# axi_wr_rr_arbiter

Figure 1. Metal 4 (axi_wr_rr_arbiter).
Drawn at 1.5 px/um. Supply wires on this layer in gray.
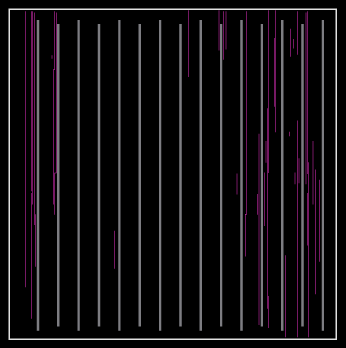

`src/rtl/axi_wr_rr_arbiter.sv`:
```
// Round-robin AW arbiter for one shared AXI write slave port; W follows AW grant order via a write-order FIFO.
// Optional AXI_WR_ARB_AW_REG_EN: registered one-entry AW output slice (+1 cycle AW latency).
module axi_wr_rr_arbiter #(
  parameter int NUM_MST    = 4,
  parameter int ADDR_W     = 32,
  parameter int DATA_W     = 64,
  parameter int FIFO_DEPTH = 4,
  localparam int IDX_W     = (NUM_MST > 1) ? $clog2(NUM_MST) : 1
) (
  input  logic                      clk,
  input  logic                      rstn,
  input  logic [NUM_MST-1:0]        m_awvalid,
  output logic [NUM_MST-1:0]        m_awready,
  input  logic [NUM_MST*ADDR_W-1:0] m_awaddr,
  input  logic [NUM_MST*8-1:0]      m_awlen,
  input  logic [NUM_MST-1:0]        m_wvalid,
  output logic [NUM_MST-1:0]        m_wready,
  input  logic [NUM_MST*DATA_W-1:0] m_wdata,
  input  logic [NUM_MST-1:0]        m_wlast,
  output logic                      s_awvalid,
  input  logic                      s_awready,
  output logic [ADDR_W-1:0]         s_awaddr,
  output logic [7:0]                s_awlen,
  output logic [IDX_W-1:0]          s_awid,
  output logic                      s_wvalid,
  input  logic                      s_wready,
  output logic [DATA_W-1:0]         s_wdata,
  output logic                      s_wlast
);
  localparam int PTR_W = $clog2(FIFO_DEPTH);

  // Handshakes: a transfer happens on a rising clk edge where valid and ready are both 1;
  // valid never waits on ready, and a presented AW stays fixed until accepted.

  logic               r_en;
  logic [IDX_W-1:0]   r_ptr;
  logic               r_lock;
  logic [IDX_W-1:0]   r_lock_idx;
  logic [IDX_W-1:0]   r_fifo [FIFO_DEPTH];
  logic [PTR_W:0]     r_wr_ptr;
  logic [PTR_W:0]     r_rd_ptr;

  logic [IDX_W-1:0]   w_sel_hi, w_sel_lo, w_sel, w_gnt, w_head;
  logic               w_hit_hi;
  logic               w_full, w_empty;
  logic               w_up_valid, w_up_ready, w_grant, w_pop;

  always_comb begin
    w_sel_hi = '0;
    w_sel_lo = '0;
    w_hit_hi = 1'b0;
    for (int i = NUM_MST - 1; i >= 0; i--) begin
      if (m_awvalid[i]) begin
        w_sel_lo = IDX_W'(i);
        if (IDX_W'(i) >= r_ptr) begin
          w_sel_hi = IDX_W'(i);
          w_hit_hi = 1'b1;
        end
      end
    end
    w_sel = w_hit_hi ? w_sel_hi : w_sel_lo;
  end

  assign w_gnt   = r_lock ? r_lock_idx : w_sel;
  assign w_empty = (r_wr_ptr == r_rd_ptr);
  assign w_full  = (r_wr_ptr[PTR_W] != r_rd_ptr[PTR_W]) &&
                   (r_wr_ptr[PTR_W-1:0] == r_rd_ptr[PTR_W-1:0]);

  // r_en is 0 throughout reset, so nothing is offered while rstn is low.
  assign w_up_valid = r_en & ~w_full & m_awvalid[w_gnt];
  assign w_grant    = w_up_valid & w_up_ready;

  always_comb begin
    m_awready        = '0;
    m_awready[w_gnt] = w_grant;
  end

`ifdef AXI_WR_ARB_AW_REG_EN
  logic              r_aw_vld;
  logic [ADDR_W-1:0] r_aw_addr;
  logic [7:0]        r_aw_len;
  logic [IDX_W-1:0]  r_aw_id;

  assign w_up_ready = ~r_aw_vld | s_awready;

  always_ff @(posedge clk or negedge rstn) begin
    if (!rstn) begin
      r_aw_vld  <= 1'b0;
      r_aw_addr <= '0;
      r_aw_len  <= '0;
      r_aw_id   <= '0;
    end else if (w_grant) begin
      r_aw_vld  <= 1'b1;
      r_aw_addr <= m_awaddr[w_gnt*ADDR_W +: ADDR_W];
      r_aw_len  <= m_awlen[w_gnt*8 +: 8];
      r_aw_id   <= w_gnt;
    end else if (s_awready) begin
      r_aw_vld  <= 1'b0;
    end
  end

  assign s_awvalid = r_aw_vld;
  assign s_awaddr  = r_aw_addr;
  assign s_awlen   = r_aw_len;
  assign s_awid    = r_aw_id;
`else
  assign w_up_ready = s_awready;
  assign s_awvalid  = w_up_valid;
  assign s_awaddr   = w_up_valid ? m_awaddr[w_gnt*ADDR_W +: ADDR_W] : '0;
  assign s_awlen    = w_up_valid ? m_awlen[w_gnt*8 +: 8] : '0;
  assign s_awid     = w_up_valid ? w_gnt : '0;
`endif

  always_ff @(posedge clk or negedge rstn) begin
    if (!rstn) begin
      r_en       <= 1'b0;
      r_ptr      <= '0;
      r_lock     <= 1'b0;
      r_lock_idx <= '0;
    end else begin
      r_en <= 1'b1;
      if (w_grant) begin
        r_lock <= 1'b0;
        r_ptr  <= (w_gnt == IDX_W'(NUM_MST - 1)) ? '0 : w_gnt + 1'b1;
      end else if (w_up_valid) begin
        // Stalled offer: freeze the choice so higher-priority arrivals cannot change it.
        r_lock     <= 1'b1;
        r_lock_idx <= w_gnt;
      end
    end
  end

  assign w_head   = r_fifo[r_rd_ptr[PTR_W-1:0]];
  assign s_wvalid = ~w_empty & m_wvalid[w_head];
  assign s_wdata  = s_wvalid ? m_wdata[w_head*DATA_W +: DATA_W] : '0;
  assign s_wlast  = s_wvalid & m_wlast[w_head];
  assign w_pop    = s_wvalid & s_wready & s_wlast;

  always_comb begin
    m_wready         = '0;
    m_wready[w_head] = s_wready & ~w_empty;
  end

  always_ff @(posedge clk or negedge rstn) begin
    if (!rstn) begin
      r_wr_ptr <= '0;
      r_rd_ptr <= '0;
      for (int i = 0; i < FIFO_DEPTH; i++) r_fifo[i] <= '0;
    end else begin
      if (w_grant) begin
        r_fifo[r_wr_ptr[PTR_W-1:0]] <= w_gnt;
        r_wr_ptr <= r_wr_ptr + 1'b1;
      end
      if (w_pop) r_rd_ptr <= r_rd_ptr + 1'b1;
    end
  end

endmodule
```
`config.mk`:
```
export PLATFORM = sky130hd
export DESIGN_NAME = axi_wr_rr_arbiter
export DESIGN_NICKNAME = d
export VERILOG_FILES = /design/src/rtl/axi_wr_rr_arbiter.sv
export SDC_FILE = /design/constraint.sdc
export NUM_CORES = 1
export LEC_CHECK = 0
export ABC_AREA = 1
export CAP_MARGIN = 5
export CORE_AREA = 5 5 212 214
export CTS_CLUSTER_SIZE = 28
export DETAILED_ROUTE_END_ITERATION = 10
export DIE_AREA = 0 0 217 219
export GPL_TIMING_DRIVEN = 0
export SLEW_MARGIN = 10
export SYNTH_ARGS = -nofsm -noshare
export SYNTH_HDL_FRONTEND = slang
export SYNTH_SLANG_ARGS = --single-unit
```
`constraint.sdc`:
```
create_clock -name clk -period 2 [get_ports clk]
set_input_delay 0.2 -clock clk [delete_from_list [all_inputs] [get_ports clk]]
set_output_delay 0.2 -clock clk [all_outputs]
set_load 0.1 [all_outputs]
```
# control_fsm

## src/rtl/rv32i_pkg.sv

```systemverilog
// Shared encodings for the multi-cycle RV32I control path: opcodes, sequencer
// states and the datapath select codes driven by control_fsm.
package rv32i_pkg;

   localparam logic [6:0] OP_R      = 7'b0110011;
   localparam logic [6:0] OP_IMM    = 7'b0010011;
   localparam logic [6:0] OP_LOAD   = 7'b0000011;
   localparam logic [6:0] OP_STORE  = 7'b0100011;
   localparam logic [6:0] OP_BRANCH = 7'b1100011;
   localparam logic [6:0] OP_JAL    = 7'b1101111;
   localparam logic [6:0] OP_JALR   = 7'b1100111;
   localparam logic [6:0] OP_LUI    = 7'b0110111;
   localparam logic [6:0] OP_AUIPC  = 7'b0010111;
   localparam logic [6:0] OP_FENCE  = 7'b0001111;
   localparam logic [6:0] OP_SYSTEM = 7'b1110011;

   typedef enum logic [2:0] {
      ST_FETCH   = 3'd0,
      ST_DECODE  = 3'd1,
      ST_EXECUTE = 3'd2,
      ST_MEM     = 3'd3,
      ST_WB      = 3'd4,
      ST_HALT    = 3'd5
   } state_t;

   localparam logic [1:0] PC_PLUS4  = 2'b00;
   localparam logic [1:0] PC_IMM    = 2'b01;
   localparam logic [1:0] PC_ALU    = 2'b10;

   localparam logic [1:0] ASRC_RS1  = 2'b00;
   localparam logic [1:0] ASRC_PC   = 2'b01;
   localparam logic [1:0] ASRC_ZERO = 2'b10;

   localparam logic [1:0] BSRC_RS2  = 2'b00;
   localparam logic [1:0] BSRC_IMM  = 2'b01;
   localparam logic [1:0] BSRC_FOUR = 2'b10;

   localparam logic [1:0] WB_ALU    = 2'b00;
   localparam logic [1:0] WB_MEM    = 2'b01;
   localparam logic [1:0] WB_PC4    = 2'b10;
   localparam logic [1:0] WB_IMM    = 2'b11;

   localparam logic [3:0] ALU_ADD   = 4'b0000;
   localparam logic [3:0] ALU_SUB   = 4'b1000;

   // SYSTEM is decoded separately as a clean halt, so it is not listed here.
   function automatic logic is_rv32i_op(input logic [6:0] op);
      logic ok;
      case (op)
         OP_R, OP_IMM, OP_LOAD, OP_STORE, OP_BRANCH,
         OP_JAL, OP_JALR, OP_LUI, OP_AUIPC, OP_FENCE: ok = 1'b1;
         default:                                     ok = 1'b0;
      endcase
      return ok;
   endfunction

endpackage

```

## src/rtl/branch_unit.sv

```systemverilog
// Branch condition resolver: maps funct3 and the ALU compare flags to taken.
module branch_unit
   import rv32i_pkg::*;
(
   input  logic [2:0] funct3,
   input  logic       zero,
   input  logic       lt,
   input  logic       ltu,
   output logic       taken
);

   // funct3 010/011 are not branch encodings and never redirect the pc.
   always_comb begin
      taken = 1'b0;
      case (funct3)
         3'b000:  taken = zero;
         3'b001:  taken = ~zero;
         3'b100:  taken = lt;
         3'b101:  taken = ~lt;
         3'b110:  taken = ltu;
         3'b111:  taken = ~ltu;
         default: taken = 1'b0;
      endcase
   end

endmodule

```

## src/rtl/control_fsm.sv

```systemverilog
// Multi-cycle RV32I sequencer: FETCH/DECODE/EXECUTE/MEM/WB with a sticky HALT,
// driving every datapath select and enable combinationally from state and ir.
module control_fsm
   import rv32i_pkg::*;
#(
   parameter int MEM_WAIT_CYCLES = 1
)(
   input  logic        clk,
   input  logic        reset,
   input  logic [31:0] ir,
   input  logic        alu_zero,
   input  logic        alu_lt,
   input  logic        alu_ltu,
   output logic        ir_we,
   output logic        pc_we,
   output logic [1:0]  pc_src,
   output logic [1:0]  alu_src_a,
   output logic [1:0]  alu_src_b,
   output logic [3:0]  alu_op,
   output logic        regfile_wren,
   output logic [1:0]  wb_sel,
   output logic        dmem_wren,
   output logic [2:0]  mem_funct3,
   output logic        halted,
   output logic        illegal
);

   localparam int                CNT_W   = $clog2(MEM_WAIT_CYCLES + 1);
   localparam logic [CNT_W-1:0]  CNT_MAX = CNT_W'(MEM_WAIT_CYCLES);

   state_t            state_r;
   state_t            state_next_s;
   logic [CNT_W-1:0]  cnt_r;
   logic              halted_r;
   logic              illegal_r;
   logic              set_halt_s;
   logic              set_illegal_s;

   logic [6:0]        opcode_s;
   logic [2:0]        f3_s;
   logic [4:0]        rd_s;
   logic              last_s;
   logic              taken_s;
   logic              unused_ir_s;

   logic [1:0]        ex_a_s;
   logic [1:0]        ex_b_s;
   logic [3:0]        ex_op_s;

   logic              ir_we_s;
   logic              pc_we_s;
   logic [1:0]        pc_src_s;
   logic [1:0]        alu_src_a_s;
   logic [1:0]        alu_src_b_s;
   logic [3:0]        alu_op_s;
   logic              regfile_wren_s;
   logic [1:0]        wb_sel_s;
   logic              dmem_wren_s;
   logic [2:0]        mem_funct3_s;

   assign opcode_s    = ir[6:0];
   assign rd_s        = ir[11:7];
   assign f3_s        = ir[14:12];
   assign last_s      = (cnt_r == CNT_MAX);
   assign unused_ir_s = ^{ir[31], ir[29:15]};

   branch_unit u_branch_unit (
      .funct3 (f3_s),
      .zero   (alu_zero),
      .lt     (alu_lt),
      .ltu    (alu_ltu),
      .taken  (taken_s)
   );

   // ALU operand/op selection per instruction class; held from EXECUTE through MEM and WB.
   always_comb begin
      ex_a_s  = ASRC_RS1;
      ex_b_s  = BSRC_RS2;
      ex_op_s = ALU_ADD;
      case (opcode_s)
         OP_R: begin
            ex_op_s = {ir[30], f3_s};
         end
         OP_IMM: begin
            ex_b_s  = BSRC_IMM;
            ex_op_s = {ir[30] & (f3_s == 3'b101), f3_s};
         end
         OP_LOAD, OP_STORE, OP_JALR: begin
            ex_b_s  = BSRC_IMM;
         end
         OP_BRANCH: begin
            ex_op_s = ALU_SUB;
         end
         OP_AUIPC: begin
            ex_a_s  = ASRC_PC;
            ex_b_s  = BSRC_IMM;
         end
         default: begin
            ex_a_s  = ASRC_RS1;
         end
      endcase
   end

   // Next-state and per-state datapath controls.
   always_comb begin
      state_next_s   = state_r;
      set_halt_s     = 1'b0;
      set_illegal_s  = 1'b0;
      ir_we_s        = 1'b0;
      pc_we_s        = 1'b0;
      pc_src_s       = PC_PLUS4;
      alu_src_a_s    = ASRC_RS1;
      alu_src_b_s    = BSRC_RS2;
      alu_op_s       = ALU_ADD;
      regfile_wren_s = 1'b0;
      wb_sel_s       = WB_ALU;
      dmem_wren_s    = 1'b0;
      mem_funct3_s   = 3'b000;
      case (state_r)
         ST_FETCH: begin
            if (last_s) begin
               ir_we_s      = 1'b1;
               state_next_s = ST_DECODE;
            end else begin
               ir_we_s      = 1'b0;
            end
         end
         ST_DECODE: begin
            if (opcode_s == OP_SYSTEM) begin
               set_halt_s    = 1'b1;
               state_next_s  = ST_HALT;
            end else if (!is_rv32i_op(opcode_s)) begin
               set_halt_s    = 1'b1;
               set_illegal_s = 1'b1;
               state_next_s  = ST_HALT;
            end else begin
               state_next_s  = ST_EXECUTE;
            end
         end
         ST_EXECUTE: begin
            alu_src_a_s = ex_a_s;
            alu_src_b_s = ex_b_s;
            alu_op_s    = ex_op_s;
            case (opcode_s)
               OP_R, OP_IMM, OP_JAL, OP_JALR, OP_LUI, OP_AUIPC: begin
                  state_next_s = ST_WB;
               end
               OP_LOAD, OP_STORE: begin
                  state_next_s = ST_MEM;
               end
               OP_BRANCH: begin
                  pc_we_s      = 1'b1;
                  pc_src_s     = taken_s ? PC_IMM : PC_PLUS4;
                  state_next_s = ST_FETCH;
               end
               OP_FENCE: begin
                  pc_we_s      = 1'b1;
                  state_next_s = ST_FETCH;
               end
               default: begin
                  state_next_s = ST_HALT;
               end
            endcase
         end
         ST_MEM: begin
            alu_src_a_s  = ex_a_s;
            alu_src_b_s  = ex_b_s;
            alu_op_s     = ex_op_s;
            mem_funct3_s = f3_s;
            if (opcode_s == OP_STORE) begin
               // Single strobe on the first MEM cycle; the remaining cycles only wait out latency.
               dmem_wren_s = (cnt_r == {CNT_W{1'b0}});
               if (last_s) begin
                  pc_we_s      = 1'b1;
                  state_next_s = ST_FETCH;
               end else begin
                  state_next_s = ST_MEM;
               end
            end else begin
               if (last_s) begin
                  state_next_s = ST_WB;
               end else begin
                  state_next_s = ST_MEM;
               end
            end
         end
         ST_WB: begin
            alu_src_a_s    = ex_a_s;
            alu_src_b_s    = ex_b_s;
            alu_op_s       = ex_op_s;
            regfile_wren_s = (rd_s != 5'd0);
            pc_we_s        = 1'b1;
            state_next_s   = ST_FETCH;
            case (opcode_s)
               OP_LOAD: begin
                  wb_sel_s = WB_MEM;
               end
               OP_JAL: begin
                  wb_sel_s = WB_PC4;
                  pc_src_s = PC_IMM;
               end
               OP_JALR: begin
                  wb_sel_s = WB_PC4;
                  pc_src_s = PC_ALU;
               end
               OP_LUI: begin
                  wb_sel_s = WB_IMM;
               end
               default: begin
                  wb_sel_s = WB_ALU;
               end
            endcase
         end
         ST_HALT: begin
            state_next_s = ST_HALT;
         end
         default: begin
            state_next_s = ST_HALT;
         end
      endcase
   end

   // State, wait counter and sticky halt flags.
   always_ff @(posedge clk or negedge reset) begin
      if (!reset) begin
         state_r   <= ST_FETCH;
         cnt_r     <= {CNT_W{1'b0}};
         halted_r  <= 1'b0;
         illegal_r <= 1'b0;
      end else begin
         state_r   <= state_next_s;
         halted_r  <= halted_r | set_halt_s;
         illegal_r <= illegal_r | set_illegal_s;
         if (state_next_s != state_r) begin
            cnt_r <= {CNT_W{1'b0}};
         end else if (!last_s) begin
            cnt_r <= cnt_r + CNT_W'(1'b1);
         end else begin
            cnt_r <= cnt_r;
         end
      end
   end

   // Reset gates every output directly so a store strobe dies without waiting for an edge.
   always_comb begin
      if (!reset) begin
         ir_we        = 1'b0;
         pc_we        = 1'b0;
         pc_src       = 2'b00;
         alu_src_a    = 2'b00;
         alu_src_b    = 2'b00;
         alu_op       = 4'b0000;
         regfile_wren = 1'b0;
         wb_sel       = 2'b00;
         dmem_wren    = 1'b0;
         mem_funct3   = 3'b000;
         halted       = 1'b0;
         illegal      = 1'b0;
      end else begin
         ir_we        = ir_we_s;
         pc_we        = pc_we_s;
         pc_src       = pc_src_s;
         alu_src_a    = alu_src_a_s;
         alu_src_b    = alu_src_b_s;
         alu_op       = alu_op_s;
         regfile_wren = regfile_wren_s;
         wb_sel       = wb_sel_s;
         dmem_wren    = dmem_wren_s;
         mem_funct3   = mem_funct3_s;
         halted       = halted_r;
         illegal      = illegal_r;
      end
   end

endmodule
```

## config.mk

```make
export PLATFORM = sky130hd
export DESIGN_NAME = control_fsm
export DESIGN_NICKNAME = d
export VERILOG_FILES = /design/src/rtl/rv32i_pkg.sv /design/src/rtl/branch_unit.sv /design/src/rtl/control_fsm.sv
export SDC_FILE = /design/constraint.sdc
export NUM_CORES = 1
export LEC_CHECK = 0
export ABC_AREA = 0
export CAP_MARGIN = 20
export CORE_MARGIN = 2
export CORE_UTILIZATION = 25
export DETAILED_ROUTE_END_ITERATION = 8
export SYNTH_ARGS = -nofsm -noshare
export SYNTH_HDL_FRONTEND = slang
export SYNTH_HIERARCHICAL = 1
export SYNTH_SLANG_ARGS = --single-unit
```

## constraint.sdc

```tcl
create_clock -name clk -period 1.55 [get_ports clk]
set_input_delay 0.2325 -clock clk [delete_from_list [all_inputs] [get_ports clk]]
set_output_delay 0.2325 -clock clk [all_outputs]
set_load 0.02 [all_outputs]
```

Figure 2. Cell area per tile (axi_wr_rr_arbiter).
Drawn at 1.5 px/um. 22 x 22 tiles, from dark blue (low) to red (high), 0 to 100% covered.
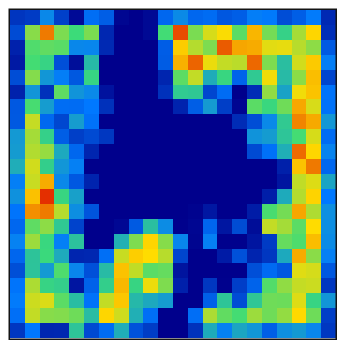
- mean over tiles: 30%
- tiles over 75% full: 7.9%
- nearly empty tiles: 26%

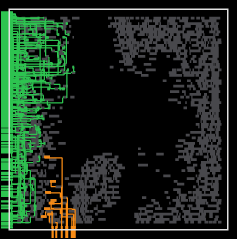
Figure 3: axi_wr_rr_arbiter, nets reached from selected ports.
Drawn at 1 px/um.
- green: m_awaddr (direction input; edge left; end cells 128; buffers 128; wire 4530 um)
- orange: s_awlen (direction output; edge bottom; end cells 8; buffers 8; wire 362 um)

Notes on Figure 1 above:
- wire length on this layer: 2700 um
- nets with wire on the layer: 39

==> results.toml, axi_wr_rr_arbiter <==
# synthesis and place-and-route metrics
[run_status]
outcome = "finished, violations left"
failed_checks = "setup timing"

[cells_and_area]
buf_share_pct = 55.3
largest_reg_flops = 8
antenna_cells = 10
design_area_sq_mm = 0.0151
layout-drive-gt1-share_pct = 34.6

[synthesis]
top_logic_kind = "AND-OR/OR-AND gates"
most_common_cell = "nand2_1"
synth-edff-count = 0

[place]
dp_slack_ns = -2.19
numPlacedInstances = 1855
gp_congestion = 0.956

[route]
vias = 8462
avgRoutedWirePerCell_um = 25.4

[final_timing]
min_period_ns = 2.63
setup_tns_ns = -62.94
worst_slack_ns = -0.626
holdWs_ns = 0.414
skew_ns = 0.00117
finalSetupViolCount = 134

[setup_path]
arrival_ns = 2.43
cp-endpoint = "s_awaddr[1]"
required_ns = 1.80

[power]
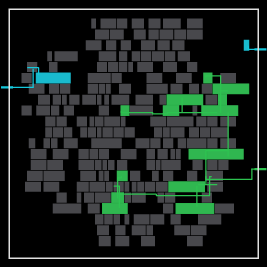
Figure 4: control_fsm, nets reached from selected ports.
Drawn at 4 px/um.
- cyan: alu_src_a (direction output; edge 1 left, 1 right; end cells 2; buffers 1; wire 16.8 um)
- green: reset (direction input; edge right; end cells 14; buffers 3; wire 136 um)

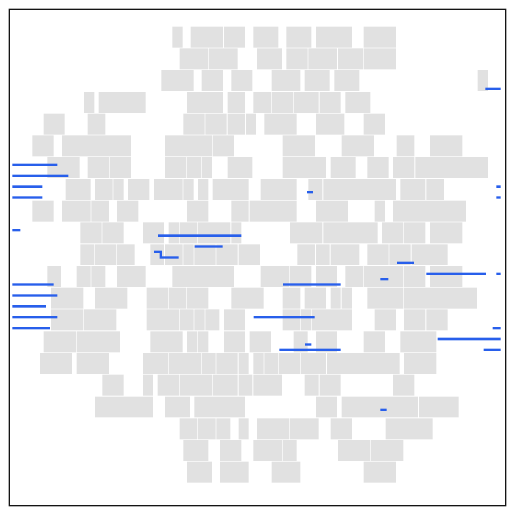
Figure 5: control_fsm, the metal 3 layer.
Drawn at 8 px/um.
- nets with wire on the layer: 26
- main direction: horizontal

==> results.toml, control_fsm <==
# synthesis and place-and-route metrics
[place]
numPlacedInstances = 237
post-dp-hpwl_mm = 2.43

[final_timing]
finalSetupViolCount = 17
fmaxAchievable_mhz = 536
min_period_ns = 1.87
drv_slew = 0
worst_slack_ns = -0.315

[flow_run]
max_cap_violations = 0
warnings = 45

[cells_and_area]
clock_buffers = 3
syn_to_final_growth_pct = 126

[run_status]
failed_checks = "setup timing"
outcome = "finished, violations left"

[clock_network]
cts-resized-gates = 167
cts_buffer_depth = 2

[synthesis]
xor_share_pct = 2.09
ys_seq_share_pct = 17.9

[setup_path]
slowest_stage = "dfrtp_1"
path_buffers = 2

[floorplan]
fp_util_pct = 25.5

# timer_digit_loader

Figure 6. Routing congestion (timer_digit_loader).
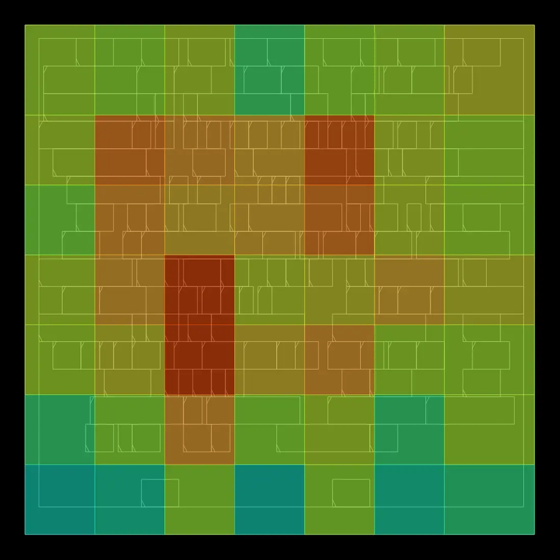

<file path="config.mk">
export PLATFORM = sky130hd
export DESIGN_NAME = timer_digit_loader
export DESIGN_NICKNAME = d
export VERILOG_FILES = /design/src/rtl/timer_digit_loader.sv
export SDC_FILE = /design/constraint.sdc
export NUM_CORES = 1
export LEC_CHECK = 0
export ABC_AREA = 0
export ABC_CLOCK_PERIOD_IN_PS = 3000
export CORE_MARGIN = 1
export CORE_UTILIZATION = 50
export CTS_BUF_LIST = sky130_fd_sc_hd__clkbuf_4
export DETAILED_ROUTE_END_ITERATION = 8
export PLACE_DENSITY = 0.9
export REMOVE_ABC_BUFFERS = 1
export SLEW_MARGIN = 20
export SYNTH_ARGS = -nofsm -noshare
export SYNTH_HDL_FRONTEND = slang
export SYNTH_SLANG_ARGS = --single-unit
export TNS_END_PERCENT = 50
</file>
<file path="constraint.sdc">
create_clock -name clk -period 3 [get_ports clk]
set_input_delay 0.45 -clock clk [delete_from_list [all_inputs] [get_ports clk]]
set_output_delay 0.45 -clock clk [all_outputs]
set_load 0.02 [all_outputs]
</file>
<file path="src/rtl/timer_digit_loader.sv">
// Keypad digit collector for the timer down-counter chain: shifts BCD digits in calculator-style,
// clamps seconds-tens at commit and pulses load for LOAD_CYCLES clocks; entry is locked while busy.
module timer_digit_loader #(
  parameter int unsigned LOAD_CYCLES = 1,
  parameter int unsigned MAX_TENS    = 5
) (
  input  logic       clk,
  input  logic       rst,
  input  logic       key_valid,
  input  logic [3:0] key_code,
  input  logic       commit,
  input  logic       timer_busy,
  output logic [3:0] min_units,
  output logic [3:0] sec_tens,
  output logic [3:0] sec_units,
  output logic       load,
  output logic [1:0] digit_count,
  output logic       entry_active,
  output logic       key_err
);

  localparam logic [3:0] LoadLen = 4'(LOAD_CYCLES);
  localparam logic [3:0] MaxTens = 4'(MAX_TENS);
  localparam logic [3:0] KeyClear = 4'hC;

  typedef enum logic [1:0] {
    IDLE  = 2'd0,
    ENTRY = 2'd1,
    LOAD  = 2'd2
  } state_t;

  state_t     state_q, state_d;
  logic [3:0] min_q, min_d;
  logic [3:0] tens_q, tens_d;
  logic [3:0] units_q, units_d;
  logic [1:0] cnt_q, cnt_d;
  logic [3:0] load_cnt_q, load_cnt_d;
  logic       key_err_q, key_err_d;
  logic       key_prev_q;
  logic       commit_prev_q;

  logic key_edge;
  logic commit_edge;
  logic is_digit;
  logic is_clear;

  // Previous-sample registers reset high so a level held through reset is not a press.
  assign key_edge    = key_valid & ~key_prev_q;
  assign commit_edge = commit & ~commit_prev_q;
  assign is_digit    = (key_code <= 4'd9);
  assign is_clear    = (key_code == KeyClear);

  always_comb begin
    state_d    = state_q;
    min_d      = min_q;
    tens_d     = tens_q;
    units_d    = units_q;
    cnt_d      = cnt_q;
    load_cnt_d = load_cnt_q;
    key_err_d  = 1'b0;

    case (state_q)
      IDLE, ENTRY: begin
        if (!timer_busy) begin
          // Commit takes priority over a key edge on the same clock.
          if (commit_edge && (state_q == ENTRY) && (cnt_q != 2'd0)) begin
            state_d    = LOAD;
            load_cnt_d = LoadLen;
            if (tens_q > MaxTens) begin
              tens_d = MaxTens;
            end
          end else if (key_edge) begin
            if (is_digit) begin
              min_d   = tens_q;
              tens_d  = units_q;
              units_d = key_code;
              cnt_d   = (cnt_q == 2'd3) ? 2'd3 : cnt_q + 2'd1;
              state_d = ENTRY;
            end else if (is_clear) begin
              min_d   = 4'd0;
              tens_d  = 4'd0;
              units_d = 4'd0;
              cnt_d   = 2'd0;
              state_d = IDLE;
            end else begin
              key_err_d = 1'b1;
            end
          end
        end
      end
      LOAD: begin
        if (load_cnt_q <= 4'd1) begin
          state_d    = IDLE;
          cnt_d      = 2'd0;
          load_cnt_d = 4'd0;
        end else begin
          load_cnt_d = load_cnt_q - 4'd1;
        end
      end
      default: begin
        state_d = IDLE;
      end
    endcase
  end

  always_ff @(posedge clk or negedge rst) begin
    if (!rst) begin
      state_q       <= IDLE;
      min_q         <= 4'd0;
      tens_q        <= 4'd0;
      units_q       <= 4'd0;
      cnt_q         <= 2'd0;
      load_cnt_q    <= 4'd0;
      key_err_q     <= 1'b0;
      key_prev_q    <= 1'b1;
      commit_prev_q <= 1'b1;
    end else begin
      state_q       <= state_d;
      min_q         <= min_d;
      tens_q        <= tens_d;
      units_q       <= units_d;
      cnt_q         <= cnt_d;
      load_cnt_q    <= load_cnt_d;
      key_err_q     <= key_err_d;
      key_prev_q    <= key_valid;
      commit_prev_q <= commit;
    end
  end

  assign min_units    = min_q;
  assign sec_tens     = tens_q;
  assign sec_units    = units_q;
  assign digit_count  = cnt_q;
  assign load         = (state_q == LOAD);
  assign entry_active = (state_q == ENTRY);
  assign key_err      = key_err_q;

endmodule
</file>
# nr_sqrt_stream

`config.mk`:
```
export PLATFORM = sky130hd
export DESIGN_NAME = nr_sqrt_stream
export DESIGN_NICKNAME = d
export VERILOG_FILES = /design/src/rtl/nr_sqrt_stream.sv
export SDC_FILE = /design/constraint.sdc
export NUM_CORES = 1
export LEC_CHECK = 0
export ABC_AREA = 1
export CORE_ASPECT_RATIO = 0.5
export CORE_UTILIZATION = 50
export CTS_BUF_LIST = sky130_fd_sc_hd__clkbuf_8 sky130_fd_sc_hd__clkbuf_16
export CTS_CLUSTER_SIZE = 14
export DETAILED_ROUTE_END_ITERATION = 7
export PLACE_DENSITY = 0.76
export SLEW_MARGIN = 40
export SYNTH_ARGS = -nofsm -noshare
export SYNTH_HDL_FRONTEND = slang
export SYNTH_SLANG_ARGS = --single-unit
export TNS_END_PERCENT = 5
```
`constraint.sdc`:
```
create_clock -name clk_i -period 3.4 [get_ports clk_i]
set_input_delay 0.68 -clock clk_i [delete_from_list [all_inputs] [get_ports clk_i]]
set_output_delay 0.68 -clock clk_i [all_outputs]
set_load 0.01 [all_outputs]
```
`src/rtl/nr_sqrt_stream.sv`:
```
// Streaming unsigned integer square root using a non-restoring, add-only
// digit recurrence: one root bit per cycle, then a single correction cycle.
module nr_sqrt_stream #(
   parameter  int NBITS     = 16,
   parameter  int FRAC_BITS = 0,
   parameter  int TAG_BITS  = 1,
   localparam int QW        = NBITS / 2 + FRAC_BITS,
   localparam int RW        = QW + 1
) (
   input  logic                clk_i,
   input  logic                rst_i,
   input  logic                in_valid_i,
   output logic                in_ready_o,
   input  logic [NBITS-1:0]    in_data_i,
   input  logic [TAG_BITS-1:0] in_tag_i,
   output logic                out_valid_o,
   input  logic                out_ready_i,
   output logic [QW-1:0]       out_root_o,
   output logic [RW-1:0]       out_rem_o,
   output logic [TAG_BITS-1:0] out_tag_o,
   output logic                busy_o
);

   localparam int CW = $clog2(QW + 1);

   typedef enum logic [1:0] {IDLE, RUN, FIX, DONE} state_t;

   state_t              state;
   logic [NBITS-1:0]    rad;
   logic [RW:0]         r;
   logic [QW-1:0]       q;
   logic [CW-1:0]       cnt;
   logic [TAG_BITS-1:0] tag;
   logic                take;
   logic [RW:0]         r_step;
   logic [RW:0]         r_fix;

   // NOTE: in_ready depends combinationally on out_ready_i so a finished result
   // can be drained and the next radicand accepted on the same edge.
   assign in_ready_o = ~rst_i & ((state == IDLE) | ((state == DONE) & out_ready_i));
   assign take       = in_valid_i & in_ready_o;
   assign busy_o     = (state != IDLE);

   // The sign of R selects +{Q,11} or -{Q,01}; both are formed as one addend.
   assign r_step = {r[RW-2:0], rad[NBITS-1 -: 2]} + {q ^ {QW{~r[RW]}}, 2'b11};
   assign r_fix  = r[RW] ? r + {1'b0, q, 1'b1} : r;

   // NOTE: all state uses non-blocking assignments so every register samples
   // the pre-edge values, regardless of statement order.
   always_ff @(posedge clk_i or posedge rst_i) begin
      if (rst_i) begin
         state       <= IDLE;
         rad         <= '0;
         r           <= '0;
         q           <= '0;
         cnt         <= '0;
         tag         <= '0;
         out_valid_o <= 1'b0;
         out_root_o  <= '0;
         out_rem_o   <= '0;
         out_tag_o   <= '0;
      end else if (take) begin
         // Only reachable from IDLE or from DONE while the result is drained.
         state       <= RUN;
         rad         <= in_data_i;
         tag         <= in_tag_i;
         r           <= '0;
         q           <= '0;
         cnt         <= CW'(QW);
         out_valid_o <= 1'b0;
      end else begin
         case (state)
            RUN: begin
               r   <= r_step;
               q   <= QW'({q, ~r_step[RW]});
               rad <= rad << 2;
               cnt <= cnt - CW'(1);
               if (cnt == CW'(1)) state <= FIX;
            end
            FIX: begin
               r           <= r_fix;
               out_root_o  <= q;
               out_rem_o   <= r_fix[RW-1:0];
               out_tag_o   <= tag;
               out_valid_o <= 1'b1;
               state       <= DONE;
            end
            DONE: begin
               if (out_ready_i) begin
                  out_valid_o <= 1'b0;
                  state       <= IDLE;
               end
            end
            default: state <= IDLE;
         endcase
      end
   end

endmodule

```

==> screenshots <==
Nets reached from selected ports.
image #1
Drawn at 3 px/um.
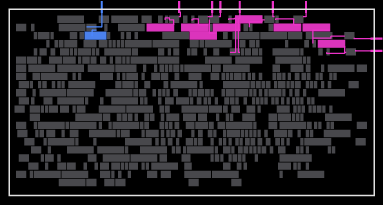
image #2
Drawn at 6 px/um.
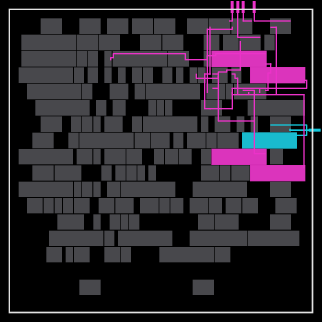
image #1: nr_sqrt_stream
image #2: timer_digit_loader
The one with the most cells is image #1.

Figure 7. The metal 3 layer (timer_digit_loader).
Drawn at 10 px/um.
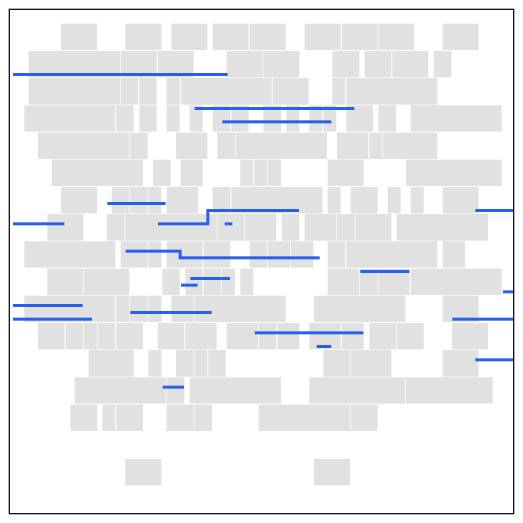
- main direction: horizontal
- share of all routed wire: 5.6%

## Picture notes: Figure 6
Top Usage Layer GRT: met2
met2 Use GR: 37.8%
M1 GR Usage: 33.3%
GRT Util Overall: 24.0%

==> results.toml, timer_digit_loader <==
# synthesis and place-and-route metrics
[place]
dp_slack_ns = 0.714
gp_congestion = 0.859

[synthesis]
most_common_cell = "dfrtp_1"
netlist_instances = 118
ys.flop_type = "dfrtp_1"
netlist.area_leader.share_pct = 45.1
post-synth-top-area-cell = "dfrtp_1"

[setup_path]
critical-path-max-stage-delay_ns = 0.63
worstSetupPathType = "flip-flop to output pin"
slowest_stage = "clkdlybuf4s50_1"

[power]
p_sw_uw = 482
clk-power_uw = 141
p_clk_share_pct = 11.9
switching_share_pct = 40.8
post-layout-total-power_mw = 1.18

[cells_and_area]
lay_top_count = "clkdlybuf4s50_1"
fin_cells = 173
buf_share_pct = 17.7

[final_timing]
period_used_pct = 75.9
drv_slew = 0
final_hold_viol_count = 0

[floorplan]
io_pins = 26
tap_cells = 28

[route]
drt_pre_antenna_iters = 4
wirelength_met1_mm = 1.23

[clock_network]
cts_made_buffers = 3
clk-insertion-delay-late_ns = 0.31
cts_buffer_depth = 2

[run_status]
outcome = "finished clean"

[global_routing]
antenna_found_initial = 0
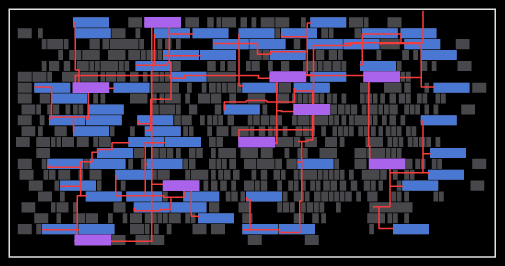
Figure 8: nr_sqrt_stream, clock network drawn from the DEF.
Drawn at 4 px/um.
- blue: flip-flops (count 60)
- purple: clock-net drivers (count 9)
- red: clock wires (length 812 um)
- routed clock nets: 10

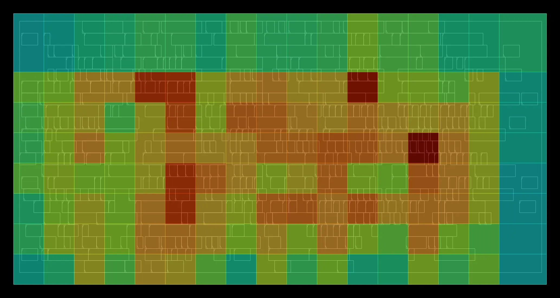
Figure 9: nr_sqrt_stream, routing congestion.
GRT Util Overall: 22.3%
M3 GR Usage: 6.11%
met2 Use GR: 34.4%
M1 GR Usage: 30.4%

==> results.toml, nr_sqrt_stream <==
# synthesis and place-and-route metrics
[place]
post-dp-hpwl_mm = 5.33

[setup_path]
path_buffers = 3
cp-endpoint = "in_ready_o"
crit_path_cell_trace = "clkdlybuf4s50_1, nand2_1, nand2_1, nand2_1, inv_2, clkdlybuf4s50_1"

[synthesis]
async_flop_share_pct = 100
ys_cells = 447
area_leaders = "dfrtp_1 (42%), nand2_1 (14%), ha_1 (7.8%), inv_1 (7.0%), o221ai_1 (3.5%)"

[run_status]
outcome = "finished clean"

[cells_and_area]
regArea_sq_mm = 0.00150
final_util_pct = 63.9
clock_buffers = 10
antenna_cells = 0
largest_reg_flops = 16
sh_seq_area_pct = 34.7
fillers = 594

[global_routing]
antenna_found_initial = 0
grt_max_degree = 61

[final_timing]
setup_tns_ns = 0
final_hold_viol_count = 0
fmaxAchievable_mhz = 377
min_period_ns = 2.65

[flow_run]
max_cap_violations = 0

[power]
p_int_mw = 2.79
total_leakage_power_nw = 2.17
p_seq_mw = 1.30

[clock_network]
cts_root_buf = "clkbuf_16"
cts_buffer_depth = 2

[route]
wl_met3_um = 561
vias = 2978
avgRoutedWirePerCell_um = 12.8

# ieu32_flat

Figure 10. Clock network drawn from the DEF (ieu32_flat).
Drawn at 3 px/um.
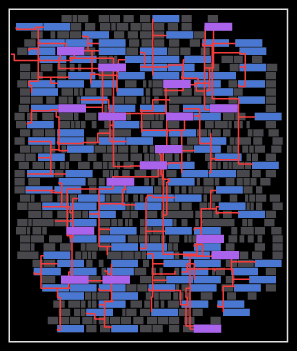

## config.mk

```make
export PLATFORM = sky130hd
export DESIGN_NAME = ieu32_flat
export DESIGN_NICKNAME = d
export VERILOG_FILES = /design/src/rtl/ieu32_pkg.sv /design/src/rtl/ieu32_if.sv /design/src/rtl/ieu32_packer.sv /design/src/rtl/ieu32.sv /design/src/flat_wrapper.sv
export SDC_FILE = /design/constraint.sdc
export NUM_CORES = 1
export LEC_CHECK = 0
export CORE_ASPECT_RATIO = 1.2
export CORE_UTILIZATION = 54
export CTS_CLUSTER_DIAMETER = 80
export DETAILED_ROUTE_END_ITERATION = 8
export HOLD_SLACK_MARGIN = 0.05
export PLACE_DENSITY = 0.86
export SLEW_MARGIN = 20
export SYNTH_ARGS = -nofsm -noshare
export SYNTH_HDL_FRONTEND = slang
export SYNTH_SLANG_ARGS = --single-unit
```

## constraint.sdc

```tcl
create_clock -name clk -period 6.9 [get_ports clk]
set_input_delay 1.38 -clock clk [delete_from_list [all_inputs] [get_ports clk]]
set_output_delay 1.38 -clock clk [all_outputs]
set_load 0.05 [all_outputs]
```

## src/rtl/ieu32_pkg.sv

```systemverilog
// Shared types and constants for the IEU32 RV32I instruction encoder.
// Holds inst_type one-hot bit positions, opcodes, the NOP word and the S1 request record.
package ieu32_pkg;

  localparam int IDX_R = 5;
  localparam int IDX_I = 4;
  localparam int IDX_S = 3;
  localparam int IDX_B = 2;
  localparam int IDX_U = 1;
  localparam int IDX_J = 0;

  localparam logic [31:0] NOP_WORD = 32'h0000_0013;

  localparam logic [6:0] OP_LUI    = 7'h37;
  localparam logic [6:0] OP_AUIPC  = 7'h17;
  localparam logic [6:0] OP_JAL    = 7'h6F;
  localparam logic [6:0] OP_JALR   = 7'h67;
  localparam logic [6:0] OP_BRANCH = 7'h63;
  localparam logic [6:0] OP_LOAD   = 7'h03;
  localparam logic [6:0] OP_STORE  = 7'h23;
  localparam logic [6:0] OP_IMM    = 7'h13;
  localparam logic [6:0] OP_REG    = 7'h33;

  typedef struct packed {
    logic [5:0]  inst_type;
    logic [6:0]  opcode;
    logic [4:0]  rd;
    logic [4:0]  rs1;
    logic [4:0]  rs2;
    logic [9:0]  fun;
    logic [31:0] imm;
    logic        err;
  } req_t;

  // True when v is representable as a signed value of the given bit count.
  function automatic logic fits_signed(input logic [31:0] v, input int bits);
    logic [31:0] hi;
    hi = $signed(v) >>> (bits - 1);
    return (hi == '0) || (hi == '1);
  endfunction

endpackage

```

## src/rtl/ieu32_if.sv

```systemverilog
// Request/response bundle of the IEU32 encoder; slave = encoder side, master = producer/consumer side.
interface ieu32_if #(
  parameter int INST_MAX = 32,
  parameter int WIDTH    = 32
);
  logic                in_valid;
  logic                in_ready;
  logic [5:0]          inst_type;
  logic [6:0]          opcode;
  logic [4:0]          rd;
  logic [4:0]          rs1;
  logic [4:0]          rs2;
  logic [9:0]          fun;
  logic [WIDTH-1:0]    imm;
  logic                out_valid;
  logic                out_ready;
  logic [INST_MAX-1:0] inst;
  logic                err;
  logic [15:0]         enc_cnt;

  modport slave (
    input  in_valid, inst_type, opcode, rd, rs1, rs2, fun, imm, out_ready,
    output in_ready, out_valid, inst, err, enc_cnt
  );

  modport master (
    output in_valid, inst_type, opcode, rd, rs1, rs2, fun, imm, out_ready,
    input  in_ready, out_valid, inst, err, enc_cnt
  );
endinterface

```

## src/rtl/ieu32_packer.sv

```systemverilog
// Combinational RV32I field assembly from a registered S1 request; flagged requests become NOP.
module ieu32_packer
  import ieu32_pkg::*;
(
  input  req_t        req,
  output logic [31:0] word
);

  logic [2:0] f3;
  logic [6:0] f7;

  assign f3 = req.fun[9:7];
  assign f7 = req.fun[6:0];

  always_comb begin
    word = NOP_WORD;
    if (!req.err) begin
      if (req.inst_type[IDX_R])
        word = {f7, req.rs2, req.rs1, f3, req.rd, req.opcode};
      else if (req.inst_type[IDX_I])
        word = {req.imm[11:0], req.rs1, f3, req.rd, req.opcode};
      else if (req.inst_type[IDX_S])
        word = {req.imm[11:5], req.rs2, req.rs1, f3, req.imm[4:0], req.opcode};
      else if (req.inst_type[IDX_B])
        word = {req.imm[12], req.imm[10:5], req.rs2, req.rs1, f3,
                req.imm[4:1], req.imm[11], req.opcode};
      else if (req.inst_type[IDX_U])
        word = {req.imm[31:12], req.rd, req.opcode};
      else if (req.inst_type[IDX_J])
        word = {req.imm[20], req.imm[10:1], req.imm[11], req.imm[19:12],
                req.rd, req.opcode};
    end
  end

endmodule

```

## src/rtl/ieu32.sv

```systemverilog
// IEU32: two-stage RV32I instruction encoder with valid/ready on both sides.
// Define IEU32_RANGE_CHECK_EN to reject immediates that do not fit their format.
module ieu32
  import ieu32_pkg::*;
#(
  parameter int INST_MAX = 32,
  parameter int WIDTH    = 32
) (
  input  logic    clk,
  input  logic    rst,
  ieu32_if.slave  bus
);

  logic [31:0] imm_ext;
  logic        type_err;
  logic        range_err;
  req_t        req_next;

  logic        s1_valid_reg;
  req_t        s1_req_reg;
  logic        s2_valid_reg;
  logic [31:0] inst_reg;
  logic        err_reg;
  logic [15:0] enc_cnt_reg;

  logic        s1_ready;
  logic        s2_ready;
  logic [31:0] packed_word;

  generate
    if (WIDTH >= 32) begin : g_imm_trunc
      assign imm_ext = bus.imm[31:0];
    end else begin : g_imm_sext
      assign imm_ext = {{(32-WIDTH){bus.imm[WIDTH-1]}}, bus.imm};
    end
  endgenerate

  assign type_err = !$onehot(bus.inst_type);

`ifdef IEU32_RANGE_CHECK_EN
  always_comb begin
    range_err = 1'b0;
    if (bus.inst_type[IDX_I] || bus.inst_type[IDX_S])
      range_err = !fits_signed(imm_ext, 12);
    if (bus.inst_type[IDX_B])
      range_err = !fits_signed(imm_ext, 13) || imm_ext[0];
    if (bus.inst_type[IDX_J])
      range_err = !fits_signed(imm_ext, 21) || imm_ext[0];
    if (bus.inst_type[IDX_U])
      range_err = (imm_ext[11:0] != 12'h000);
  end
`else
  assign range_err = 1'b0;
`endif

  always_comb begin
    req_next.inst_type = bus.inst_type;
    req_next.opcode    = bus.opcode;
    req_next.rd        = bus.rd;
    req_next.rs1       = bus.rs1;
    req_next.rs2       = bus.rs2;
    req_next.fun       = bus.fun;
    req_next.imm       = imm_ext;
    req_next.err       = type_err || range_err;
  end

  // A stage may load when empty or when its contents move on this cycle.
  assign s2_ready = !s2_valid_reg || bus.out_ready;
  assign s1_ready = !s1_valid_reg || s2_ready;

  always_ff @(posedge clk or posedge rst) begin
    if (rst) begin
      s1_valid_reg <= 1'b0;
      s1_req_reg   <= '0;
    end else if (s1_ready) begin
      s1_valid_reg <= bus.in_valid;
      if (bus.in_valid)
        s1_req_reg <= req_next;
    end
  end

  ieu32_packer u_packer (
    .req  (s1_req_reg),
    .word (packed_word)
  );

  always_ff @(posedge clk or posedge rst) begin
    if (rst) begin
      s2_valid_reg <= 1'b0;
      inst_reg     <= '0;
      err_reg      <= 1'b0;
    end else if (s2_ready) begin
      s2_valid_reg <= s1_valid_reg;
      if (s1_valid_reg) begin
        inst_reg <= packed_word;
        err_reg  <= s1_req_reg.err;
      end
    end
  end

  always_ff @(posedge clk or posedge rst) begin
    if (rst)
      enc_cnt_reg <= '0;
    else if (s2_valid_reg && bus.out_ready && enc_cnt_reg != 16'hFFFF)
      enc_cnt_reg <= enc_cnt_reg + 16'd1;
  end

  // The stages are already empty under reset; the gate keeps producers out until release.
  assign bus.in_ready  = !rst && s1_ready;
  assign bus.out_valid = s2_valid_reg;
  assign bus.err       = err_reg;
  assign bus.enc_cnt   = enc_cnt_reg;

  generate
    if (INST_MAX > 32) begin : g_inst_wide
      assign bus.inst = {{(INST_MAX-32){1'b0}}, inst_reg};
    end else begin : g_inst_fit
      assign bus.inst = inst_reg[INST_MAX-1:0];
    end
  endgenerate

endmodule

```

## src/flat_wrapper.sv

```systemverilog
// flat-port wrapper written by rule: the top's interface ports become plain ports
module ieu32_flat import ieu32_pkg::*;
#(
  parameter int INST_MAX = 32,
  parameter int WIDTH    = 32
)
  (clk, rst, bus_in_valid, bus_inst_type, bus_opcode, bus_rd, bus_rs1, bus_rs2, bus_fun, bus_imm, bus_out_ready, bus_in_ready, bus_out_valid, bus_inst, bus_err, bus_enc_cnt);
  ieu32_if #(.INST_MAX(INST_MAX), .WIDTH(WIDTH)) bus_i ();
  input  logic clk;
  input  logic rst;
  input wire logic [$bits(bus_i.in_valid)-1:0] bus_in_valid;
  input wire logic [$bits(bus_i.inst_type)-1:0] bus_inst_type;
  input wire logic [$bits(bus_i.opcode)-1:0] bus_opcode;
  input wire logic [$bits(bus_i.rd)-1:0] bus_rd;
  input wire logic [$bits(bus_i.rs1)-1:0] bus_rs1;
  input wire logic [$bits(bus_i.rs2)-1:0] bus_rs2;
  input wire logic [$bits(bus_i.fun)-1:0] bus_fun;
  input wire logic [$bits(bus_i.imm)-1:0] bus_imm;
  input wire logic [$bits(bus_i.out_ready)-1:0] bus_out_ready;
  output wire logic [$bits(bus_i.in_ready)-1:0] bus_in_ready;
  output wire logic [$bits(bus_i.out_valid)-1:0] bus_out_valid;
  output wire logic [$bits(bus_i.inst)-1:0] bus_inst;
  output wire logic [$bits(bus_i.err)-1:0] bus_err;
  output wire logic [$bits(bus_i.enc_cnt)-1:0] bus_enc_cnt;
  assign bus_i.in_valid = bus_in_valid;
  assign bus_i.inst_type = bus_inst_type;
  assign bus_i.opcode = bus_opcode;
  assign bus_i.rd = bus_rd;
  assign bus_i.rs1 = bus_rs1;
  assign bus_i.rs2 = bus_rs2;
  assign bus_i.fun = bus_fun;
  assign bus_i.imm = bus_imm;
  assign bus_i.out_ready = bus_out_ready;
  assign bus_in_ready = bus_i.in_ready;
  assign bus_out_valid = bus_i.out_valid;
  assign bus_inst = bus_i.inst;
  assign bus_err = bus_i.err;
  assign bus_enc_cnt = bus_i.enc_cnt;
  ieu32 #(.INST_MAX(INST_MAX), .WIDTH(WIDTH)) u_core (.clk(clk), .rst(rst), .bus(bus_i));
endmodule
```

# poci_uart

**src/rtl/poci_uart.sv**
```systemverilog
// POCI-attached UART: 8N1 transmitter with TX FIFO, optional receiver, zero-wait-state register port.
// Define POCI_UART_RX_EN to build the receiver; without it uart_rxd is unused and RX status/data read 0.
module poci_uart #(
    parameter int unsigned TX_DEPTH    = 8,
    parameter int unsigned DEFAULT_DIV = 174
) (
    input  logic        pclk,
    input  logic        presetn,
    input  logic [3:2]  paddr,
    input  logic        psel,
    input  logic        penable,
    input  logic        pwrite,
    input  logic [31:0] pwdata,
    output logic [31:0] prdata,
    output logic        pready,
    output logic        uart_txd,
    input  logic        uart_rxd
);

    localparam int unsigned AW = $clog2(TX_DEPTH);
    localparam int unsigned PW = AW + 1;
    localparam int unsigned DW = 16;

    typedef enum logic [1:0] {TX_IDLE, TX_START, TX_DATA, TX_STOP} tx_state_t;

    // bus decode: side effects only in the access-phase cycle
    logic w_acc, w_wr, w_rd;
    logic w_data_wr, w_data_rd, w_sts_wr, w_div_wr;
    assign w_acc     = psel & penable;
    assign w_wr      = w_acc & pwrite;
    assign w_rd      = w_acc & ~pwrite & presetn;
    assign w_data_wr = w_wr & (paddr == 2'b00);
    assign w_data_rd = w_rd & (paddr == 2'b00);
    assign w_sts_wr  = w_wr & (paddr == 2'b01);
    assign w_div_wr  = w_wr & (paddr == 2'b10);
    assign pready    = 1'b1;

    logic [DW-1:0] r_div;
    logic [DW-1:0] w_div_eff;
    assign w_div_eff = (r_div < DW'(2)) ? DW'(2) : r_div;

    always_ff @(posedge pclk or negedge presetn) begin
        if (!presetn)      r_div <= DW'(DEFAULT_DIV);
        else if (w_div_wr) r_div <= pwdata[DW-1:0];
    end

    // TX FIFO; a push into a full FIFO still succeeds when the transmitter pops that cycle
    logic [7:0]    r_mem [TX_DEPTH];
    logic [PW-1:0] r_wptr, r_rptr;
    logic          w_full, w_empty, w_push, w_pop, w_ovf_set;
    logic [7:0]    w_head;
    assign w_empty   = (r_wptr == r_rptr);
    assign w_full    = ((r_wptr - r_rptr) == PW'(TX_DEPTH));
    assign w_push    = w_data_wr & (~w_full | w_pop);
    assign w_ovf_set = w_data_wr & w_full & ~w_pop;
    assign w_head    = r_mem[r_rptr[AW-1:0]];

    always_ff @(posedge pclk) begin
        if (w_push) r_mem[r_wptr[AW-1:0]] <= pwdata[7:0];
    end

    always_ff @(posedge pclk or negedge presetn) begin
        if (!presetn) begin
            r_wptr <= '0;
            r_rptr <= '0;
        end else begin
            if (w_push) r_wptr <= r_wptr + PW'(1);
            if (w_pop)  r_rptr <= r_rptr + PW'(1);
        end
    end

    // transmitter
    tx_state_t     r_tx_state, w_tx_state_n;
    logic [DW-1:0] r_tx_cnt, w_tx_cnt_n, r_tx_div, w_tx_div_n;
    logic [2:0]    r_tx_bit, w_tx_bit_n;
    logic [7:0]    r_tx_shift, w_tx_shift_n;
    logic          r_txd, w_txd_n, w_tx_last;
    assign w_tx_last = (r_tx_cnt == r_tx_div - DW'(1));

    always_ff @(posedge pclk or negedge presetn) begin
        if (!presetn) begin
            r_tx_state <= TX_IDLE;
            r_tx_cnt   <= '0;
            r_tx_div   <= DW'(2);
            r_tx_bit   <= '0;
            r_tx_shift <= '0;
            r_txd      <= 1'b1;
        end else begin
            r_tx_state <= w_tx_state_n;
            r_tx_cnt   <= w_tx_cnt_n;
            r_tx_div   <= w_tx_div_n;
            r_tx_bit   <= w_tx_bit_n;
            r_tx_shift <= w_tx_shift_n;
            r_txd      <= w_txd_n;
        end
    end

    always_comb begin
        w_tx_state_n = r_tx_state;
        w_tx_cnt_n   = r_tx_cnt + DW'(1);
        w_tx_div_n   = r_tx_div;
        w_tx_bit_n   = r_tx_bit;
        w_tx_shift_n = r_tx_shift;
        w_txd_n      = r_txd;
        w_pop        = 1'b0;
        case (r_tx_state)
            TX_IDLE: begin
                w_tx_cnt_n = '0;
                if (!w_empty) begin
                    w_pop        = 1'b1;
                    w_tx_state_n = TX_START;
                    w_tx_shift_n = w_head;
                    w_tx_div_n   = w_div_eff;
                    w_txd_n      = 1'b0;
                end
            end
            TX_START: begin
                if (w_tx_last) begin
                    w_tx_state_n = TX_DATA;
                    w_tx_cnt_n   = '0;
                    w_tx_bit_n   = '0;
                    w_txd_n      = r_tx_shift[0];
                end
            end
            TX_DATA: begin
                if (w_tx_last) begin
                    w_tx_cnt_n = '0;
                    if (r_tx_bit == 3'd7) begin
                        w_tx_state_n = TX_STOP;
                        w_txd_n      = 1'b1;
                    end else begin
                        w_tx_bit_n   = r_tx_bit + 3'd1;
                        w_tx_shift_n = r_tx_shift >> 1;
                        w_txd_n      = r_tx_shift[1];
                    end
                end
            end
            TX_STOP: begin
                if (w_tx_last) begin
                    w_tx_cnt_n = '0;
                    if (!w_empty) begin
                        w_pop        = 1'b1;
                        w_tx_state_n = TX_START;
                        w_tx_shift_n = w_head;
                        w_tx_div_n   = w_div_eff;
                        w_txd_n      = 1'b0;
                    end else begin
                        w_tx_state_n = TX_IDLE;
                    end
                end
            end
            default: begin
                w_tx_state_n = TX_IDLE;
                w_txd_n      = 1'b1;
            end
        endcase
    end

    assign uart_txd = r_txd;

    logic r_txovf;
    always_ff @(posedge pclk or negedge presetn) begin
        if (!presetn)                     r_txovf <= 1'b0;
        else if (w_ovf_set)               r_txovf <= 1'b1;
        else if (w_sts_wr && pwdata[3])   r_txovf <= 1'b0;
    end

    logic       w_rxv, w_rxovr, w_ferr;
    logic [7:0] w_rx_byte;

`ifdef POCI_UART_RX_EN
    typedef enum logic [1:0] {RX_IDLE, RX_START, RX_DATA, RX_STOP} rx_state_t;

    // two-flop synchronizer plus one history flop for edge detection
    logic r_rx_s1, r_rx_s2, r_rx_prev;
    always_ff @(posedge pclk or negedge presetn) begin
        if (!presetn) begin
            r_rx_s1   <= 1'b1;
            r_rx_s2   <= 1'b1;
            r_rx_prev <= 1'b1;
        end else begin
            r_rx_s1   <= uart_rxd;
            r_rx_s2   <= r_rx_s1;
            r_rx_prev <= r_rx_s2;
        end
    end

    rx_state_t     r_rx_state, w_rx_state_n;
    logic [DW-1:0] r_rx_cnt, w_rx_cnt_n, r_rx_div, w_rx_div_n;
    logic [2:0]    r_rx_bit, w_rx_bit_n;
    logic [7:0]    r_rx_shift, w_rx_shift_n;
    logic          w_rx_mid, w_rx_last, w_rx_done, w_rx_ferr;
    assign w_rx_mid  = (r_rx_cnt == {1'b0, r_rx_div[DW-1:1]} - DW'(1));
    assign w_rx_last = (r_rx_cnt == r_rx_div - DW'(1));

    always_ff @(posedge pclk or negedge presetn) begin
        if (!presetn) begin
            r_rx_state <= RX_IDLE;
            r_rx_cnt   <= '0;
            r_rx_div   <= DW'(2);
            r_rx_bit   <= '0;
            r_rx_shift <= '0;
        end else begin
            r_rx_state <= w_rx_state_n;
            r_rx_cnt   <= w_rx_cnt_n;
            r_rx_div   <= w_rx_div_n;
            r_rx_bit   <= w_rx_bit_n;
            r_rx_shift <= w_rx_shift_n;
        end
    end

    always_comb begin
        w_rx_state_n = r_rx_state;
        w_rx_cnt_n   = r_rx_cnt + DW'(1);
        w_rx_div_n   = r_rx_div;
        w_rx_bit_n   = r_rx_bit;
        w_rx_shift_n = r_rx_shift;
        w_rx_done    = 1'b0;
        w_rx_ferr    = 1'b0;
        case (r_rx_state)
            RX_IDLE: begin
                w_rx_cnt_n = '0;
                if (r_rx_prev && !r_rx_s2) begin
                    w_rx_state_n = RX_START;
                    w_rx_div_n   = w_div_eff;
                end
            end
            RX_START: begin
                if (w_rx_mid) begin
                    w_rx_cnt_n   = '0;
                    w_rx_bit_n   = '0;
                    w_rx_state_n = r_rx_s2 ? RX_IDLE : RX_DATA;
                end
            end
            RX_DATA: begin
                if (w_rx_last) begin
                    w_rx_cnt_n   = '0;
                    w_rx_shift_n = {r_rx_s2, r_rx_shift[7:1]};
                    w_rx_bit_n   = r_rx_bit + 3'd1;
                    if (r_rx_bit == 3'd7) w_rx_state_n = RX_STOP;
                end
            end
            RX_STOP: begin
                if (w_rx_last) begin
                    w_rx_state_n = RX_IDLE;
                    w_rx_done    = r_rx_s2;
                    w_rx_ferr    = ~r_rx_s2;
                end
            end
            default: w_rx_state_n = RX_IDLE;
        endcase
    end

    // a read that clears RXV in the completion cycle lets the new byte in without overrun
    logic       r_rxv, r_rxovr, r_ferr;
    logic [7:0] r_rx_byte;
    always_ff @(posedge pclk or negedge presetn) begin
        if (!presetn) begin
            r_rxv     <= 1'b0;
            r_rxovr   <= 1'b0;
            r_ferr    <= 1'b0;
            r_rx_byte <= '0;
        end else begin
            if (w_rx_done && (!r_rxv || w_data_rd)) begin
                r_rxv     <= 1'b1;
                r_rx_byte <= r_rx_shift;
            end else if (w_data_rd) begin
                r_rxv <= 1'b0;
            end
            if (w_rx_done && r_rxv && !w_data_rd) r_rxovr <= 1'b1;
            else if (w_sts_wr && pwdata[4])      r_rxovr <= 1'b0;
            if (w_rx_ferr)                       r_ferr <= 1'b1;
            else if (w_sts_wr && pwdata[5])      r_ferr <= 1'b0;
        end
    end

    assign w_rxv     = r_rxv;
    assign w_rxovr   = r_rxovr;
    assign w_ferr    = r_ferr;
    assign w_rx_byte = r_rx_byte;

    logic w_unused;
    assign w_unused = ^pwdata[31:16];
`else
    assign w_rxv     = 1'b0;
    assign w_rxovr   = 1'b0;
    assign w_ferr    = 1'b0;
    assign w_rx_byte = 8'd0;

    logic w_unused;
    assign w_unused = ^{pwdata[31:16], pwdata[5:4], uart_rxd, w_data_rd};
`endif

    logic        w_txbusy;
    logic [31:0] w_rdata;
    assign w_txbusy = ~w_empty | (r_tx_state != TX_IDLE);

    always_comb begin
        w_rdata = '0;
        case (paddr)
            2'b00:   w_rdata = w_rxv ? {24'd0, w_rx_byte} : 32'd0;
            2'b01:   w_rdata = {26'd0, w_ferr, w_rxovr, r_txovf, w_rxv, w_txbusy, w_full};
            2'b10:   w_rdata = {16'd0, r_div};
            default: w_rdata = '0;
        endcase
    end

    assign prdata = w_rd ? w_rdata : 32'd0;

endmodule

```
**config.mk**
```make
export PLATFORM = sky130hd
export DESIGN_NAME = poci_uart
export DESIGN_NICKNAME = d
export VERILOG_FILES = /design/src/rtl/poci_uart.sv
export SDC_FILE = /design/constraint.sdc
export NUM_CORES = 1
export LEC_CHECK = 0
export ABC_CLOCK_PERIOD_IN_PS = 4670
export CAP_MARGIN = 10
export CORE_AREA = 2 2 138 140
export DETAILED_ROUTE_END_ITERATION = 8
export DIE_AREA = 0 0 140 142
export HOLD_SLACK_MARGIN = 0.02
export PLACE_DENSITY = 0.6
export SYNTH_ARGS = -nofsm -noshare
export SYNTH_HDL_FRONTEND = slang
export SYNTH_SLANG_ARGS = --single-unit
```
**constraint.sdc**
```tcl
create_clock -name pclk -period 4.67 [get_ports pclk]
set_clock_uncertainty 0.2 [all_clocks]
set_input_delay 0.7005 -clock pclk [delete_from_list [all_inputs] [get_ports pclk]]
set_output_delay 0.7005 -clock pclk [all_outputs]
set_load 0.005 [all_outputs]
```
# prng_chip_sched

**src/rtl/prng_chip_sched.sv**
```systemverilog
// ---------------------------------------------------------------------------
// prng_chip_sched
//
// Chip-rate scheduler for the PRN generator of the GPS signal generator.
// Divides clk_in down to a programmable chip rate and emits one enable pulse
// per chip toward the generator. Counts chips modulo CODE_LEN and flags code
// epochs. Runs an IDLE/RUN/PAUSE sequence driven by level requests.
//
// The generator shares clk_in/rst_in_n with this block, so both leave reset
// aligned at chip 0. chip_cnt_out is the index of the chip the generator
// presents at the next enable pulse.
//
// Optional feature macro: PRNG_SYNC_CHECK_EN
//   defined   : prng_start_in is compared against the local chip index on
//               every enable cycle; a mismatch sets the sticky sync_err_out.
//   undefined : no check logic; sync_err_out is tied to 0.
//
// Parameters
//   DIV_BITS  width of chip-period divider input
//   CNT_BITS  width of chip counter (2**CNT_BITS >= CODE_LEN)
//   CODE_LEN  chips per code epoch
//
// Ports
//   clk_in         in   1         single clock
//   rst_in_n       in   1         asynchronous active-low reset
//   start_in       in   1         level, IDLE->RUN request
//   stop_in        in   1         level, RUN/PAUSE->IDLE request (highest priority)
//   hold_in        in   1         level, RUN<->PAUSE
//   div_in         in   DIV_BITS  chip period minus 1 in clocks, sampled on start
//   prng_start_in  in   1         generator start_out (sync check only)
//   prng_ena_out   out  1         one-cycle enable pulse per chip
//   epoch_out      out  1         enable pulse that presents chip 0
//   chip_cnt_out   out  CNT_BITS  chip index presented at the next enable pulse
//   busy_out       out  1         state is not IDLE
//   sync_err_out   out  1         sticky generator/scheduler misalignment flag
// ---------------------------------------------------------------------------
module prng_chip_sched #(
    parameter int DIV_BITS = 8,
    parameter int CNT_BITS = 10,
    parameter int CODE_LEN = 1023
) (
    input  logic                clk_in,
    input  logic                rst_in_n,
    input  logic                start_in,
    input  logic                stop_in,
    input  logic                hold_in,
    input  logic [DIV_BITS-1:0] div_in,
    input  logic                prng_start_in,
    output logic                prng_ena_out,
    output logic                epoch_out,
    output logic [CNT_BITS-1:0] chip_cnt_out,
    output logic                busy_out,
    output logic                sync_err_out
);

    typedef enum logic [1:0] {
        ST_IDLE  = 2'd0,
        ST_RUN   = 2'd1,
        ST_PAUSE = 2'd2
    } state_t;

    localparam logic [CNT_BITS-1:0] CHIP_LAST = CNT_BITS'(CODE_LEN - 1);

    state_t              state_q;
    logic [DIV_BITS-1:0] div_q;
    logic [DIV_BITS-1:0] div_cnt_q;
    logic [CNT_BITS-1:0] chip_cnt_q;
    logic                ena_q;
    logic                busy_q;
    logic                start_accept;

    // Chip index successor with wrap at the end of the code epoch.
    function automatic logic [CNT_BITS-1:0] chip_next(input logic [CNT_BITS-1:0] c);
        return (c == CHIP_LAST) ? '0 : c + CNT_BITS'(1);
    endfunction

    // Only a start seen in IDLE without a concurrent stop is accepted.
    assign start_accept = (state_q == ST_IDLE) && start_in && !stop_in;

    // Control FSM and chip-rate divider. The divider advances only on edges
    // where the FSM stays in RUN, so the edge that leaves RUN neither counts
    // nor produces a pulse; div_cnt therefore resumes exactly where it froze.
    always_ff @(posedge clk_in or negedge rst_in_n) begin
        if (!rst_in_n) begin
            state_q   <= ST_IDLE;
            div_q     <= '0;
            div_cnt_q <= '0;
            ena_q     <= 1'b0;
            busy_q    <= 1'b0;
        end else begin
            case (state_q)
                ST_IDLE: begin
                    ena_q     <= 1'b0;
                    div_cnt_q <= '0;
                    if (start_accept) begin
                        state_q <= ST_RUN;
                        div_q   <= div_in;
                        busy_q  <= 1'b1;
                    end else begin
                        busy_q  <= 1'b0;
                    end
                end
                ST_RUN: begin
                    if (stop_in) begin
                        state_q   <= ST_IDLE;
                        ena_q     <= 1'b0;
                        div_cnt_q <= '0;
                        busy_q    <= 1'b0;
                    end else if (hold_in) begin
                        state_q   <= ST_PAUSE;
                        ena_q     <= 1'b0;
                    end else if (div_cnt_q == div_q) begin
                        div_cnt_q <= '0;
                        ena_q     <= 1'b1;
                    end else begin
                        div_cnt_q <= div_cnt_q + DIV_BITS'(1);
                        ena_q     <= 1'b0;
                    end
                end
                ST_PAUSE: begin
                    ena_q <= 1'b0;
                    if (stop_in) begin
                        state_q   <= ST_IDLE;
                        div_cnt_q <= '0;
                        busy_q    <= 1'b0;
                    end else if (!hold_in) begin
                        state_q   <= ST_RUN;
                    end
                end
                default: begin
                    state_q   <= ST_IDLE;
                    div_cnt_q <= '0;
                    ena_q     <= 1'b0;
                    busy_q    <= 1'b0;
                end
            endcase
        end
    end

    // Chip counter follows the generator: it advances on every edge at which
    // the generator is enabled, independent of the FSM state, and is kept
    // across stop so a restart resumes at the same chip.
    always_ff @(posedge clk_in or negedge rst_in_n) begin
        if (!rst_in_n) begin
            chip_cnt_q <= '0;
        end else if (ena_q) begin
            chip_cnt_q <= chip_next(chip_cnt_q);
        end
    end

`ifdef PRNG_SYNC_CHECK_EN
    logic sync_err_q;
    logic chip_zero;

    assign chip_zero = (chip_cnt_q == '0);

    // The generator must report its start chip exactly when we present chip 0.
    always_ff @(posedge clk_in or negedge rst_in_n) begin
        if (!rst_in_n) begin
            sync_err_q <= 1'b0;
        end else if (ena_q && (prng_start_in != chip_zero)) begin
            sync_err_q <= 1'b1;
        end else if (start_accept) begin
            sync_err_q <= 1'b0;
        end
    end

    assign sync_err_out = sync_err_q;
`else
    logic unused_prng_start;

    assign unused_prng_start = prng_start_in;
    assign sync_err_out      = 1'b0;
`endif

    assign prng_ena_out = ena_q;
    assign epoch_out    = ena_q && (chip_cnt_q == '0);
    assign chip_cnt_out = chip_cnt_q;
    assign busy_out     = busy_q;

endmodule

```
**config.mk**
```make
export PLATFORM = sky130hd
export DESIGN_NAME = prng_chip_sched
export DESIGN_NICKNAME = d
export VERILOG_FILES = /design/src/rtl/prng_chip_sched.sv
export SDC_FILE = /design/constraint.sdc
export NUM_CORES = 1
export LEC_CHECK = 0
export ABC_CLOCK_PERIOD_IN_PS = 1400
export CORE_MARGIN = 4
export CORE_UTILIZATION = 40
export DETAILED_ROUTE_END_ITERATION = 6
export HOLD_SLACK_MARGIN = 0.1
export PLACE_DENSITY = 0.69
export SLEW_MARGIN = 20
export SYNTH_ARGS = -nofsm -noshare
export SYNTH_HDL_FRONTEND = slang
export SYNTH_SLANG_ARGS = --single-unit
```
**constraint.sdc**
```tcl
create_clock -name clk_in -period 1.4 [get_ports clk_in]
set_input_delay 0.35 -clock clk_in [delete_from_list [all_inputs] [get_ports clk_in]]
set_output_delay 0.35 -clock clk_in [all_outputs]
set_load 0.005 [all_outputs]
```
# led_flow_sequencer

===== src/rtl/led_flow_pkg.sv =====
// Shared types and constants for the LED flow sequencer: FSM state encoding,
// SPEED rate-select codes and the default step period.
package led_flow_pkg;

  typedef enum logic [1:0] {
    ST_IDLE  = 2'd0,
    ST_RUN   = 2'd1,
    ST_PAUSE = 2'd2
  } state_t;

  localparam logic [1:0] SPEED_X1 = 2'd0;
  localparam logic [1:0] SPEED_X2 = 2'd1;
  localparam logic [1:0] SPEED_X4 = 2'd2;
  localparam logic [1:0] SPEED_X8 = 2'd3;

  localparam int unsigned DEFAULT_STEP_CYCLES = 32'd12_500_000;

  // Terminal prescaler count for a given base period and rate select.
  function automatic int unsigned step_limit(input int unsigned cycles,
                                             input logic [1:0]  speed);
    return (cycles >> speed) - 32'd1;
  endfunction

endpackage


===== src/rtl/led_flow_sequencer_prescaler.sv =====
// Step prescaler: free-running counter with a live, SPEED-dependent terminal
// count. Compare is ">=" so shortening the period mid-count steps at once.
module led_step_prescaler
  import led_flow_pkg::*;
#(
  parameter int unsigned STEP_CYCLES = DEFAULT_STEP_CYCLES
) (
  input  logic       CLK,
  input  logic       RST,
  input  logic       run,
  input  logic       clr,
  input  logic [1:0] shift,
  output logic       tick
);

  localparam int CNT_W = $clog2(STEP_CYCLES);

  logic [CNT_W-1:0] cnt;
  logic [CNT_W-1:0] limit;

  assign limit = CNT_W'(step_limit(STEP_CYCLES, shift));
  assign tick  = run && (cnt >= limit);

  always_ff @(posedge CLK or posedge RST) begin
    if (RST) begin
      cnt <= '0;
    end else if (clr) begin
      cnt <= '0;
    end else if (run) begin
      cnt <= tick ? '0 : cnt + CNT_W'(1);
    end
  end

endmodule


===== src/rtl/led_flow_sequencer.sv =====
// LED flow sequencer top: IDLE/RUN/PAUSE FSM, one-hot pattern register and,
// when LED_FLOW_PINGPONG_EN is defined, the internal bounce-direction latch.
module led_flow_sequencer
  import led_flow_pkg::*;
#(
  parameter int unsigned STEP_CYCLES = DEFAULT_STEP_CYCLES,
  parameter int unsigned LED_W       = 4
) (
  input  logic             CLK,
  input  logic             RST,
  input  logic             EN,
  input  logic             DIR,
  input  logic [1:0]       SPEED,
  output logic [LED_W-1:0] LED_out,
  output logic             STEP_tick,
  output logic [1:0]       STATE
);

  state_t           state;
  logic             run;
  logic             clr;
  logic             step;
  logic [LED_W-1:0] next_led;

  // A held EN in PAUSE counts on the resume edge, so pausing never adds cycles.
  assign run   = EN && (state != ST_IDLE);
  assign clr   = (state == ST_IDLE);
  assign STATE = state;

  led_step_prescaler #(
    .STEP_CYCLES (STEP_CYCLES)
  ) u_prescaler (
    .CLK   (CLK),
    .RST   (RST),
    .run   (run),
    .clr   (clr),
    .shift (SPEED),
    .tick  (step)
  );

`ifdef LED_FLOW_PINGPONG_EN
  logic dir_q;
  logic dir_nxt;
  logic unused_dir;

  assign unused_dir = DIR;

  // Turn around on reaching an end lane so no end lane is shown twice.
  always_comb begin
    dir_nxt = dir_q;
    if (!dir_q && LED_out[LED_W-1]) begin
      dir_nxt = 1'b1;
    end else if (dir_q && LED_out[0]) begin
      dir_nxt = 1'b0;
    end
    next_led = dir_nxt ? (LED_out >> 1) : (LED_out << 1);
  end

  always_ff @(posedge CLK or posedge RST) begin
    if (RST) begin
      dir_q <= 1'b0;
    end else if (state == ST_IDLE) begin
      dir_q <= 1'b0;
    end else if (step) begin
      dir_q <= dir_nxt;
    end
  end
`else
  assign next_led = DIR ? {LED_out[0], LED_out[LED_W-1:1]}
                        : {LED_out[LED_W-2:0], LED_out[LED_W-1]};
`endif

  always_ff @(posedge CLK or posedge RST) begin
    if (RST) begin
      state     <= ST_IDLE;
      LED_out   <= '0;
      STEP_tick <= 1'b0;
    end else begin
      STEP_tick <= 1'b0;
      case (state)
        ST_IDLE: begin
          state   <= EN ? ST_RUN : ST_IDLE;
          LED_out <= EN ? LED_W'(1) : '0;
        end
        ST_RUN, ST_PAUSE: begin
          state <= EN ? ST_RUN : ST_PAUSE;
          if (step) begin
            LED_out   <= next_led;
            STEP_tick <= 1'b1;
          end
        end
        default: begin
          state   <= ST_IDLE;
          LED_out <= '0;
        end
      endcase
    end
  end

endmodule


===== config.mk =====
export PLATFORM = sky130hd
export DESIGN_NAME = led_flow_sequencer
export DESIGN_NICKNAME = d
export VERILOG_FILES = /design/src/rtl/led_flow_pkg.sv /design/src/rtl/led_flow_sequencer_prescaler.sv /design/src/rtl/led_flow_sequencer.sv
export SDC_FILE = /design/constraint.sdc
export NUM_CORES = 1
export LEC_CHECK = 0
export CAP_MARGIN = 10
export CORE_AREA = 2 2 75 59
export CTS_CLUSTER_DIAMETER = 30
export DETAILED_ROUTE_END_ITERATION = 8
export DIE_AREA = 0 0 77 61
export GPL_TIMING_DRIVEN = 0
export PLACE_DENSITY = 0.84
export SETUP_SLACK_MARGIN = 0.05
export SLEW_MARGIN = 30
export SYNTH_ARGS = -nofsm -noshare
export SYNTH_HDL_FRONTEND = slang
export SYNTH_SLANG_ARGS = --single-unit

===== constraint.sdc =====
create_clock -name CLK -period 4.35 [get_ports CLK]
set_input_delay 0.435 -clock CLK [delete_from_list [all_inputs] [get_ports CLK]]
set_output_delay 0.435 -clock CLK [all_outputs]
set_load 0.005 [all_outputs]

Figure 11. Routing congestion (ieu32_flat).
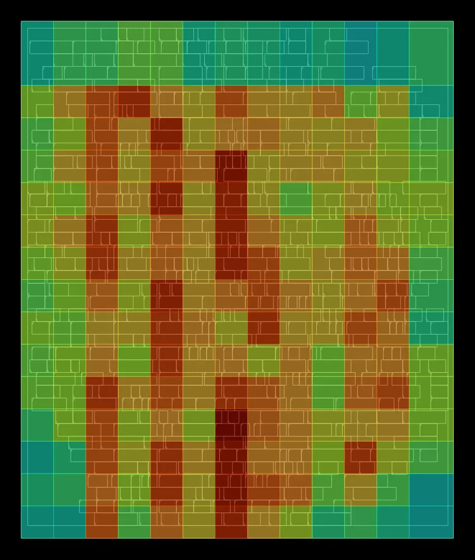
DR WL/cell: 18.6 um
GRT Util Overall: 27.0%
M1 GR Usage: 32.0%
met2 Use GR: 46.3%

Notes on Figure 10 above:
- blue: flip-flops (count 122)
- purple: clock-net drivers (count 17)
- red: clock wires (length 1490 um)
- routed clock nets: 18

==> results.toml, ieu32_flat <==
# synthesis and place-and-route metrics
[setup_path]
critPathMaxFanout = 7
crit_path_cell_trace = "clkdlybuf4s50_1, nor2b_1, a21oi_1, clkdlybuf4s50_1"
worstSetupPathType = "input port to output pin"
arrival_ns = 3.26
critical-path-max-stage-delay_ns = 0.72

[run_status]
outcome = "finished clean"

[synthesis]
netlist.area_leader.share_pct = 57.8
xor_share_pct = 2.66
netlist_instances = 420
syn_nets = 501
most_common_cell = "dfrtp_1"

[final_timing]
holdWs_ns = 0.481
worst_slack_ns = 2.26

[clock_network]
clk-insertion-delay-late_ns = 0.42

[place]
dp_slack_ns = 2.33
post-dp-hpwl_mm = 8.66

[power]
total_leakage_power_nw = 3.11
powerDensity_mw_per_mm2 = 359
powerComb_uw = 679
p_seq_uw = 962
post-layout-total-power_mw = 2.61

[hold_path]
worstHoldPathCells = 1

[global_routing]
grtUsageMet3_pct = 7.48

[floorplan]
core.rowCount = 39

[cells_and_area]
comb_area_sq_mm = 0.00213
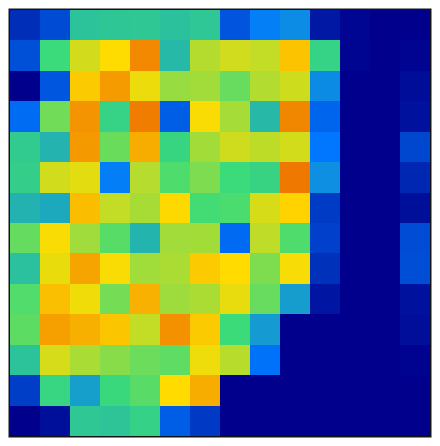
Figure 12: poci_uart, cell area per tile.
Drawn at 3 px/um. 14 x 14 tiles, from dark blue (low) to red (high), 0 to 100% covered.
- nearly empty tiles: 24%
- mean over tiles: 39%
- emptiest ninth of the die: lower right
- fullest tile: 86%
- tiles over 75% full: 13%

==> results.toml, poci_uart <==
# synthesis and place-and-route metrics
[setup_path]
r2r_start = "r_tx_div[0]"
crit_path_cell_trace = "inv_1, ha_1, nor3b_2, nand3_1, xnor2_1, o221ai_1, a21oi_2, o31ai_4, nand2_4, a2111oi_4"
critical-path-max-stage-delay_ns = 0.89
worst_setup_path_start_kind = "flip-flop"

[synthesis]
aoi_share_pct = 7.55
post-synth-top-area-cell = "edfxtp_1"
netlist.area_leader.share_pct = 28.1

[power]
p_comb_share_pct = 35.6
p_sw_mw = 1.73
p_clk_share_pct = 28.2
irDropWorstVdd_v = 0.000369

[global_routing]
met1_usage_pct = 20.8
groute.usage.overall_pct = 15.5
overflow = 0

[route]
wirelength_met1_mm = 6.83
drc = 7

[place]
place_area_sq_mm = 0.00745
gp_congestion = 0.882

[final_timing]
drv_slew = 0
min_period_ns = 3.91

[run_status]
failed_checks = "DRC"
outcome = "finished, violations left"

[clock_network]
cts_htree_levels = 4
numClockSinks = 135

[cells_and_area]
comb_cells = 369

[floorplan]
fp_util_pct = 37.1
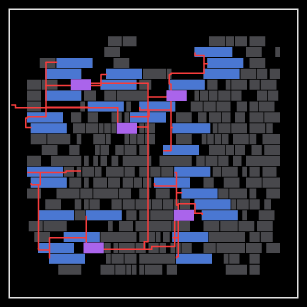
Figure 13: prng_chip_sched, clock network drawn from the DEF.
Drawn at 4 px/um.
- purple: clock-net drivers (count 5)
- red: clock wires (length 350 um)
- blue: flip-flops (count 30)
- routed clock nets: 6

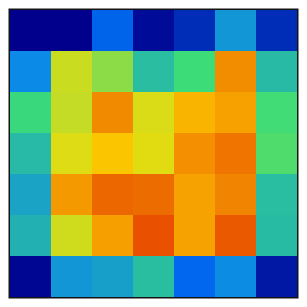
Figure 14: prng_chip_sched, cell area per tile.
Drawn at 4 px/um. 7 x 7 tiles, from dark blue (low) to red (high), 0 to 100% covered.
- densest ninth of the die: center
- emptiest ninth of the die: upper left
- tiles over 75% full: 33%

==> results.toml, prng_chip_sched <==
# synthesis and place-and-route metrics
[final_timing]
finalSetupViolCount = 20
min_period_ns = 1.77
worst_slack_ns = -0.373

[setup_path]
worstSetupPathType = "flip-flop to output pin"
cp-endpoint = "epoch_out"

[power]
p_sw_mw = 1.14
total_leakage_power_nw = 1.31
irDropWorstVdd_v = 0.00121
power.group.top = "combinational cells"

[floorplan]
die_y_um = 71.7

[cells_and_area]
layout-drive-gt1-share_pct = 52.4
flops = 30

[place]
gp_congestion = 0.821
post-dp-hpwl_mm = 2.57
io_buffers = 25

[clock_network]
clk-insertion-delay-late_ns = 0.28
cts_made_buffers = 5

[global_routing]
grtUsageMet2_pct = 30.0

[synthesis]
most_common_cell = "dfrtp_1"
yosys_area_sq_mm = 0.00162

[run_status]
failed_checks = "setup timing"
outcome = "finished, violations left"

[route]
drt-initial-drc-count = 44
wl_met2_mm = 2.21
finalWirelength_mm = 4.17
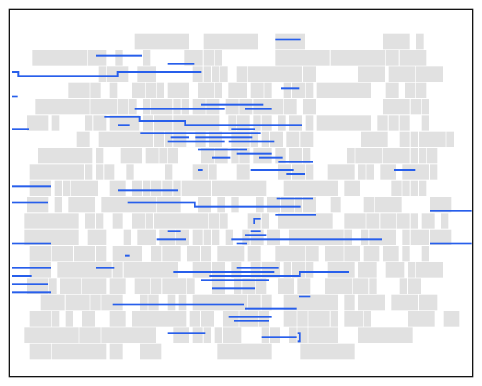
Figure 15: led_flow_sequencer, the metal 3 layer.
Drawn at 6 px/um.
- nets with wire on the layer: 48
- wire length on this layer: 477 um
- share of all routed wire: 7.3%
- main direction: horizontal
- longest straight run: 24.8 um

==> results.toml, led_flow_sequencer <==
# synthesis and place-and-route metrics
[run_status]
outcome = "finished clean"

[synthesis]
ys.flop_type = "dfrtp_1"
xor_share_pct = 0.349
aoi_share_pct = 17.6
adder_share_pct = 11.9
ys_cells = 306

[setup_path]
slowest_stage = "clkdlybuf4s50_1"
r2r_cells = 9

[global_routing]
antenna_found_initial = 0

[power]
clk-power_uw = 259
switching_share_pct = 34.3

[cells_and_area]
comb_share_pct = 56.6
comb_cells = 241

[route]
drt-initial-drc-count = 397
avgRoutedWirePerCell_um = 17.0

[place]
numPlacedInstances = 374
gp_congestion = 0.931

[clock_network]
cts-resized-gates = 0
clk-insertion-delay-late_ns = 0.30

==> screenshots <==
Nets reached from selected ports.
Plate I
Drawn at 4 px/um.
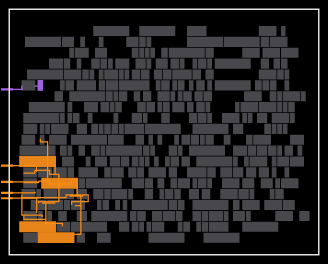
Plate II
Drawn at 2 px/um.
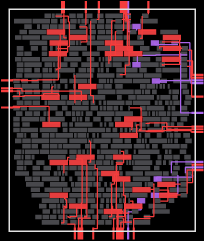
Plate III
Drawn at 4 px/um.
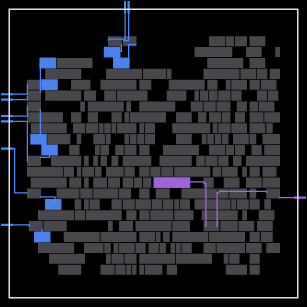
Plate IV
Drawn at 2 px/um.
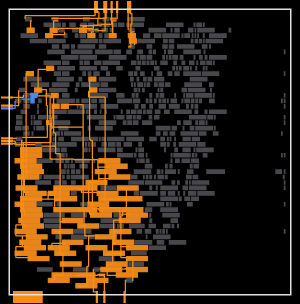
Plate I is led_flow_sequencer.
Plate III is prng_chip_sched.
Plate IV is poci_uart.
Plate II is ieu32_flat.
The one with the largest die is Plate IV.
The one with the most cells is Plate IV.

Key to Plate III:
- purple: prng_ena_out (direction output; edge right; end cells 1; buffers 2; wire 41.0 um)
- blue: div_in (direction input; edge 6 left, 2 top; end cells 8; buffers 8; wire 112 um)


# iter_div

### config.mk
export PLATFORM = sky130hd
export DESIGN_NAME = iter_div
export DESIGN_NICKNAME = d
export VERILOG_FILES = /design/src/rtl/iter_div.sv
export SDC_FILE = /design/constraint.sdc
export NUM_CORES = 1
export LEC_CHECK = 0
export ABC_AREA = 1
export CORE_MARGIN = 1
export CORE_UTILIZATION = 50
export DETAILED_ROUTE_END_ITERATION = 10
export GPL_TIMING_DRIVEN = 0
export PLACE_DENSITY_LB_ADDON = 0.05
export SLEW_MARGIN = 15
export SYNTH_ARGS = -nofsm -noshare
export SYNTH_HDL_FRONTEND = slang
export SYNTH_SLANG_ARGS = --single-unit
export TNS_END_PERCENT = 50
### constraint.sdc
create_clock -name clk -period 3.9 [get_ports clk]
set_clock_uncertainty 0.2 [all_clocks]
set_input_delay 0.78 -clock clk [delete_from_list [all_inputs] [get_ports clk]]
set_output_delay 0.78 -clock clk [all_outputs]
set_load 0.03 [all_outputs]
### src/rtl/iter_div.sv
// iter_div: 16-bit restoring divider, unsigned and signed, one quotient bit
// per cycle. The FSM takes 16 CALC cycles and 1 DONE cycle per divide.
//
// state | meaning
// ------+--------------------------------------------------------------
// IDLE  | waiting for start; output registers hold the last result
// CALC  | 16 restoring iterations; cnt counts down from 15 to 0
// DONE  | done=1 for one cycle with results valid, then back to IDLE
module iter_div (
  input  logic        clk,
  input  logic        rst,
  input  logic        start,
  input  logic        sgn,
  input  logic [15:0] src1,
  input  logic [15:0] src0,
  output logic        busy,
  output logic        done,
  output logic [15:0] quot,
  output logic [15:0] rem,
  output logic        dz,
  output logic        ov
);

  typedef enum logic [1:0] {IDLE, CALC, DONE} state_t;

  state_t      state;
  logic [3:0]  cnt;
  logic [15:0] dvd;       // dividend shifting out, quotient shifting in
  logic [15:0] prem;      // partial remainder
  logic [15:0] dsr;       // divisor magnitude
  logic [15:0] dvd_raw;   // original dividend, returned as rem on divide by zero
  logic        qneg;
  logic        rneg;
  logic        dz_p;
  logic        ov_p;

  logic [15:0] mag1;
  logic [15:0] mag0;
  logic [16:0] shifted;
  logic        ge;
  logic [15:0] diff;
  logic [15:0] prem_nx;
  logic [15:0] dvd_nx;
  logic [15:0] quot_fix;
  logic [15:0] rem_fix;

  // Operand magnitudes; 0x8000 negates to itself and reads correctly as unsigned.
  always_comb begin
    mag1 = (sgn && src1[15]) ? (16'd0 - src1) : src1;
    mag0 = (sgn && src0[15]) ? (16'd0 - src0) : src0;
  end

  // One restoring iteration plus sign correction of the would-be final result.
  always_comb begin
    shifted  = {prem, dvd[15]};
    ge       = (shifted >= {1'b0, dsr});
    // When ge holds the true difference is below dsr, so 16 bits are enough.
    diff     = shifted[15:0] - dsr;
    prem_nx  = ge ? diff : shifted[15:0];
    dvd_nx   = {dvd[14:0], ge};
    quot_fix = qneg ? (16'd0 - dvd_nx) : dvd_nx;
    rem_fix  = rneg ? (16'd0 - prem_nx) : prem_nx;
  end

  // Control FSM, datapath registers and registered outputs.
  always_ff @(posedge clk) begin
    if (rst) begin
      state   <= IDLE;
      cnt     <= 4'd0;
      dvd     <= 16'd0;
      prem    <= 16'd0;
      dsr     <= 16'd0;
      dvd_raw <= 16'd0;
      qneg    <= 1'b0;
      rneg    <= 1'b0;
      dz_p    <= 1'b0;
      ov_p    <= 1'b0;
      busy    <= 1'b0;
      done    <= 1'b0;
      quot    <= 16'd0;
      rem     <= 16'd0;
      dz      <= 1'b0;
      ov      <= 1'b0;
    end else begin
      case (state)
        IDLE: begin
          done <= 1'b0;
          if (start) begin
            state   <= CALC;
            busy    <= 1'b1;
            cnt     <= 4'd15;
            dvd     <= mag1;
            dsr     <= mag0;
            prem    <= 16'd0;
            dvd_raw <= src1;
            qneg    <= sgn & (src1[15] ^ src0[15]);
            rneg    <= sgn & src1[15];
            dz_p    <= (src0 == 16'd0);
            ov_p    <= sgn && (src1 == 16'h8000) && (src0 == 16'hFFFF);
          end
        end
        CALC: begin
          dvd  <= dvd_nx;
          prem <= prem_nx;
          if (cnt == 4'd0) begin
            state <= DONE;
            done  <= 1'b1;
            if (dz_p) begin
              quot <= 16'hFFFF;
              rem  <= dvd_raw;
              dz   <= 1'b1;
              ov   <= 1'b0;
            end else if (ov_p) begin
              quot <= 16'h7FFF;
              rem  <= 16'd0;
              dz   <= 1'b0;
              ov   <= 1'b1;
            end else begin
              quot <= quot_fix;
              rem  <= rem_fix;
              dz   <= 1'b0;
              ov   <= 1'b0;
            end
          end else begin
            cnt <= cnt - 4'd1;
          end
        end
        DONE: begin
          state <= IDLE;
          done  <= 1'b0;
          busy  <= 1'b0;
        end
        default: begin
          state <= IDLE;
          done  <= 1'b0;
          busy  <= 1'b0;
        end
      endcase
    end
  end

endmodule

# axi_write_sched_flat

## config.mk

```make
export PLATFORM = sky130hd
export DESIGN_NAME = axi_write_sched_flat
export DESIGN_NICKNAME = d
export VERILOG_FILES = /design/src/rtl/qspi_dma_pkg.sv /design/src/rtl/axi_write_sched_if.sv /design/src/rtl/wsched_chunk_calc.sv /design/src/rtl/axi_write_sched.sv /design/src/flat_wrapper.sv
export SDC_FILE = /design/constraint.sdc
export NUM_CORES = 1
export LEC_CHECK = 0
export CORE_MARGIN = 2
export CORE_UTILIZATION = 59
export CTS_BUF_LIST = sky130_fd_sc_hd__clkbuf_16
export DETAILED_ROUTE_END_ITERATION = 10
export DONT_BUFFER_PORTS = 1
export PLACE_DENSITY_LB_ADDON = 0.2
export SLEW_MARGIN = 10
export SYNTH_ARGS = -nofsm -noshare
export SYNTH_HDL_FRONTEND = slang
export SYNTH_SLANG_ARGS = --single-unit
export TNS_END_PERCENT = 50
```

## constraint.sdc

```tcl
create_clock -name clk -period 5.1 [get_ports clk]
set_clock_uncertainty 0.1 [all_clocks]
set_input_delay 1.275 -clock clk [delete_from_list [all_inputs] [get_ports clk]]
set_output_delay 1.275 -clock clk [all_outputs]
set_load 0.01 [all_outputs]
```

## src/rtl/qspi_dma_pkg.sv

```systemverilog
// Shared types and helpers for the QSPI DMA write path: scheduler state
// encoding, word size, default boundary and the chunk-size rule.
package qspi_dma_pkg;

  typedef enum logic [2:0] {
    IDLE,
    CALC,
    WAIT_DATA,
    ISSUE,
    WAIT_DONE,
    FINISH
  } wsched_state_t;

  localparam int unsigned WORD_BYTES       = 4;
  localparam int unsigned DEFAULT_BOUNDARY = 4096;

  // Largest chunk that fits the remaining length, the per-transaction cap and
  // the distance to the next boundary (boundary must be a power of two).
  function automatic logic [31:0] chunk_min(input logic [31:0] remaining,
                                            input logic [31:0] cur_addr,
                                            input logic [31:0] max_chunk,
                                            input logic [31:0] boundary);
    logic [31:0] to_boundary;
    logic [31:0] capped;
    to_boundary = boundary - (cur_addr & (boundary - 32'd1));
    capped      = (remaining < max_chunk) ? remaining : max_chunk;
    return (to_boundary < capped) ? to_boundary : capped;
  endfunction

endpackage

```

## src/rtl/axi_write_sched_if.sv

```systemverilog
// Command channel between the register/command layer (master) and the
// write scheduler (slave).
interface axi_write_sched_if;
  logic        cmd_valid;
  logic        cmd_ready;
  logic [31:0] cmd_addr;
  logic [31:0] cmd_len;

  modport master (output cmd_valid, output cmd_addr, output cmd_len, input cmd_ready);
  modport slave  (input cmd_valid, input cmd_addr, input cmd_len, output cmd_ready);
endinterface

```

## src/rtl/wsched_chunk_calc.sv

```systemverilog
// Combinational chunk sizing: min(remaining, MAX_CHUNK, bytes to next
// BOUNDARY), truncated to the 16-bit write-block size field.
module wsched_chunk_calc
  import qspi_dma_pkg::*;
#(
  parameter int unsigned MAX_CHUNK = 256,
  parameter int unsigned BOUNDARY  = DEFAULT_BOUNDARY
) (
  input  logic [31:0] cur_addr,
  input  logic [31:0] remaining,
  output logic [15:0] chunk
);

  // The result never exceeds MAX_CHUNK, so the upper half is always zero.
  assign chunk = 16'(chunk_min(remaining, cur_addr, MAX_CHUNK, BOUNDARY));

endmodule

```

## src/rtl/axi_write_sched.sv

```systemverilog
// Splits one long write command into boundary-safe chunks for axi_write_block.
// Optional: define WSCHED_TIMEOUT_EN to bound the wait for each chunk's done.
module axi_write_sched
  import qspi_dma_pkg::*;
#(
  parameter int unsigned MAX_CHUNK = 256,
  parameter int unsigned BOUNDARY  = DEFAULT_BOUNDARY,
  parameter int unsigned LVL_W     = 8,
  parameter int unsigned TIMEOUT   = 1024
) (
  input  logic               clk,
  input  logic               reset,
  axi_write_sched_if.slave   cmd,
  input  logic               abort,
  input  logic [LVL_W-1:0]   fifo_level,
  output logic               wb_start,
  output logic [31:0]        wb_addr,
  output logic [15:0]        wb_size,
  input  logic               wb_busy,
  input  logic               wb_done,
  output logic               busy,
  output logic               done,
  output logic               err,
  output logic [31:0]        bytes_done
);

  wsched_state_t state, state_next;
  logic [31:0]   cur_addr, remaining, remaining_left;
  logic [31:0]   level_bytes, need_bytes;
  logic [15:0]   chunk, chunk_calc;
  logic          err_flag, abort_flag;
  logic          accept, bad_cmd, level_ok, last_chunk, timed_out;

  wsched_chunk_calc #(.MAX_CHUNK(MAX_CHUNK), .BOUNDARY(BOUNDARY)) u_chunk_calc (
    .cur_addr (cur_addr),
    .remaining(remaining),
    .chunk    (chunk_calc)
  );

  assign cmd.cmd_ready  = reset && (state == IDLE);
  assign accept         = cmd.cmd_valid && cmd.cmd_ready;
  assign bad_cmd        = (cmd.cmd_len == 32'd0) || (cmd.cmd_len[1:0] != 2'b00) ||
                          (cmd.cmd_addr[1:0] != 2'b00);
  assign level_bytes    = 32'(fifo_level) * WORD_BYTES;
  // In CALC the freshly computed chunk is checked so a full FIFO issues at once.
  assign need_bytes     = {16'h0, (state == CALC) ? chunk_calc : chunk};
  assign level_ok       = level_bytes >= need_bytes;
  assign remaining_left = remaining - {16'h0, chunk};
  assign last_chunk     = (remaining_left == 32'd0) || abort_flag || abort;

  assign wb_start = (state == ISSUE);
  assign busy     = (state != IDLE);
  assign done     = (state == FINISH);
  assign err      = done && (err_flag || abort_flag);

`ifdef WSCHED_TIMEOUT_EN
  localparam int unsigned TO_W = $clog2(TIMEOUT + 1);
  logic [TO_W-1:0] to_cnt;
  logic            unused_in;

  always_ff @(posedge clk or negedge reset) begin
    if (!reset)                  to_cnt <= '0;
    else if (state == ISSUE)     to_cnt <= '0;
    else if (state == WAIT_DONE) to_cnt <= to_cnt + 1'b1;
  end

  // Fires on the cycle whose edge brings the counter to TIMEOUT.
  assign timed_out = (state == WAIT_DONE) && !wb_done &&
                     ((32'(to_cnt) + 32'd1) == TIMEOUT);
  assign unused_in = wb_busy;
`else
  logic unused_in;
  assign timed_out = 1'b0;
  assign unused_in = ^{wb_busy, TIMEOUT};
`endif

  // NOTE: sequential state uses non-blocking (<=) so every flop samples pre-edge values.
  always_ff @(posedge clk or negedge reset) begin
    if (!reset) state <= IDLE;
    else        state <= state_next;
  end

  // NOTE: defaults assigned first so no path leaves state_next unassigned (no latch).
  always_comb begin
    state_next = state;
    unique case (state)
      IDLE:      if (accept) state_next = bad_cmd ? FINISH : CALC;
      CALC:      if (abort || abort_flag) state_next = FINISH;
                 else if (level_ok)       state_next = ISSUE;
                 else                     state_next = WAIT_DATA;
      WAIT_DATA: if (abort || abort_flag) state_next = FINISH;
                 else if (level_ok)       state_next = ISSUE;
      ISSUE:     state_next = WAIT_DONE;
      WAIT_DONE: if (wb_done)        state_next = last_chunk ? FINISH : CALC;
                 else if (timed_out) state_next = FINISH;
      FINISH:    state_next = IDLE;
      default:   state_next = IDLE;
    endcase
  end

  always_ff @(posedge clk or negedge reset) begin
    if (!reset) begin
      cur_addr   <= '0;
      remaining  <= '0;
      chunk      <= '0;
      bytes_done <= '0;
      wb_addr    <= '0;
      wb_size    <= '0;
      err_flag   <= 1'b0;
      abort_flag <= 1'b0;
    end else begin
      if (state == FINISH)     abort_flag <= 1'b0;
      else if (state != IDLE)  abort_flag <= abort_flag | abort;

      // Write-block outputs stay frozen from wb_start until the next issue.
      if (state_next == ISSUE && state != ISSUE) begin
        wb_addr <= cur_addr;
        wb_size <= (state == CALC) ? chunk_calc : chunk;
      end

      unique case (state)
        IDLE: if (accept) begin
          cur_addr   <= cmd.cmd_addr;
          remaining  <= cmd.cmd_len;
          bytes_done <= '0;
          err_flag   <= bad_cmd;
        end
        CALC: chunk <= chunk_calc;
        WAIT_DONE: if (wb_done) begin
          cur_addr   <= cur_addr + {16'h0, chunk};
          remaining  <= remaining_left;
          bytes_done <= bytes_done + {16'h0, chunk};
        end else if (timed_out) begin
          err_flag <= 1'b1;
        end
        FINISH:  err_flag <= 1'b0;
        default: ;
      endcase
    end
  end

endmodule

```

## src/flat_wrapper.sv

```systemverilog
// flat-port wrapper written by rule: the top's interface ports become plain ports
module axi_write_sched_flat import qspi_dma_pkg::*;
#(
  parameter int unsigned MAX_CHUNK = 256,
  parameter int unsigned BOUNDARY  = DEFAULT_BOUNDARY,
  parameter int unsigned LVL_W     = 8,
  parameter int unsigned TIMEOUT   = 1024
)
  (clk, reset, abort, fifo_level, wb_start, wb_addr, wb_size, wb_busy, wb_done, busy, done, err, bytes_done, cmd_cmd_valid, cmd_cmd_addr, cmd_cmd_len, cmd_cmd_ready);
  axi_write_sched_if cmd_i ();
  input  logic clk;
  input  logic reset;
  input  logic abort;
  input  logic [LVL_W-1:0] fifo_level;
  output logic wb_start;
  output logic [31:0] wb_addr;
  output logic [15:0] wb_size;
  input  logic wb_busy;
  input  logic wb_done;
  output logic busy;
  output logic done;
  output logic err;
  output logic [31:0] bytes_done;
  input wire logic [$bits(cmd_i.cmd_valid)-1:0] cmd_cmd_valid;
  input wire logic [$bits(cmd_i.cmd_addr)-1:0] cmd_cmd_addr;
  input wire logic [$bits(cmd_i.cmd_len)-1:0] cmd_cmd_len;
  output wire logic [$bits(cmd_i.cmd_ready)-1:0] cmd_cmd_ready;
  assign cmd_i.cmd_valid = cmd_cmd_valid;
  assign cmd_i.cmd_addr = cmd_cmd_addr;
  assign cmd_i.cmd_len = cmd_cmd_len;
  assign cmd_cmd_ready = cmd_i.cmd_ready;
  axi_write_sched #(.MAX_CHUNK(MAX_CHUNK), .BOUNDARY(BOUNDARY), .LVL_W(LVL_W), .TIMEOUT(TIMEOUT)) u_core (.clk(clk), .reset(reset), .cmd(cmd_i), .abort(abort), .fifo_level(fifo_level), .wb_start(wb_start), .wb_addr(wb_addr), .wb_size(wb_size), .wb_busy(wb_busy), .wb_done(wb_done), .busy(busy), .done(done), .err(err), .bytes_done(bytes_done));
endmodule
```

Figure 16. Routing congestion (iter_div).
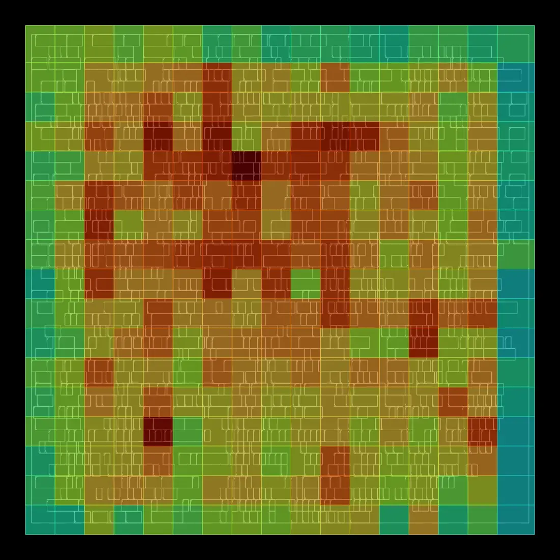
M3 GR Usage: 6.80%
GRT Util Overall: 30.6%
Top Usage Layer GRT: met1

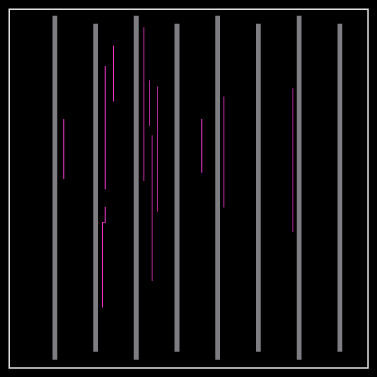
Figure 17: iter_div, metal 4.
Drawn at 3 px/um. Supply wires on this layer in gray.
- longest straight run: 51.0 um
- share of all routed wire: 1.8%
- wire length on this layer: 371 um
- nets with wire on the layer: 9

==> results.toml, iter_div <==
# synthesis and place-and-route metrics
[floorplan]
core.rowCount = 42
core_area_sq_mm = 0.0133
dieArea_sq_mm = 0.0142

[global_routing]
grt_pass1_vias = 6291

[synthesis]
netlist_instances = 1028
top_logic_kind = "simple AND/OR/NAND/NOR gates"
most_common_cell = "nand2_1"

[cells_and_area]
buf_share_pct = 10.9
largest_cell_class = "combinational gates"
num-nonclk-inverters = 155

[clock_network]
clk-insertion-delay-late_ns = 0.37
cts_buffer_depth = 2

[power]
powerDensity_mw_per_mm2 = 796
p_int_mw = 3.18

[hold_path]
min-delay-start = "dvd_raw[14]"
worst_hold_path.endpoint = "dvd_raw[14]"

[setup_path]
r2r_cells = 23
path_buffers = 8

[route]
avgRoutedWirePerCell_um = 16.4

[run_status]
outcome = "finished clean"
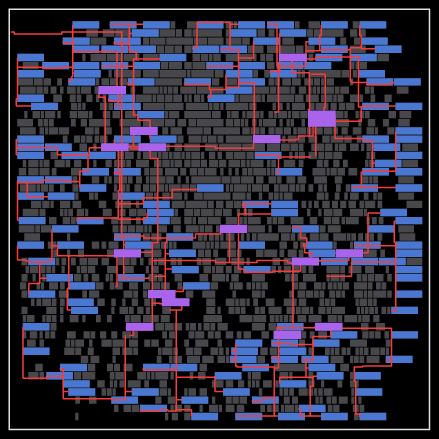
Figure 18: axi_write_sched_flat, clock network drawn from the DEF.
Drawn at 3 px/um.
- purple: clock-net drivers (count 17)
- blue: flip-flops (count 165)
- red: clock wires (length 2170 um)
- flops lie: widely spread
- routed clock nets: 18

==> results.toml, axi_write_sched_flat <==
# synthesis and place-and-route metrics
[route]
wl_met3_mm = 3.00

[final_timing]
worst_slack_ns = -0.466
finalSetupViolCount = 49

[run_status]
failed_checks = "setup timing"
outcome = "finished, violations left"

[synthesis]
yosys_area_sq_mm = 0.0108
synthMuxAreaShare_pct = 4.83
top_logic_kind = "AND-OR/OR-AND gates"
async_flop_share_pct = 100

[cells_and_area]
comb_cells = 941
lay_top_count = "dfrtp_1"

[power]
p_seq_mw = 2.34
p_sw_mw = 4.06
seqPwrFrac_pct = 26.6

[setup_path]
worst_setup_path_start_kind = "flip-flop"
path_buffers = 7
cpMostUsedCell = "buf_6"
cp-end-kind = "flip-flop"

[floorplan]
die_w_um = 140

[global_routing]
grt_pass1_vias = 9293
met1_usage_pct = 43.4

==> layout pictures side by side <==
Nets reached from selected ports.
Drawn at 2 px/um.
picture 1
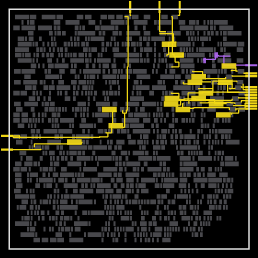
picture 2
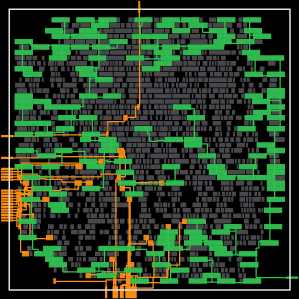
For axi_write_sched_flat, see picture 2.
For iter_div, see picture 1.


# writeback_stage

Figure 19. Routing congestion (writeback_stage).
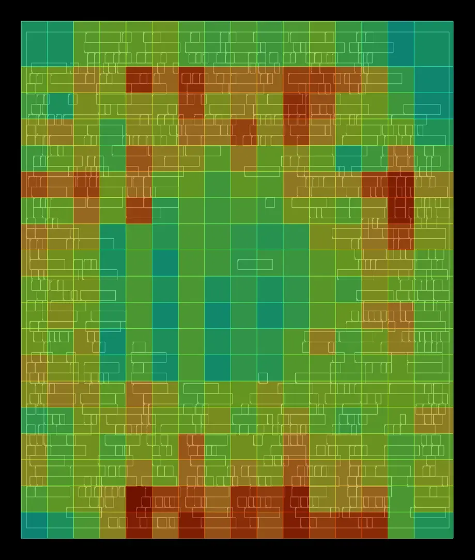

### src/rtl/writeback_stage.sv
// Writeback stage: W pipeline register, RUN/HALT/ERR status FSM and gated register-file write ports.
// Optional retired-instruction counter and retired_cnt_o port are built when RETIRE_CNT_EN is defined.
module writeback_stage (
  input  logic        clk_i,
  input  logic        rst_n_i,
  input  logic        W_stall_i,
  input  logic        W_bubble_i,
  input  logic [2:0]  m_stat_i,
  input  logic [3:0]  M_icode_i,
  input  logic [3:0]  M_dstE_i,
  input  logic [3:0]  M_dstM_i,
  input  logic [63:0] M_valE_i,
  input  logic [63:0] m_valM_i,
  output logic [3:0]  W_dstE_o,
  output logic [3:0]  W_dstM_o,
  output logic [63:0] W_valE_o,
  output logic [63:0] W_valM_o,
  output logic [3:0]  W_icode_o,
  output logic [2:0]  W_stat_o,
  output logic [2:0]  Stat_o,
  output logic        halted_o
`ifdef RETIRE_CNT_EN
  ,
  output logic [31:0] retired_cnt_o
`endif
);

  localparam int          DATA_W    = 64;
  localparam logic [2:0]  STAT_AOK  = 3'd1;
  localparam logic [2:0]  STAT_HLT  = 3'd2;
  localparam logic [2:0]  STAT_ADR  = 3'd3;
  localparam logic [2:0]  STAT_INS  = 3'd4;
  localparam logic [3:0]  REG_NONE  = 4'hF;
  localparam logic [3:0]  ICODE_NOP = 4'h1;

  typedef enum logic [1:0] {RUN, HALT, ERR} state_t;

  state_t                   state, state_nxt;
  logic [2:0]               cause_stat;
  logic [3:0]               w_icode_p1;
  logic [2:0]               w_stat_p1;
  logic [3:0]               w_dste_p1;
  logic [3:0]               w_dstm_p1;
  logic signed [DATA_W-1:0] w_vale_p1;
  logic signed [DATA_W-1:0] w_valm_p1;
  logic                     vld_p1;
  logic                     wr_en;

  // M -> W boundary: frozen by stall or once the processor has stopped
  always_ff @(posedge clk_i or negedge rst_n_i) begin
    if (!rst_n_i) begin
      w_icode_p1 <= ICODE_NOP;
      w_stat_p1  <= STAT_AOK;
      w_dste_p1  <= REG_NONE;
      w_dstm_p1  <= REG_NONE;
      w_vale_p1  <= '0;
      w_valm_p1  <= '0;
      vld_p1     <= 1'b0;
    end else if (!W_stall_i && !halted_o) begin
      if (W_bubble_i) begin
        w_icode_p1 <= ICODE_NOP;
        w_stat_p1  <= STAT_AOK;
        w_dste_p1  <= REG_NONE;
        w_dstm_p1  <= REG_NONE;
        w_vale_p1  <= '0;
        w_valm_p1  <= '0;
        vld_p1     <= 1'b0;
      end else begin
        w_icode_p1 <= M_icode_i;
        w_stat_p1  <= m_stat_i;
        w_dste_p1  <= M_dstE_i;
        w_dstm_p1  <= M_dstM_i;
        w_vale_p1  <= M_valE_i;
        w_valm_p1  <= m_valM_i;
        vld_p1     <= 1'b1;
      end
    end
  end

  always_ff @(posedge clk_i or negedge rst_n_i) begin
    if (!rst_n_i) begin
      state      <= RUN;
      cause_stat <= STAT_AOK;
    end else begin
      state <= state_nxt;
      if (state == RUN && state_nxt != RUN) cause_stat <= w_stat_p1;
    end
  end

  always_comb begin
    state_nxt = state;
    case (state)
      RUN: begin
        if (vld_p1 && w_stat_p1 == STAT_HLT) state_nxt = HALT;
        else if (vld_p1 && (w_stat_p1 == STAT_ADR || w_stat_p1 == STAT_INS)) state_nxt = ERR;
      end
      default: state_nxt = state;
    endcase
  end

  // A pop into the same register writes only valM, so the E port is suppressed
  always_comb begin
    halted_o = (state != RUN);
    Stat_o   = (state == RUN) ? STAT_AOK : cause_stat;
    wr_en    = (state == RUN) && vld_p1 && (w_stat_p1 == STAT_AOK);
    W_dstM_o = wr_en ? w_dstm_p1 : REG_NONE;
    W_dstE_o = (wr_en && w_dste_p1 != w_dstm_p1) ? w_dste_p1 : REG_NONE;
  end

  assign W_valE_o  = w_vale_p1;
  assign W_valM_o  = w_valm_p1;
  assign W_icode_o = w_icode_p1;
  assign W_stat_o  = w_stat_p1;

`ifdef RETIRE_CNT_EN
  always_ff @(posedge clk_i or negedge rst_n_i) begin
    if (!rst_n_i) retired_cnt_o <= '0;
    else if (wr_en && !W_stall_i) retired_cnt_o <= retired_cnt_o + 32'd1;
  end
`endif

endmodule

### config.mk
export PLATFORM = sky130hd
export DESIGN_NAME = writeback_stage
export DESIGN_NICKNAME = d
export VERILOG_FILES = /design/src/rtl/writeback_stage.sv
export SDC_FILE = /design/constraint.sdc
export NUM_CORES = 1
export LEC_CHECK = 0
export CORE_ASPECT_RATIO = 1.2
export CORE_UTILIZATION = 43
export DETAILED_ROUTE_END_ITERATION = 12
export DONT_BUFFER_PORTS = 1
export PLACE_DENSITY_LB_ADDON = 0.3
export SLEW_MARGIN = 20
export SYNTH_ARGS = -nofsm -noshare
export SYNTH_HDL_FRONTEND = slang
export SYNTH_SLANG_ARGS = --single-unit
### constraint.sdc
create_clock -name clk_i -period 2.1 [get_ports clk_i]
set_input_delay 0.42 -clock clk_i [delete_from_list [all_inputs] [get_ports clk_i]]
set_output_delay 0.42 -clock clk_i [all_outputs]
set_load 0.01 [all_outputs]
# sum_sq_seq

==> src/rtl/sum_sq_pkg.sv <==
// sum_sq_pkg: shared types and sizing for the sum-of-squares feeder.
// Build option: SUM_SQ_SIGNED_EN selects two's-complement operands (see sum_sq_seq).
package sum_sq_pkg;

    typedef enum logic [1:0] {IDLE, SQ_X, SQ_Y, DONE} sum_sq_state_t;

    localparam int SUM_SQ_W_DEF = 8;

    // Result width: two W-bit squares summed need one extra bit.
    function automatic int sum_sq_res_w(input int w);
        return 2 * w + 1;
    endfunction

endpackage

==> src/rtl/shift_add_sq.sv <==
// shift_add_sq: one combinational shift-add step, acc + (op[cnt] ? op<<cnt : 0).
// Shared between the X and Y squaring passes by an operand mux in the parent.
module shift_add_sq #(
    parameter int OP_W  = 8,
    parameter int RES_W = 17,
    parameter int CNT_W = 3
) (
    input  logic [RES_W-1:0] acc,
    input  logic [OP_W-1:0]  op,
    input  logic [CNT_W-1:0] cnt,
    output logic [RES_W-1:0] acc_next
);

    logic [OP_W-1:0]  op_sh;
    logic [RES_W-1:0] addend;

    // Select bit cnt of the operand by shifting, then add the weighted partial product.
    always_comb begin
        op_sh    = op >> cnt;
        addend   = op_sh[0] ? (RES_W'(op) << cnt) : '0;
        acc_next = acc + addend;
    end

endmodule

==> src/rtl/sum_sq_seq.sv <==
// sum_sq_seq: accepts (X,Y), serially computes X*X + Y*Y with one shift-add squarer,
// and hands the result to the root stage over valid/ready. Fixed 2W-cycle latency.
// Build option: define SUM_SQ_SIGNED_EN for two's-complement operands; the operand
// registers then hold |x| and |y| in W+1 bits. Undefined: unsigned W-bit operands.
module sum_sq_seq
    import sum_sq_pkg::*;
#(
    parameter int W = SUM_SQ_W_DEF
) (
    input  logic                         clk,
    input  logic                         rst,
    input  logic                         in_valid,
    output logic                         in_ready,
    input  logic [W-1:0]                 x_in,
    input  logic [W-1:0]                 y_in,
    output logic                         out_valid,
    input  logic                         out_ready,
    output logic [sum_sq_res_w(W)-1:0]   sum_sq,
    output logic                         busy
);

    localparam int RES_W = sum_sq_res_w(W);
    localparam int CNT_W = (W > 1) ? $clog2(W) : 1;
    localparam logic [CNT_W-1:0] LAST = CNT_W'(W - 1);
`ifdef SUM_SQ_SIGNED_EN
    localparam int OP_W = W + 1;
`else
    localparam int OP_W = W;
`endif

    sum_sq_state_t    state, state_next;
    logic [OP_W-1:0]  xop, yop, op_sel;
    logic [RES_W-1:0] acc, acc_next;
    logic [CNT_W-1:0] cnt;
    logic             accept, last_step;

    // Operand capture: magnitude in the signed build, pass-through otherwise.
    function automatic logic [OP_W-1:0] to_op(input logic [W-1:0] v);
`ifdef SUM_SQ_SIGNED_EN
        logic [W:0] ext;
        ext = {v[W-1], v};
        return v[W-1] ? (~ext + {{W{1'b0}}, 1'b1}) : ext;
`else
        return v;
`endif
    endfunction

    assign in_ready  = !rst && (state == IDLE);
    assign accept    = in_valid && (state == IDLE);
    assign busy      = (state != IDLE);
    assign out_valid = (state == DONE);
    assign last_step = (cnt == LAST);
    assign op_sel    = (state == SQ_Y) ? yop : xop;

    shift_add_sq #(
        .OP_W  (OP_W),
        .RES_W (RES_W),
        .CNT_W (CNT_W)
    ) u_step (
        .acc      (acc),
        .op       (op_sel),
        .cnt      (cnt),
        .acc_next (acc_next)
    );

    // State register; reset from any state returns to IDLE and drops any pending result.
    always_ff @(posedge clk) begin
        if (rst) state <= IDLE;
        else     state <= state_next;
    end

    // Next-state logic. DONE ignores in_valid: only the output handshake can leave it.
    always_comb begin
        state_next = state;
        case (state)
            IDLE: if (accept)               state_next = SQ_X;
            SQ_X: if (last_step)            state_next = SQ_Y;
            SQ_Y: if (last_step)            state_next = DONE;
            DONE: if (out_ready)            state_next = IDLE;
            default:                        state_next = IDLE;
        endcase
    end

    // Datapath: operand capture, accumulate/count during the passes, result load on the final Y step.
    always_ff @(posedge clk) begin
        if (rst) begin
            xop    <= '0;
            yop    <= '0;
            acc    <= '0;
            cnt    <= '0;
            sum_sq <= '0;
        end else begin
            case (state)
                IDLE: if (accept) begin
                    xop <= to_op(x_in);
                    yop <= to_op(y_in);
                    acc <= '0;
                    cnt <= '0;
                end
                SQ_X, SQ_Y: begin
                    acc <= acc_next;
                    cnt <= last_step ? '0 : cnt + CNT_W'(1);
                    if (state == SQ_Y && last_step) sum_sq <= acc_next;
                end
                default: ;
            endcase
        end
    end

endmodule

==> config.mk <==
export PLATFORM = sky130hd
export DESIGN_NAME = sum_sq_seq
export DESIGN_NICKNAME = d
export VERILOG_FILES = /design/src/rtl/sum_sq_pkg.sv /design/src/rtl/shift_add_sq.sv /design/src/rtl/sum_sq_seq.sv
export SDC_FILE = /design/constraint.sdc
export NUM_CORES = 1
export LEC_CHECK = 0
export CAP_MARGIN = 20
export CORE_UTILIZATION = 35
export DETAILED_ROUTE_END_ITERATION = 6
export PLACE_DENSITY = 0.57
export RECOVER_POWER = 50
export SLEW_MARGIN = 10
export SYNTH_ARGS = -nofsm -noshare
export SYNTH_HDL_FRONTEND = slang
export SYNTH_SLANG_ARGS = --single-unit
==> constraint.sdc <==
create_clock -name clk -period 6.87 [get_ports clk]
set_input_delay 1.0305 -clock clk [delete_from_list [all_inputs] [get_ports clk]]
set_output_delay 1.0305 -clock clk [all_outputs]
set_load 0.01 [all_outputs]
Figure 20. Clock network drawn from the DEF (writeback_stage).
Drawn at 3 px/um.
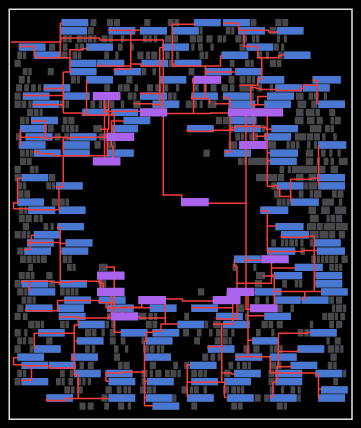
- red: clock wires (length 1860 um)
- blue: flip-flops (count 149)
- purple: clock-net drivers (count 17)
- routed clock nets: 18

About Figure 19:
final core occ: 48.6%
Top Usage Layer GRT: met2

==> results.toml, writeback_stage <==
# synthesis and place-and-route metrics
[setup_path]
r2r_cells = 5
crit_cells = 3
critical-path-max-stage-delay_ns = 0.46
crit_path_cell_trace = "nor4b_4, nand3b_1, or3b_4"
required_ns = 1.68
worst_setup_path_start_kind = "flip-flop"

[power]
p_int_mw = 6.45

[synthesis]
syn_area_sq_mm = 0.00645
aoi_share_pct = 12.1
ys_cells = 667
async_flop_share_pct = 100

[final_timing]
final_hold_viol_count = 149
max_slew.worst_pin.slew_ns = 0.615
finalSetupViolCount = 8
min_period_ns = 2.24
worst_slack_ns = -0.137
holdWs_ns = -0.297

[place]
post-dp-hpwl_mm = 9.66
numPlacedInstances = 822

[run_status]
outcome = "finished, violations left"
failed_checks = "hold timing, setup timing"

[global_routing]
grtUsageMet2_pct = 30.7
overflow = 0
grt_max_degree = 150

[cells_and_area]
fillers = 1395
num-nonclk-inverters = 3

[route]
drt_pre_antenna_iters = 4

[clock_network]
cts_htree_levels = 4
cts_root_buf = "clkbuf_16"
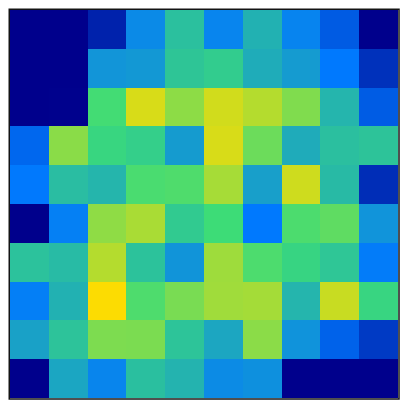
Figure 21: sum_sq_seq, cell area per tile.
Drawn at 4 px/um. 10 x 10 tiles, from dark blue (low) to red (high), 0 to 100% covered.
- mean over tiles: 38%
- fullest tile: 75%
- emptiest ninth of the die: upper left
- nearly empty tiles: 12%

==> results.toml, sum_sq_seq <==
# synthesis and place-and-route metrics
[run_status]
outcome = "finished clean"

[hold_path]
hp-class = "flip-flop to flip-flop"

[synthesis]
netlist_instances = 399
syn_nets = 441
ys_cells = 399
ys_seq_share_pct = 34.8
avgSynthCellArea_sq_um = 7.93

[power]
total_leakage_power_nw = 1.55
switching_share_pct = 41.5

[global_routing]
top_usage_layer = "met2"
met1_usage_pct = 21.5

[cells_and_area]
final_util_pct = 42.6
num-nonclk-inverters = 10
comb_area_sq_mm = 0.00195
largest_cell_class = "combinational gates"

[floorplan]
tap_cells = 108
fp_util_pct = 36.3
core.rowCount = 34
dieArea_sq_mm = 0.00943

[final_timing]
rsz0062_at_grt = "no"

[clock_network]
cts_buffer_depth = 2
ctsHoldBuffers = 0

[route]
wirelength_met1_mm = 3.72

[setup_path]
reg2reg_slack_ns = 2.67
r2r_start = "state[0]"
cpMostUsedCell = "ha_1"
required_ns = 7.09

[place]
gp_congestion = 0.893

==> layout pictures side by side <==
Nets reached from selected ports.
shot_01.png
Drawn at 3 px/um.
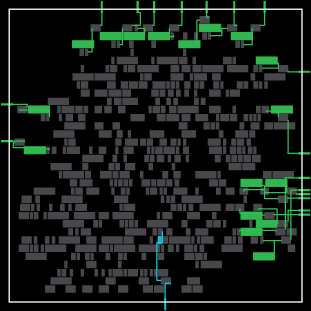
shot_02.png
Drawn at 2 px/um.
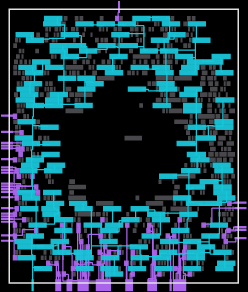
- largest die: shot_02.png
- most cells: shot_02.png
shot_01.png: sum_sq_seq
shot_02.png: writeback_stage



==> gallery <==
Metal 4.
(a)
Drawn at 4 px/um. Supply wires on this layer in gray.
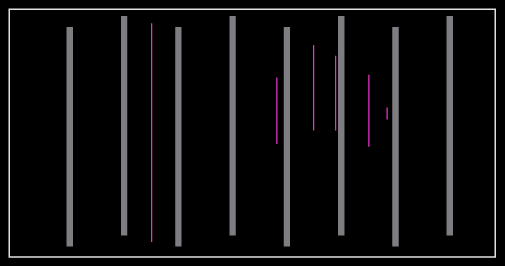
(b)
Drawn at 3 px/um. Supply wires on this layer in gray.
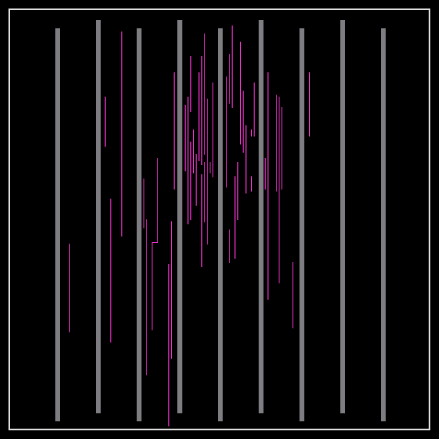
(c)
Drawn at 3 px/um. Supply wires on this layer in gray.
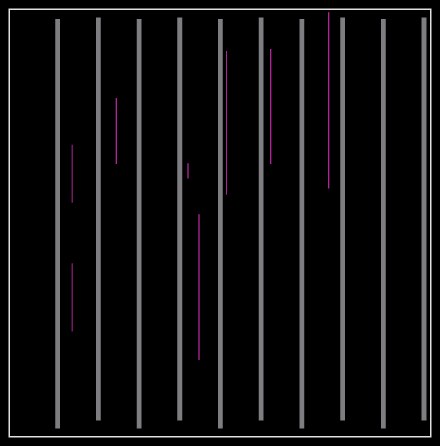
(d)
Drawn at 3 px/um. Supply wires on this layer in gray.
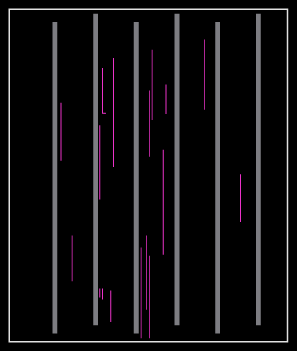
(e)
Drawn at 4 px/um. Supply wires on this layer in gray.
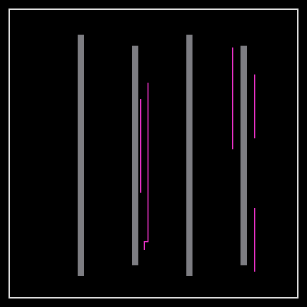
(f)
Drawn at 3 px/um. Supply wires on this layer in gray.
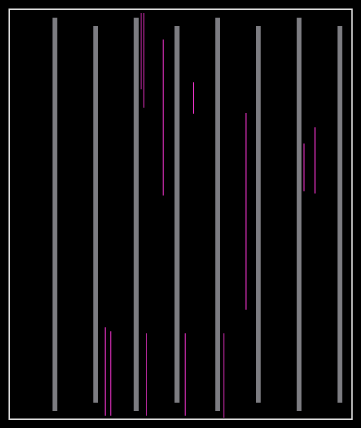
(e) is prng_chip_sched.
(c) is poci_uart.
(a) is nr_sqrt_stream.
(b) is axi_write_sched_flat.
(d) is ieu32_flat.
(f) is writeback_stage.
Of these, smallest die: (e)

Key to (f):
- share of all routed wire: 2.5%
- wire length on this layer: 360 um
- nets with wire on the layer: 11
- main direction: vertical
- longest straight run: 65.3 um


==> notes/layouts.md <==
Pictures saved along the way, in no particular order.

Clock network drawn from the DEF.
panel A
Drawn at 6 px/um.
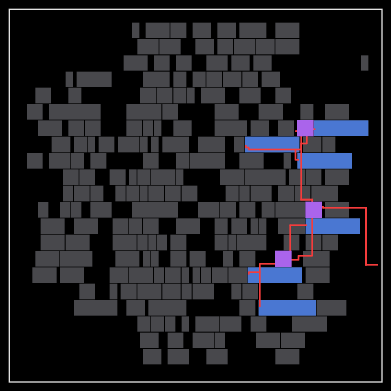
panel B
Drawn at 3 px/um.
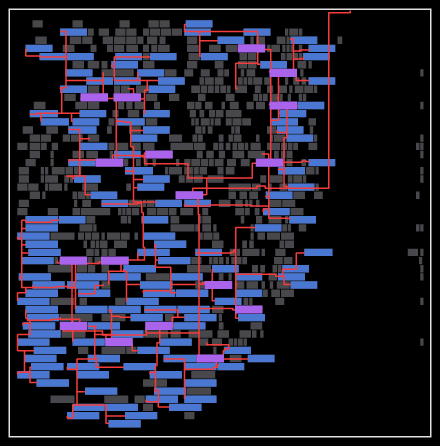
panel C
Drawn at 4 px/um.
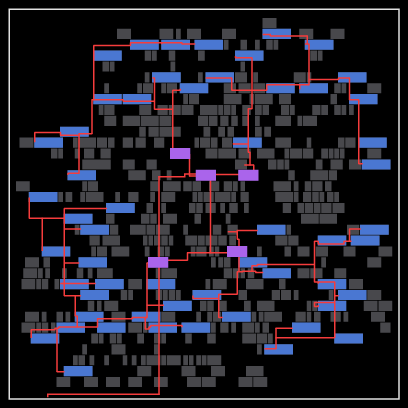
panel D
Drawn at 3 px/um.
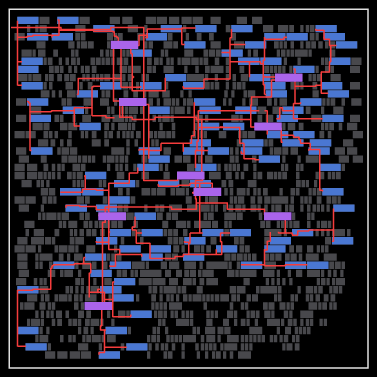
panel E
Drawn at 8 px/um.
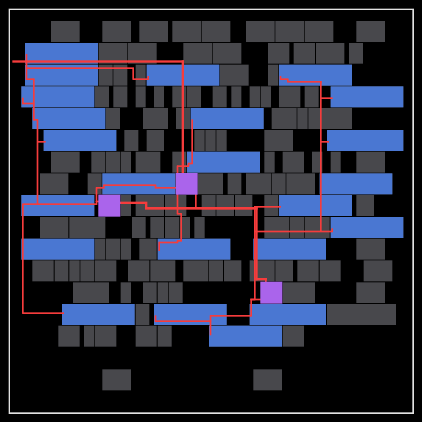
panel F
Drawn at 4 px/um.
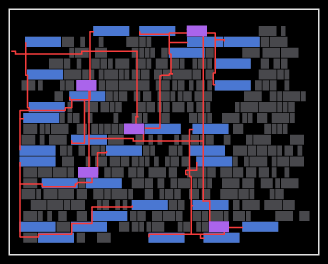
control_fsm -> panel A
timer_digit_loader -> panel E
iter_div -> panel D
poci_uart -> panel B
sum_sq_seq -> panel C
led_flow_sequencer -> panel F
The one with the largest die is panel B.

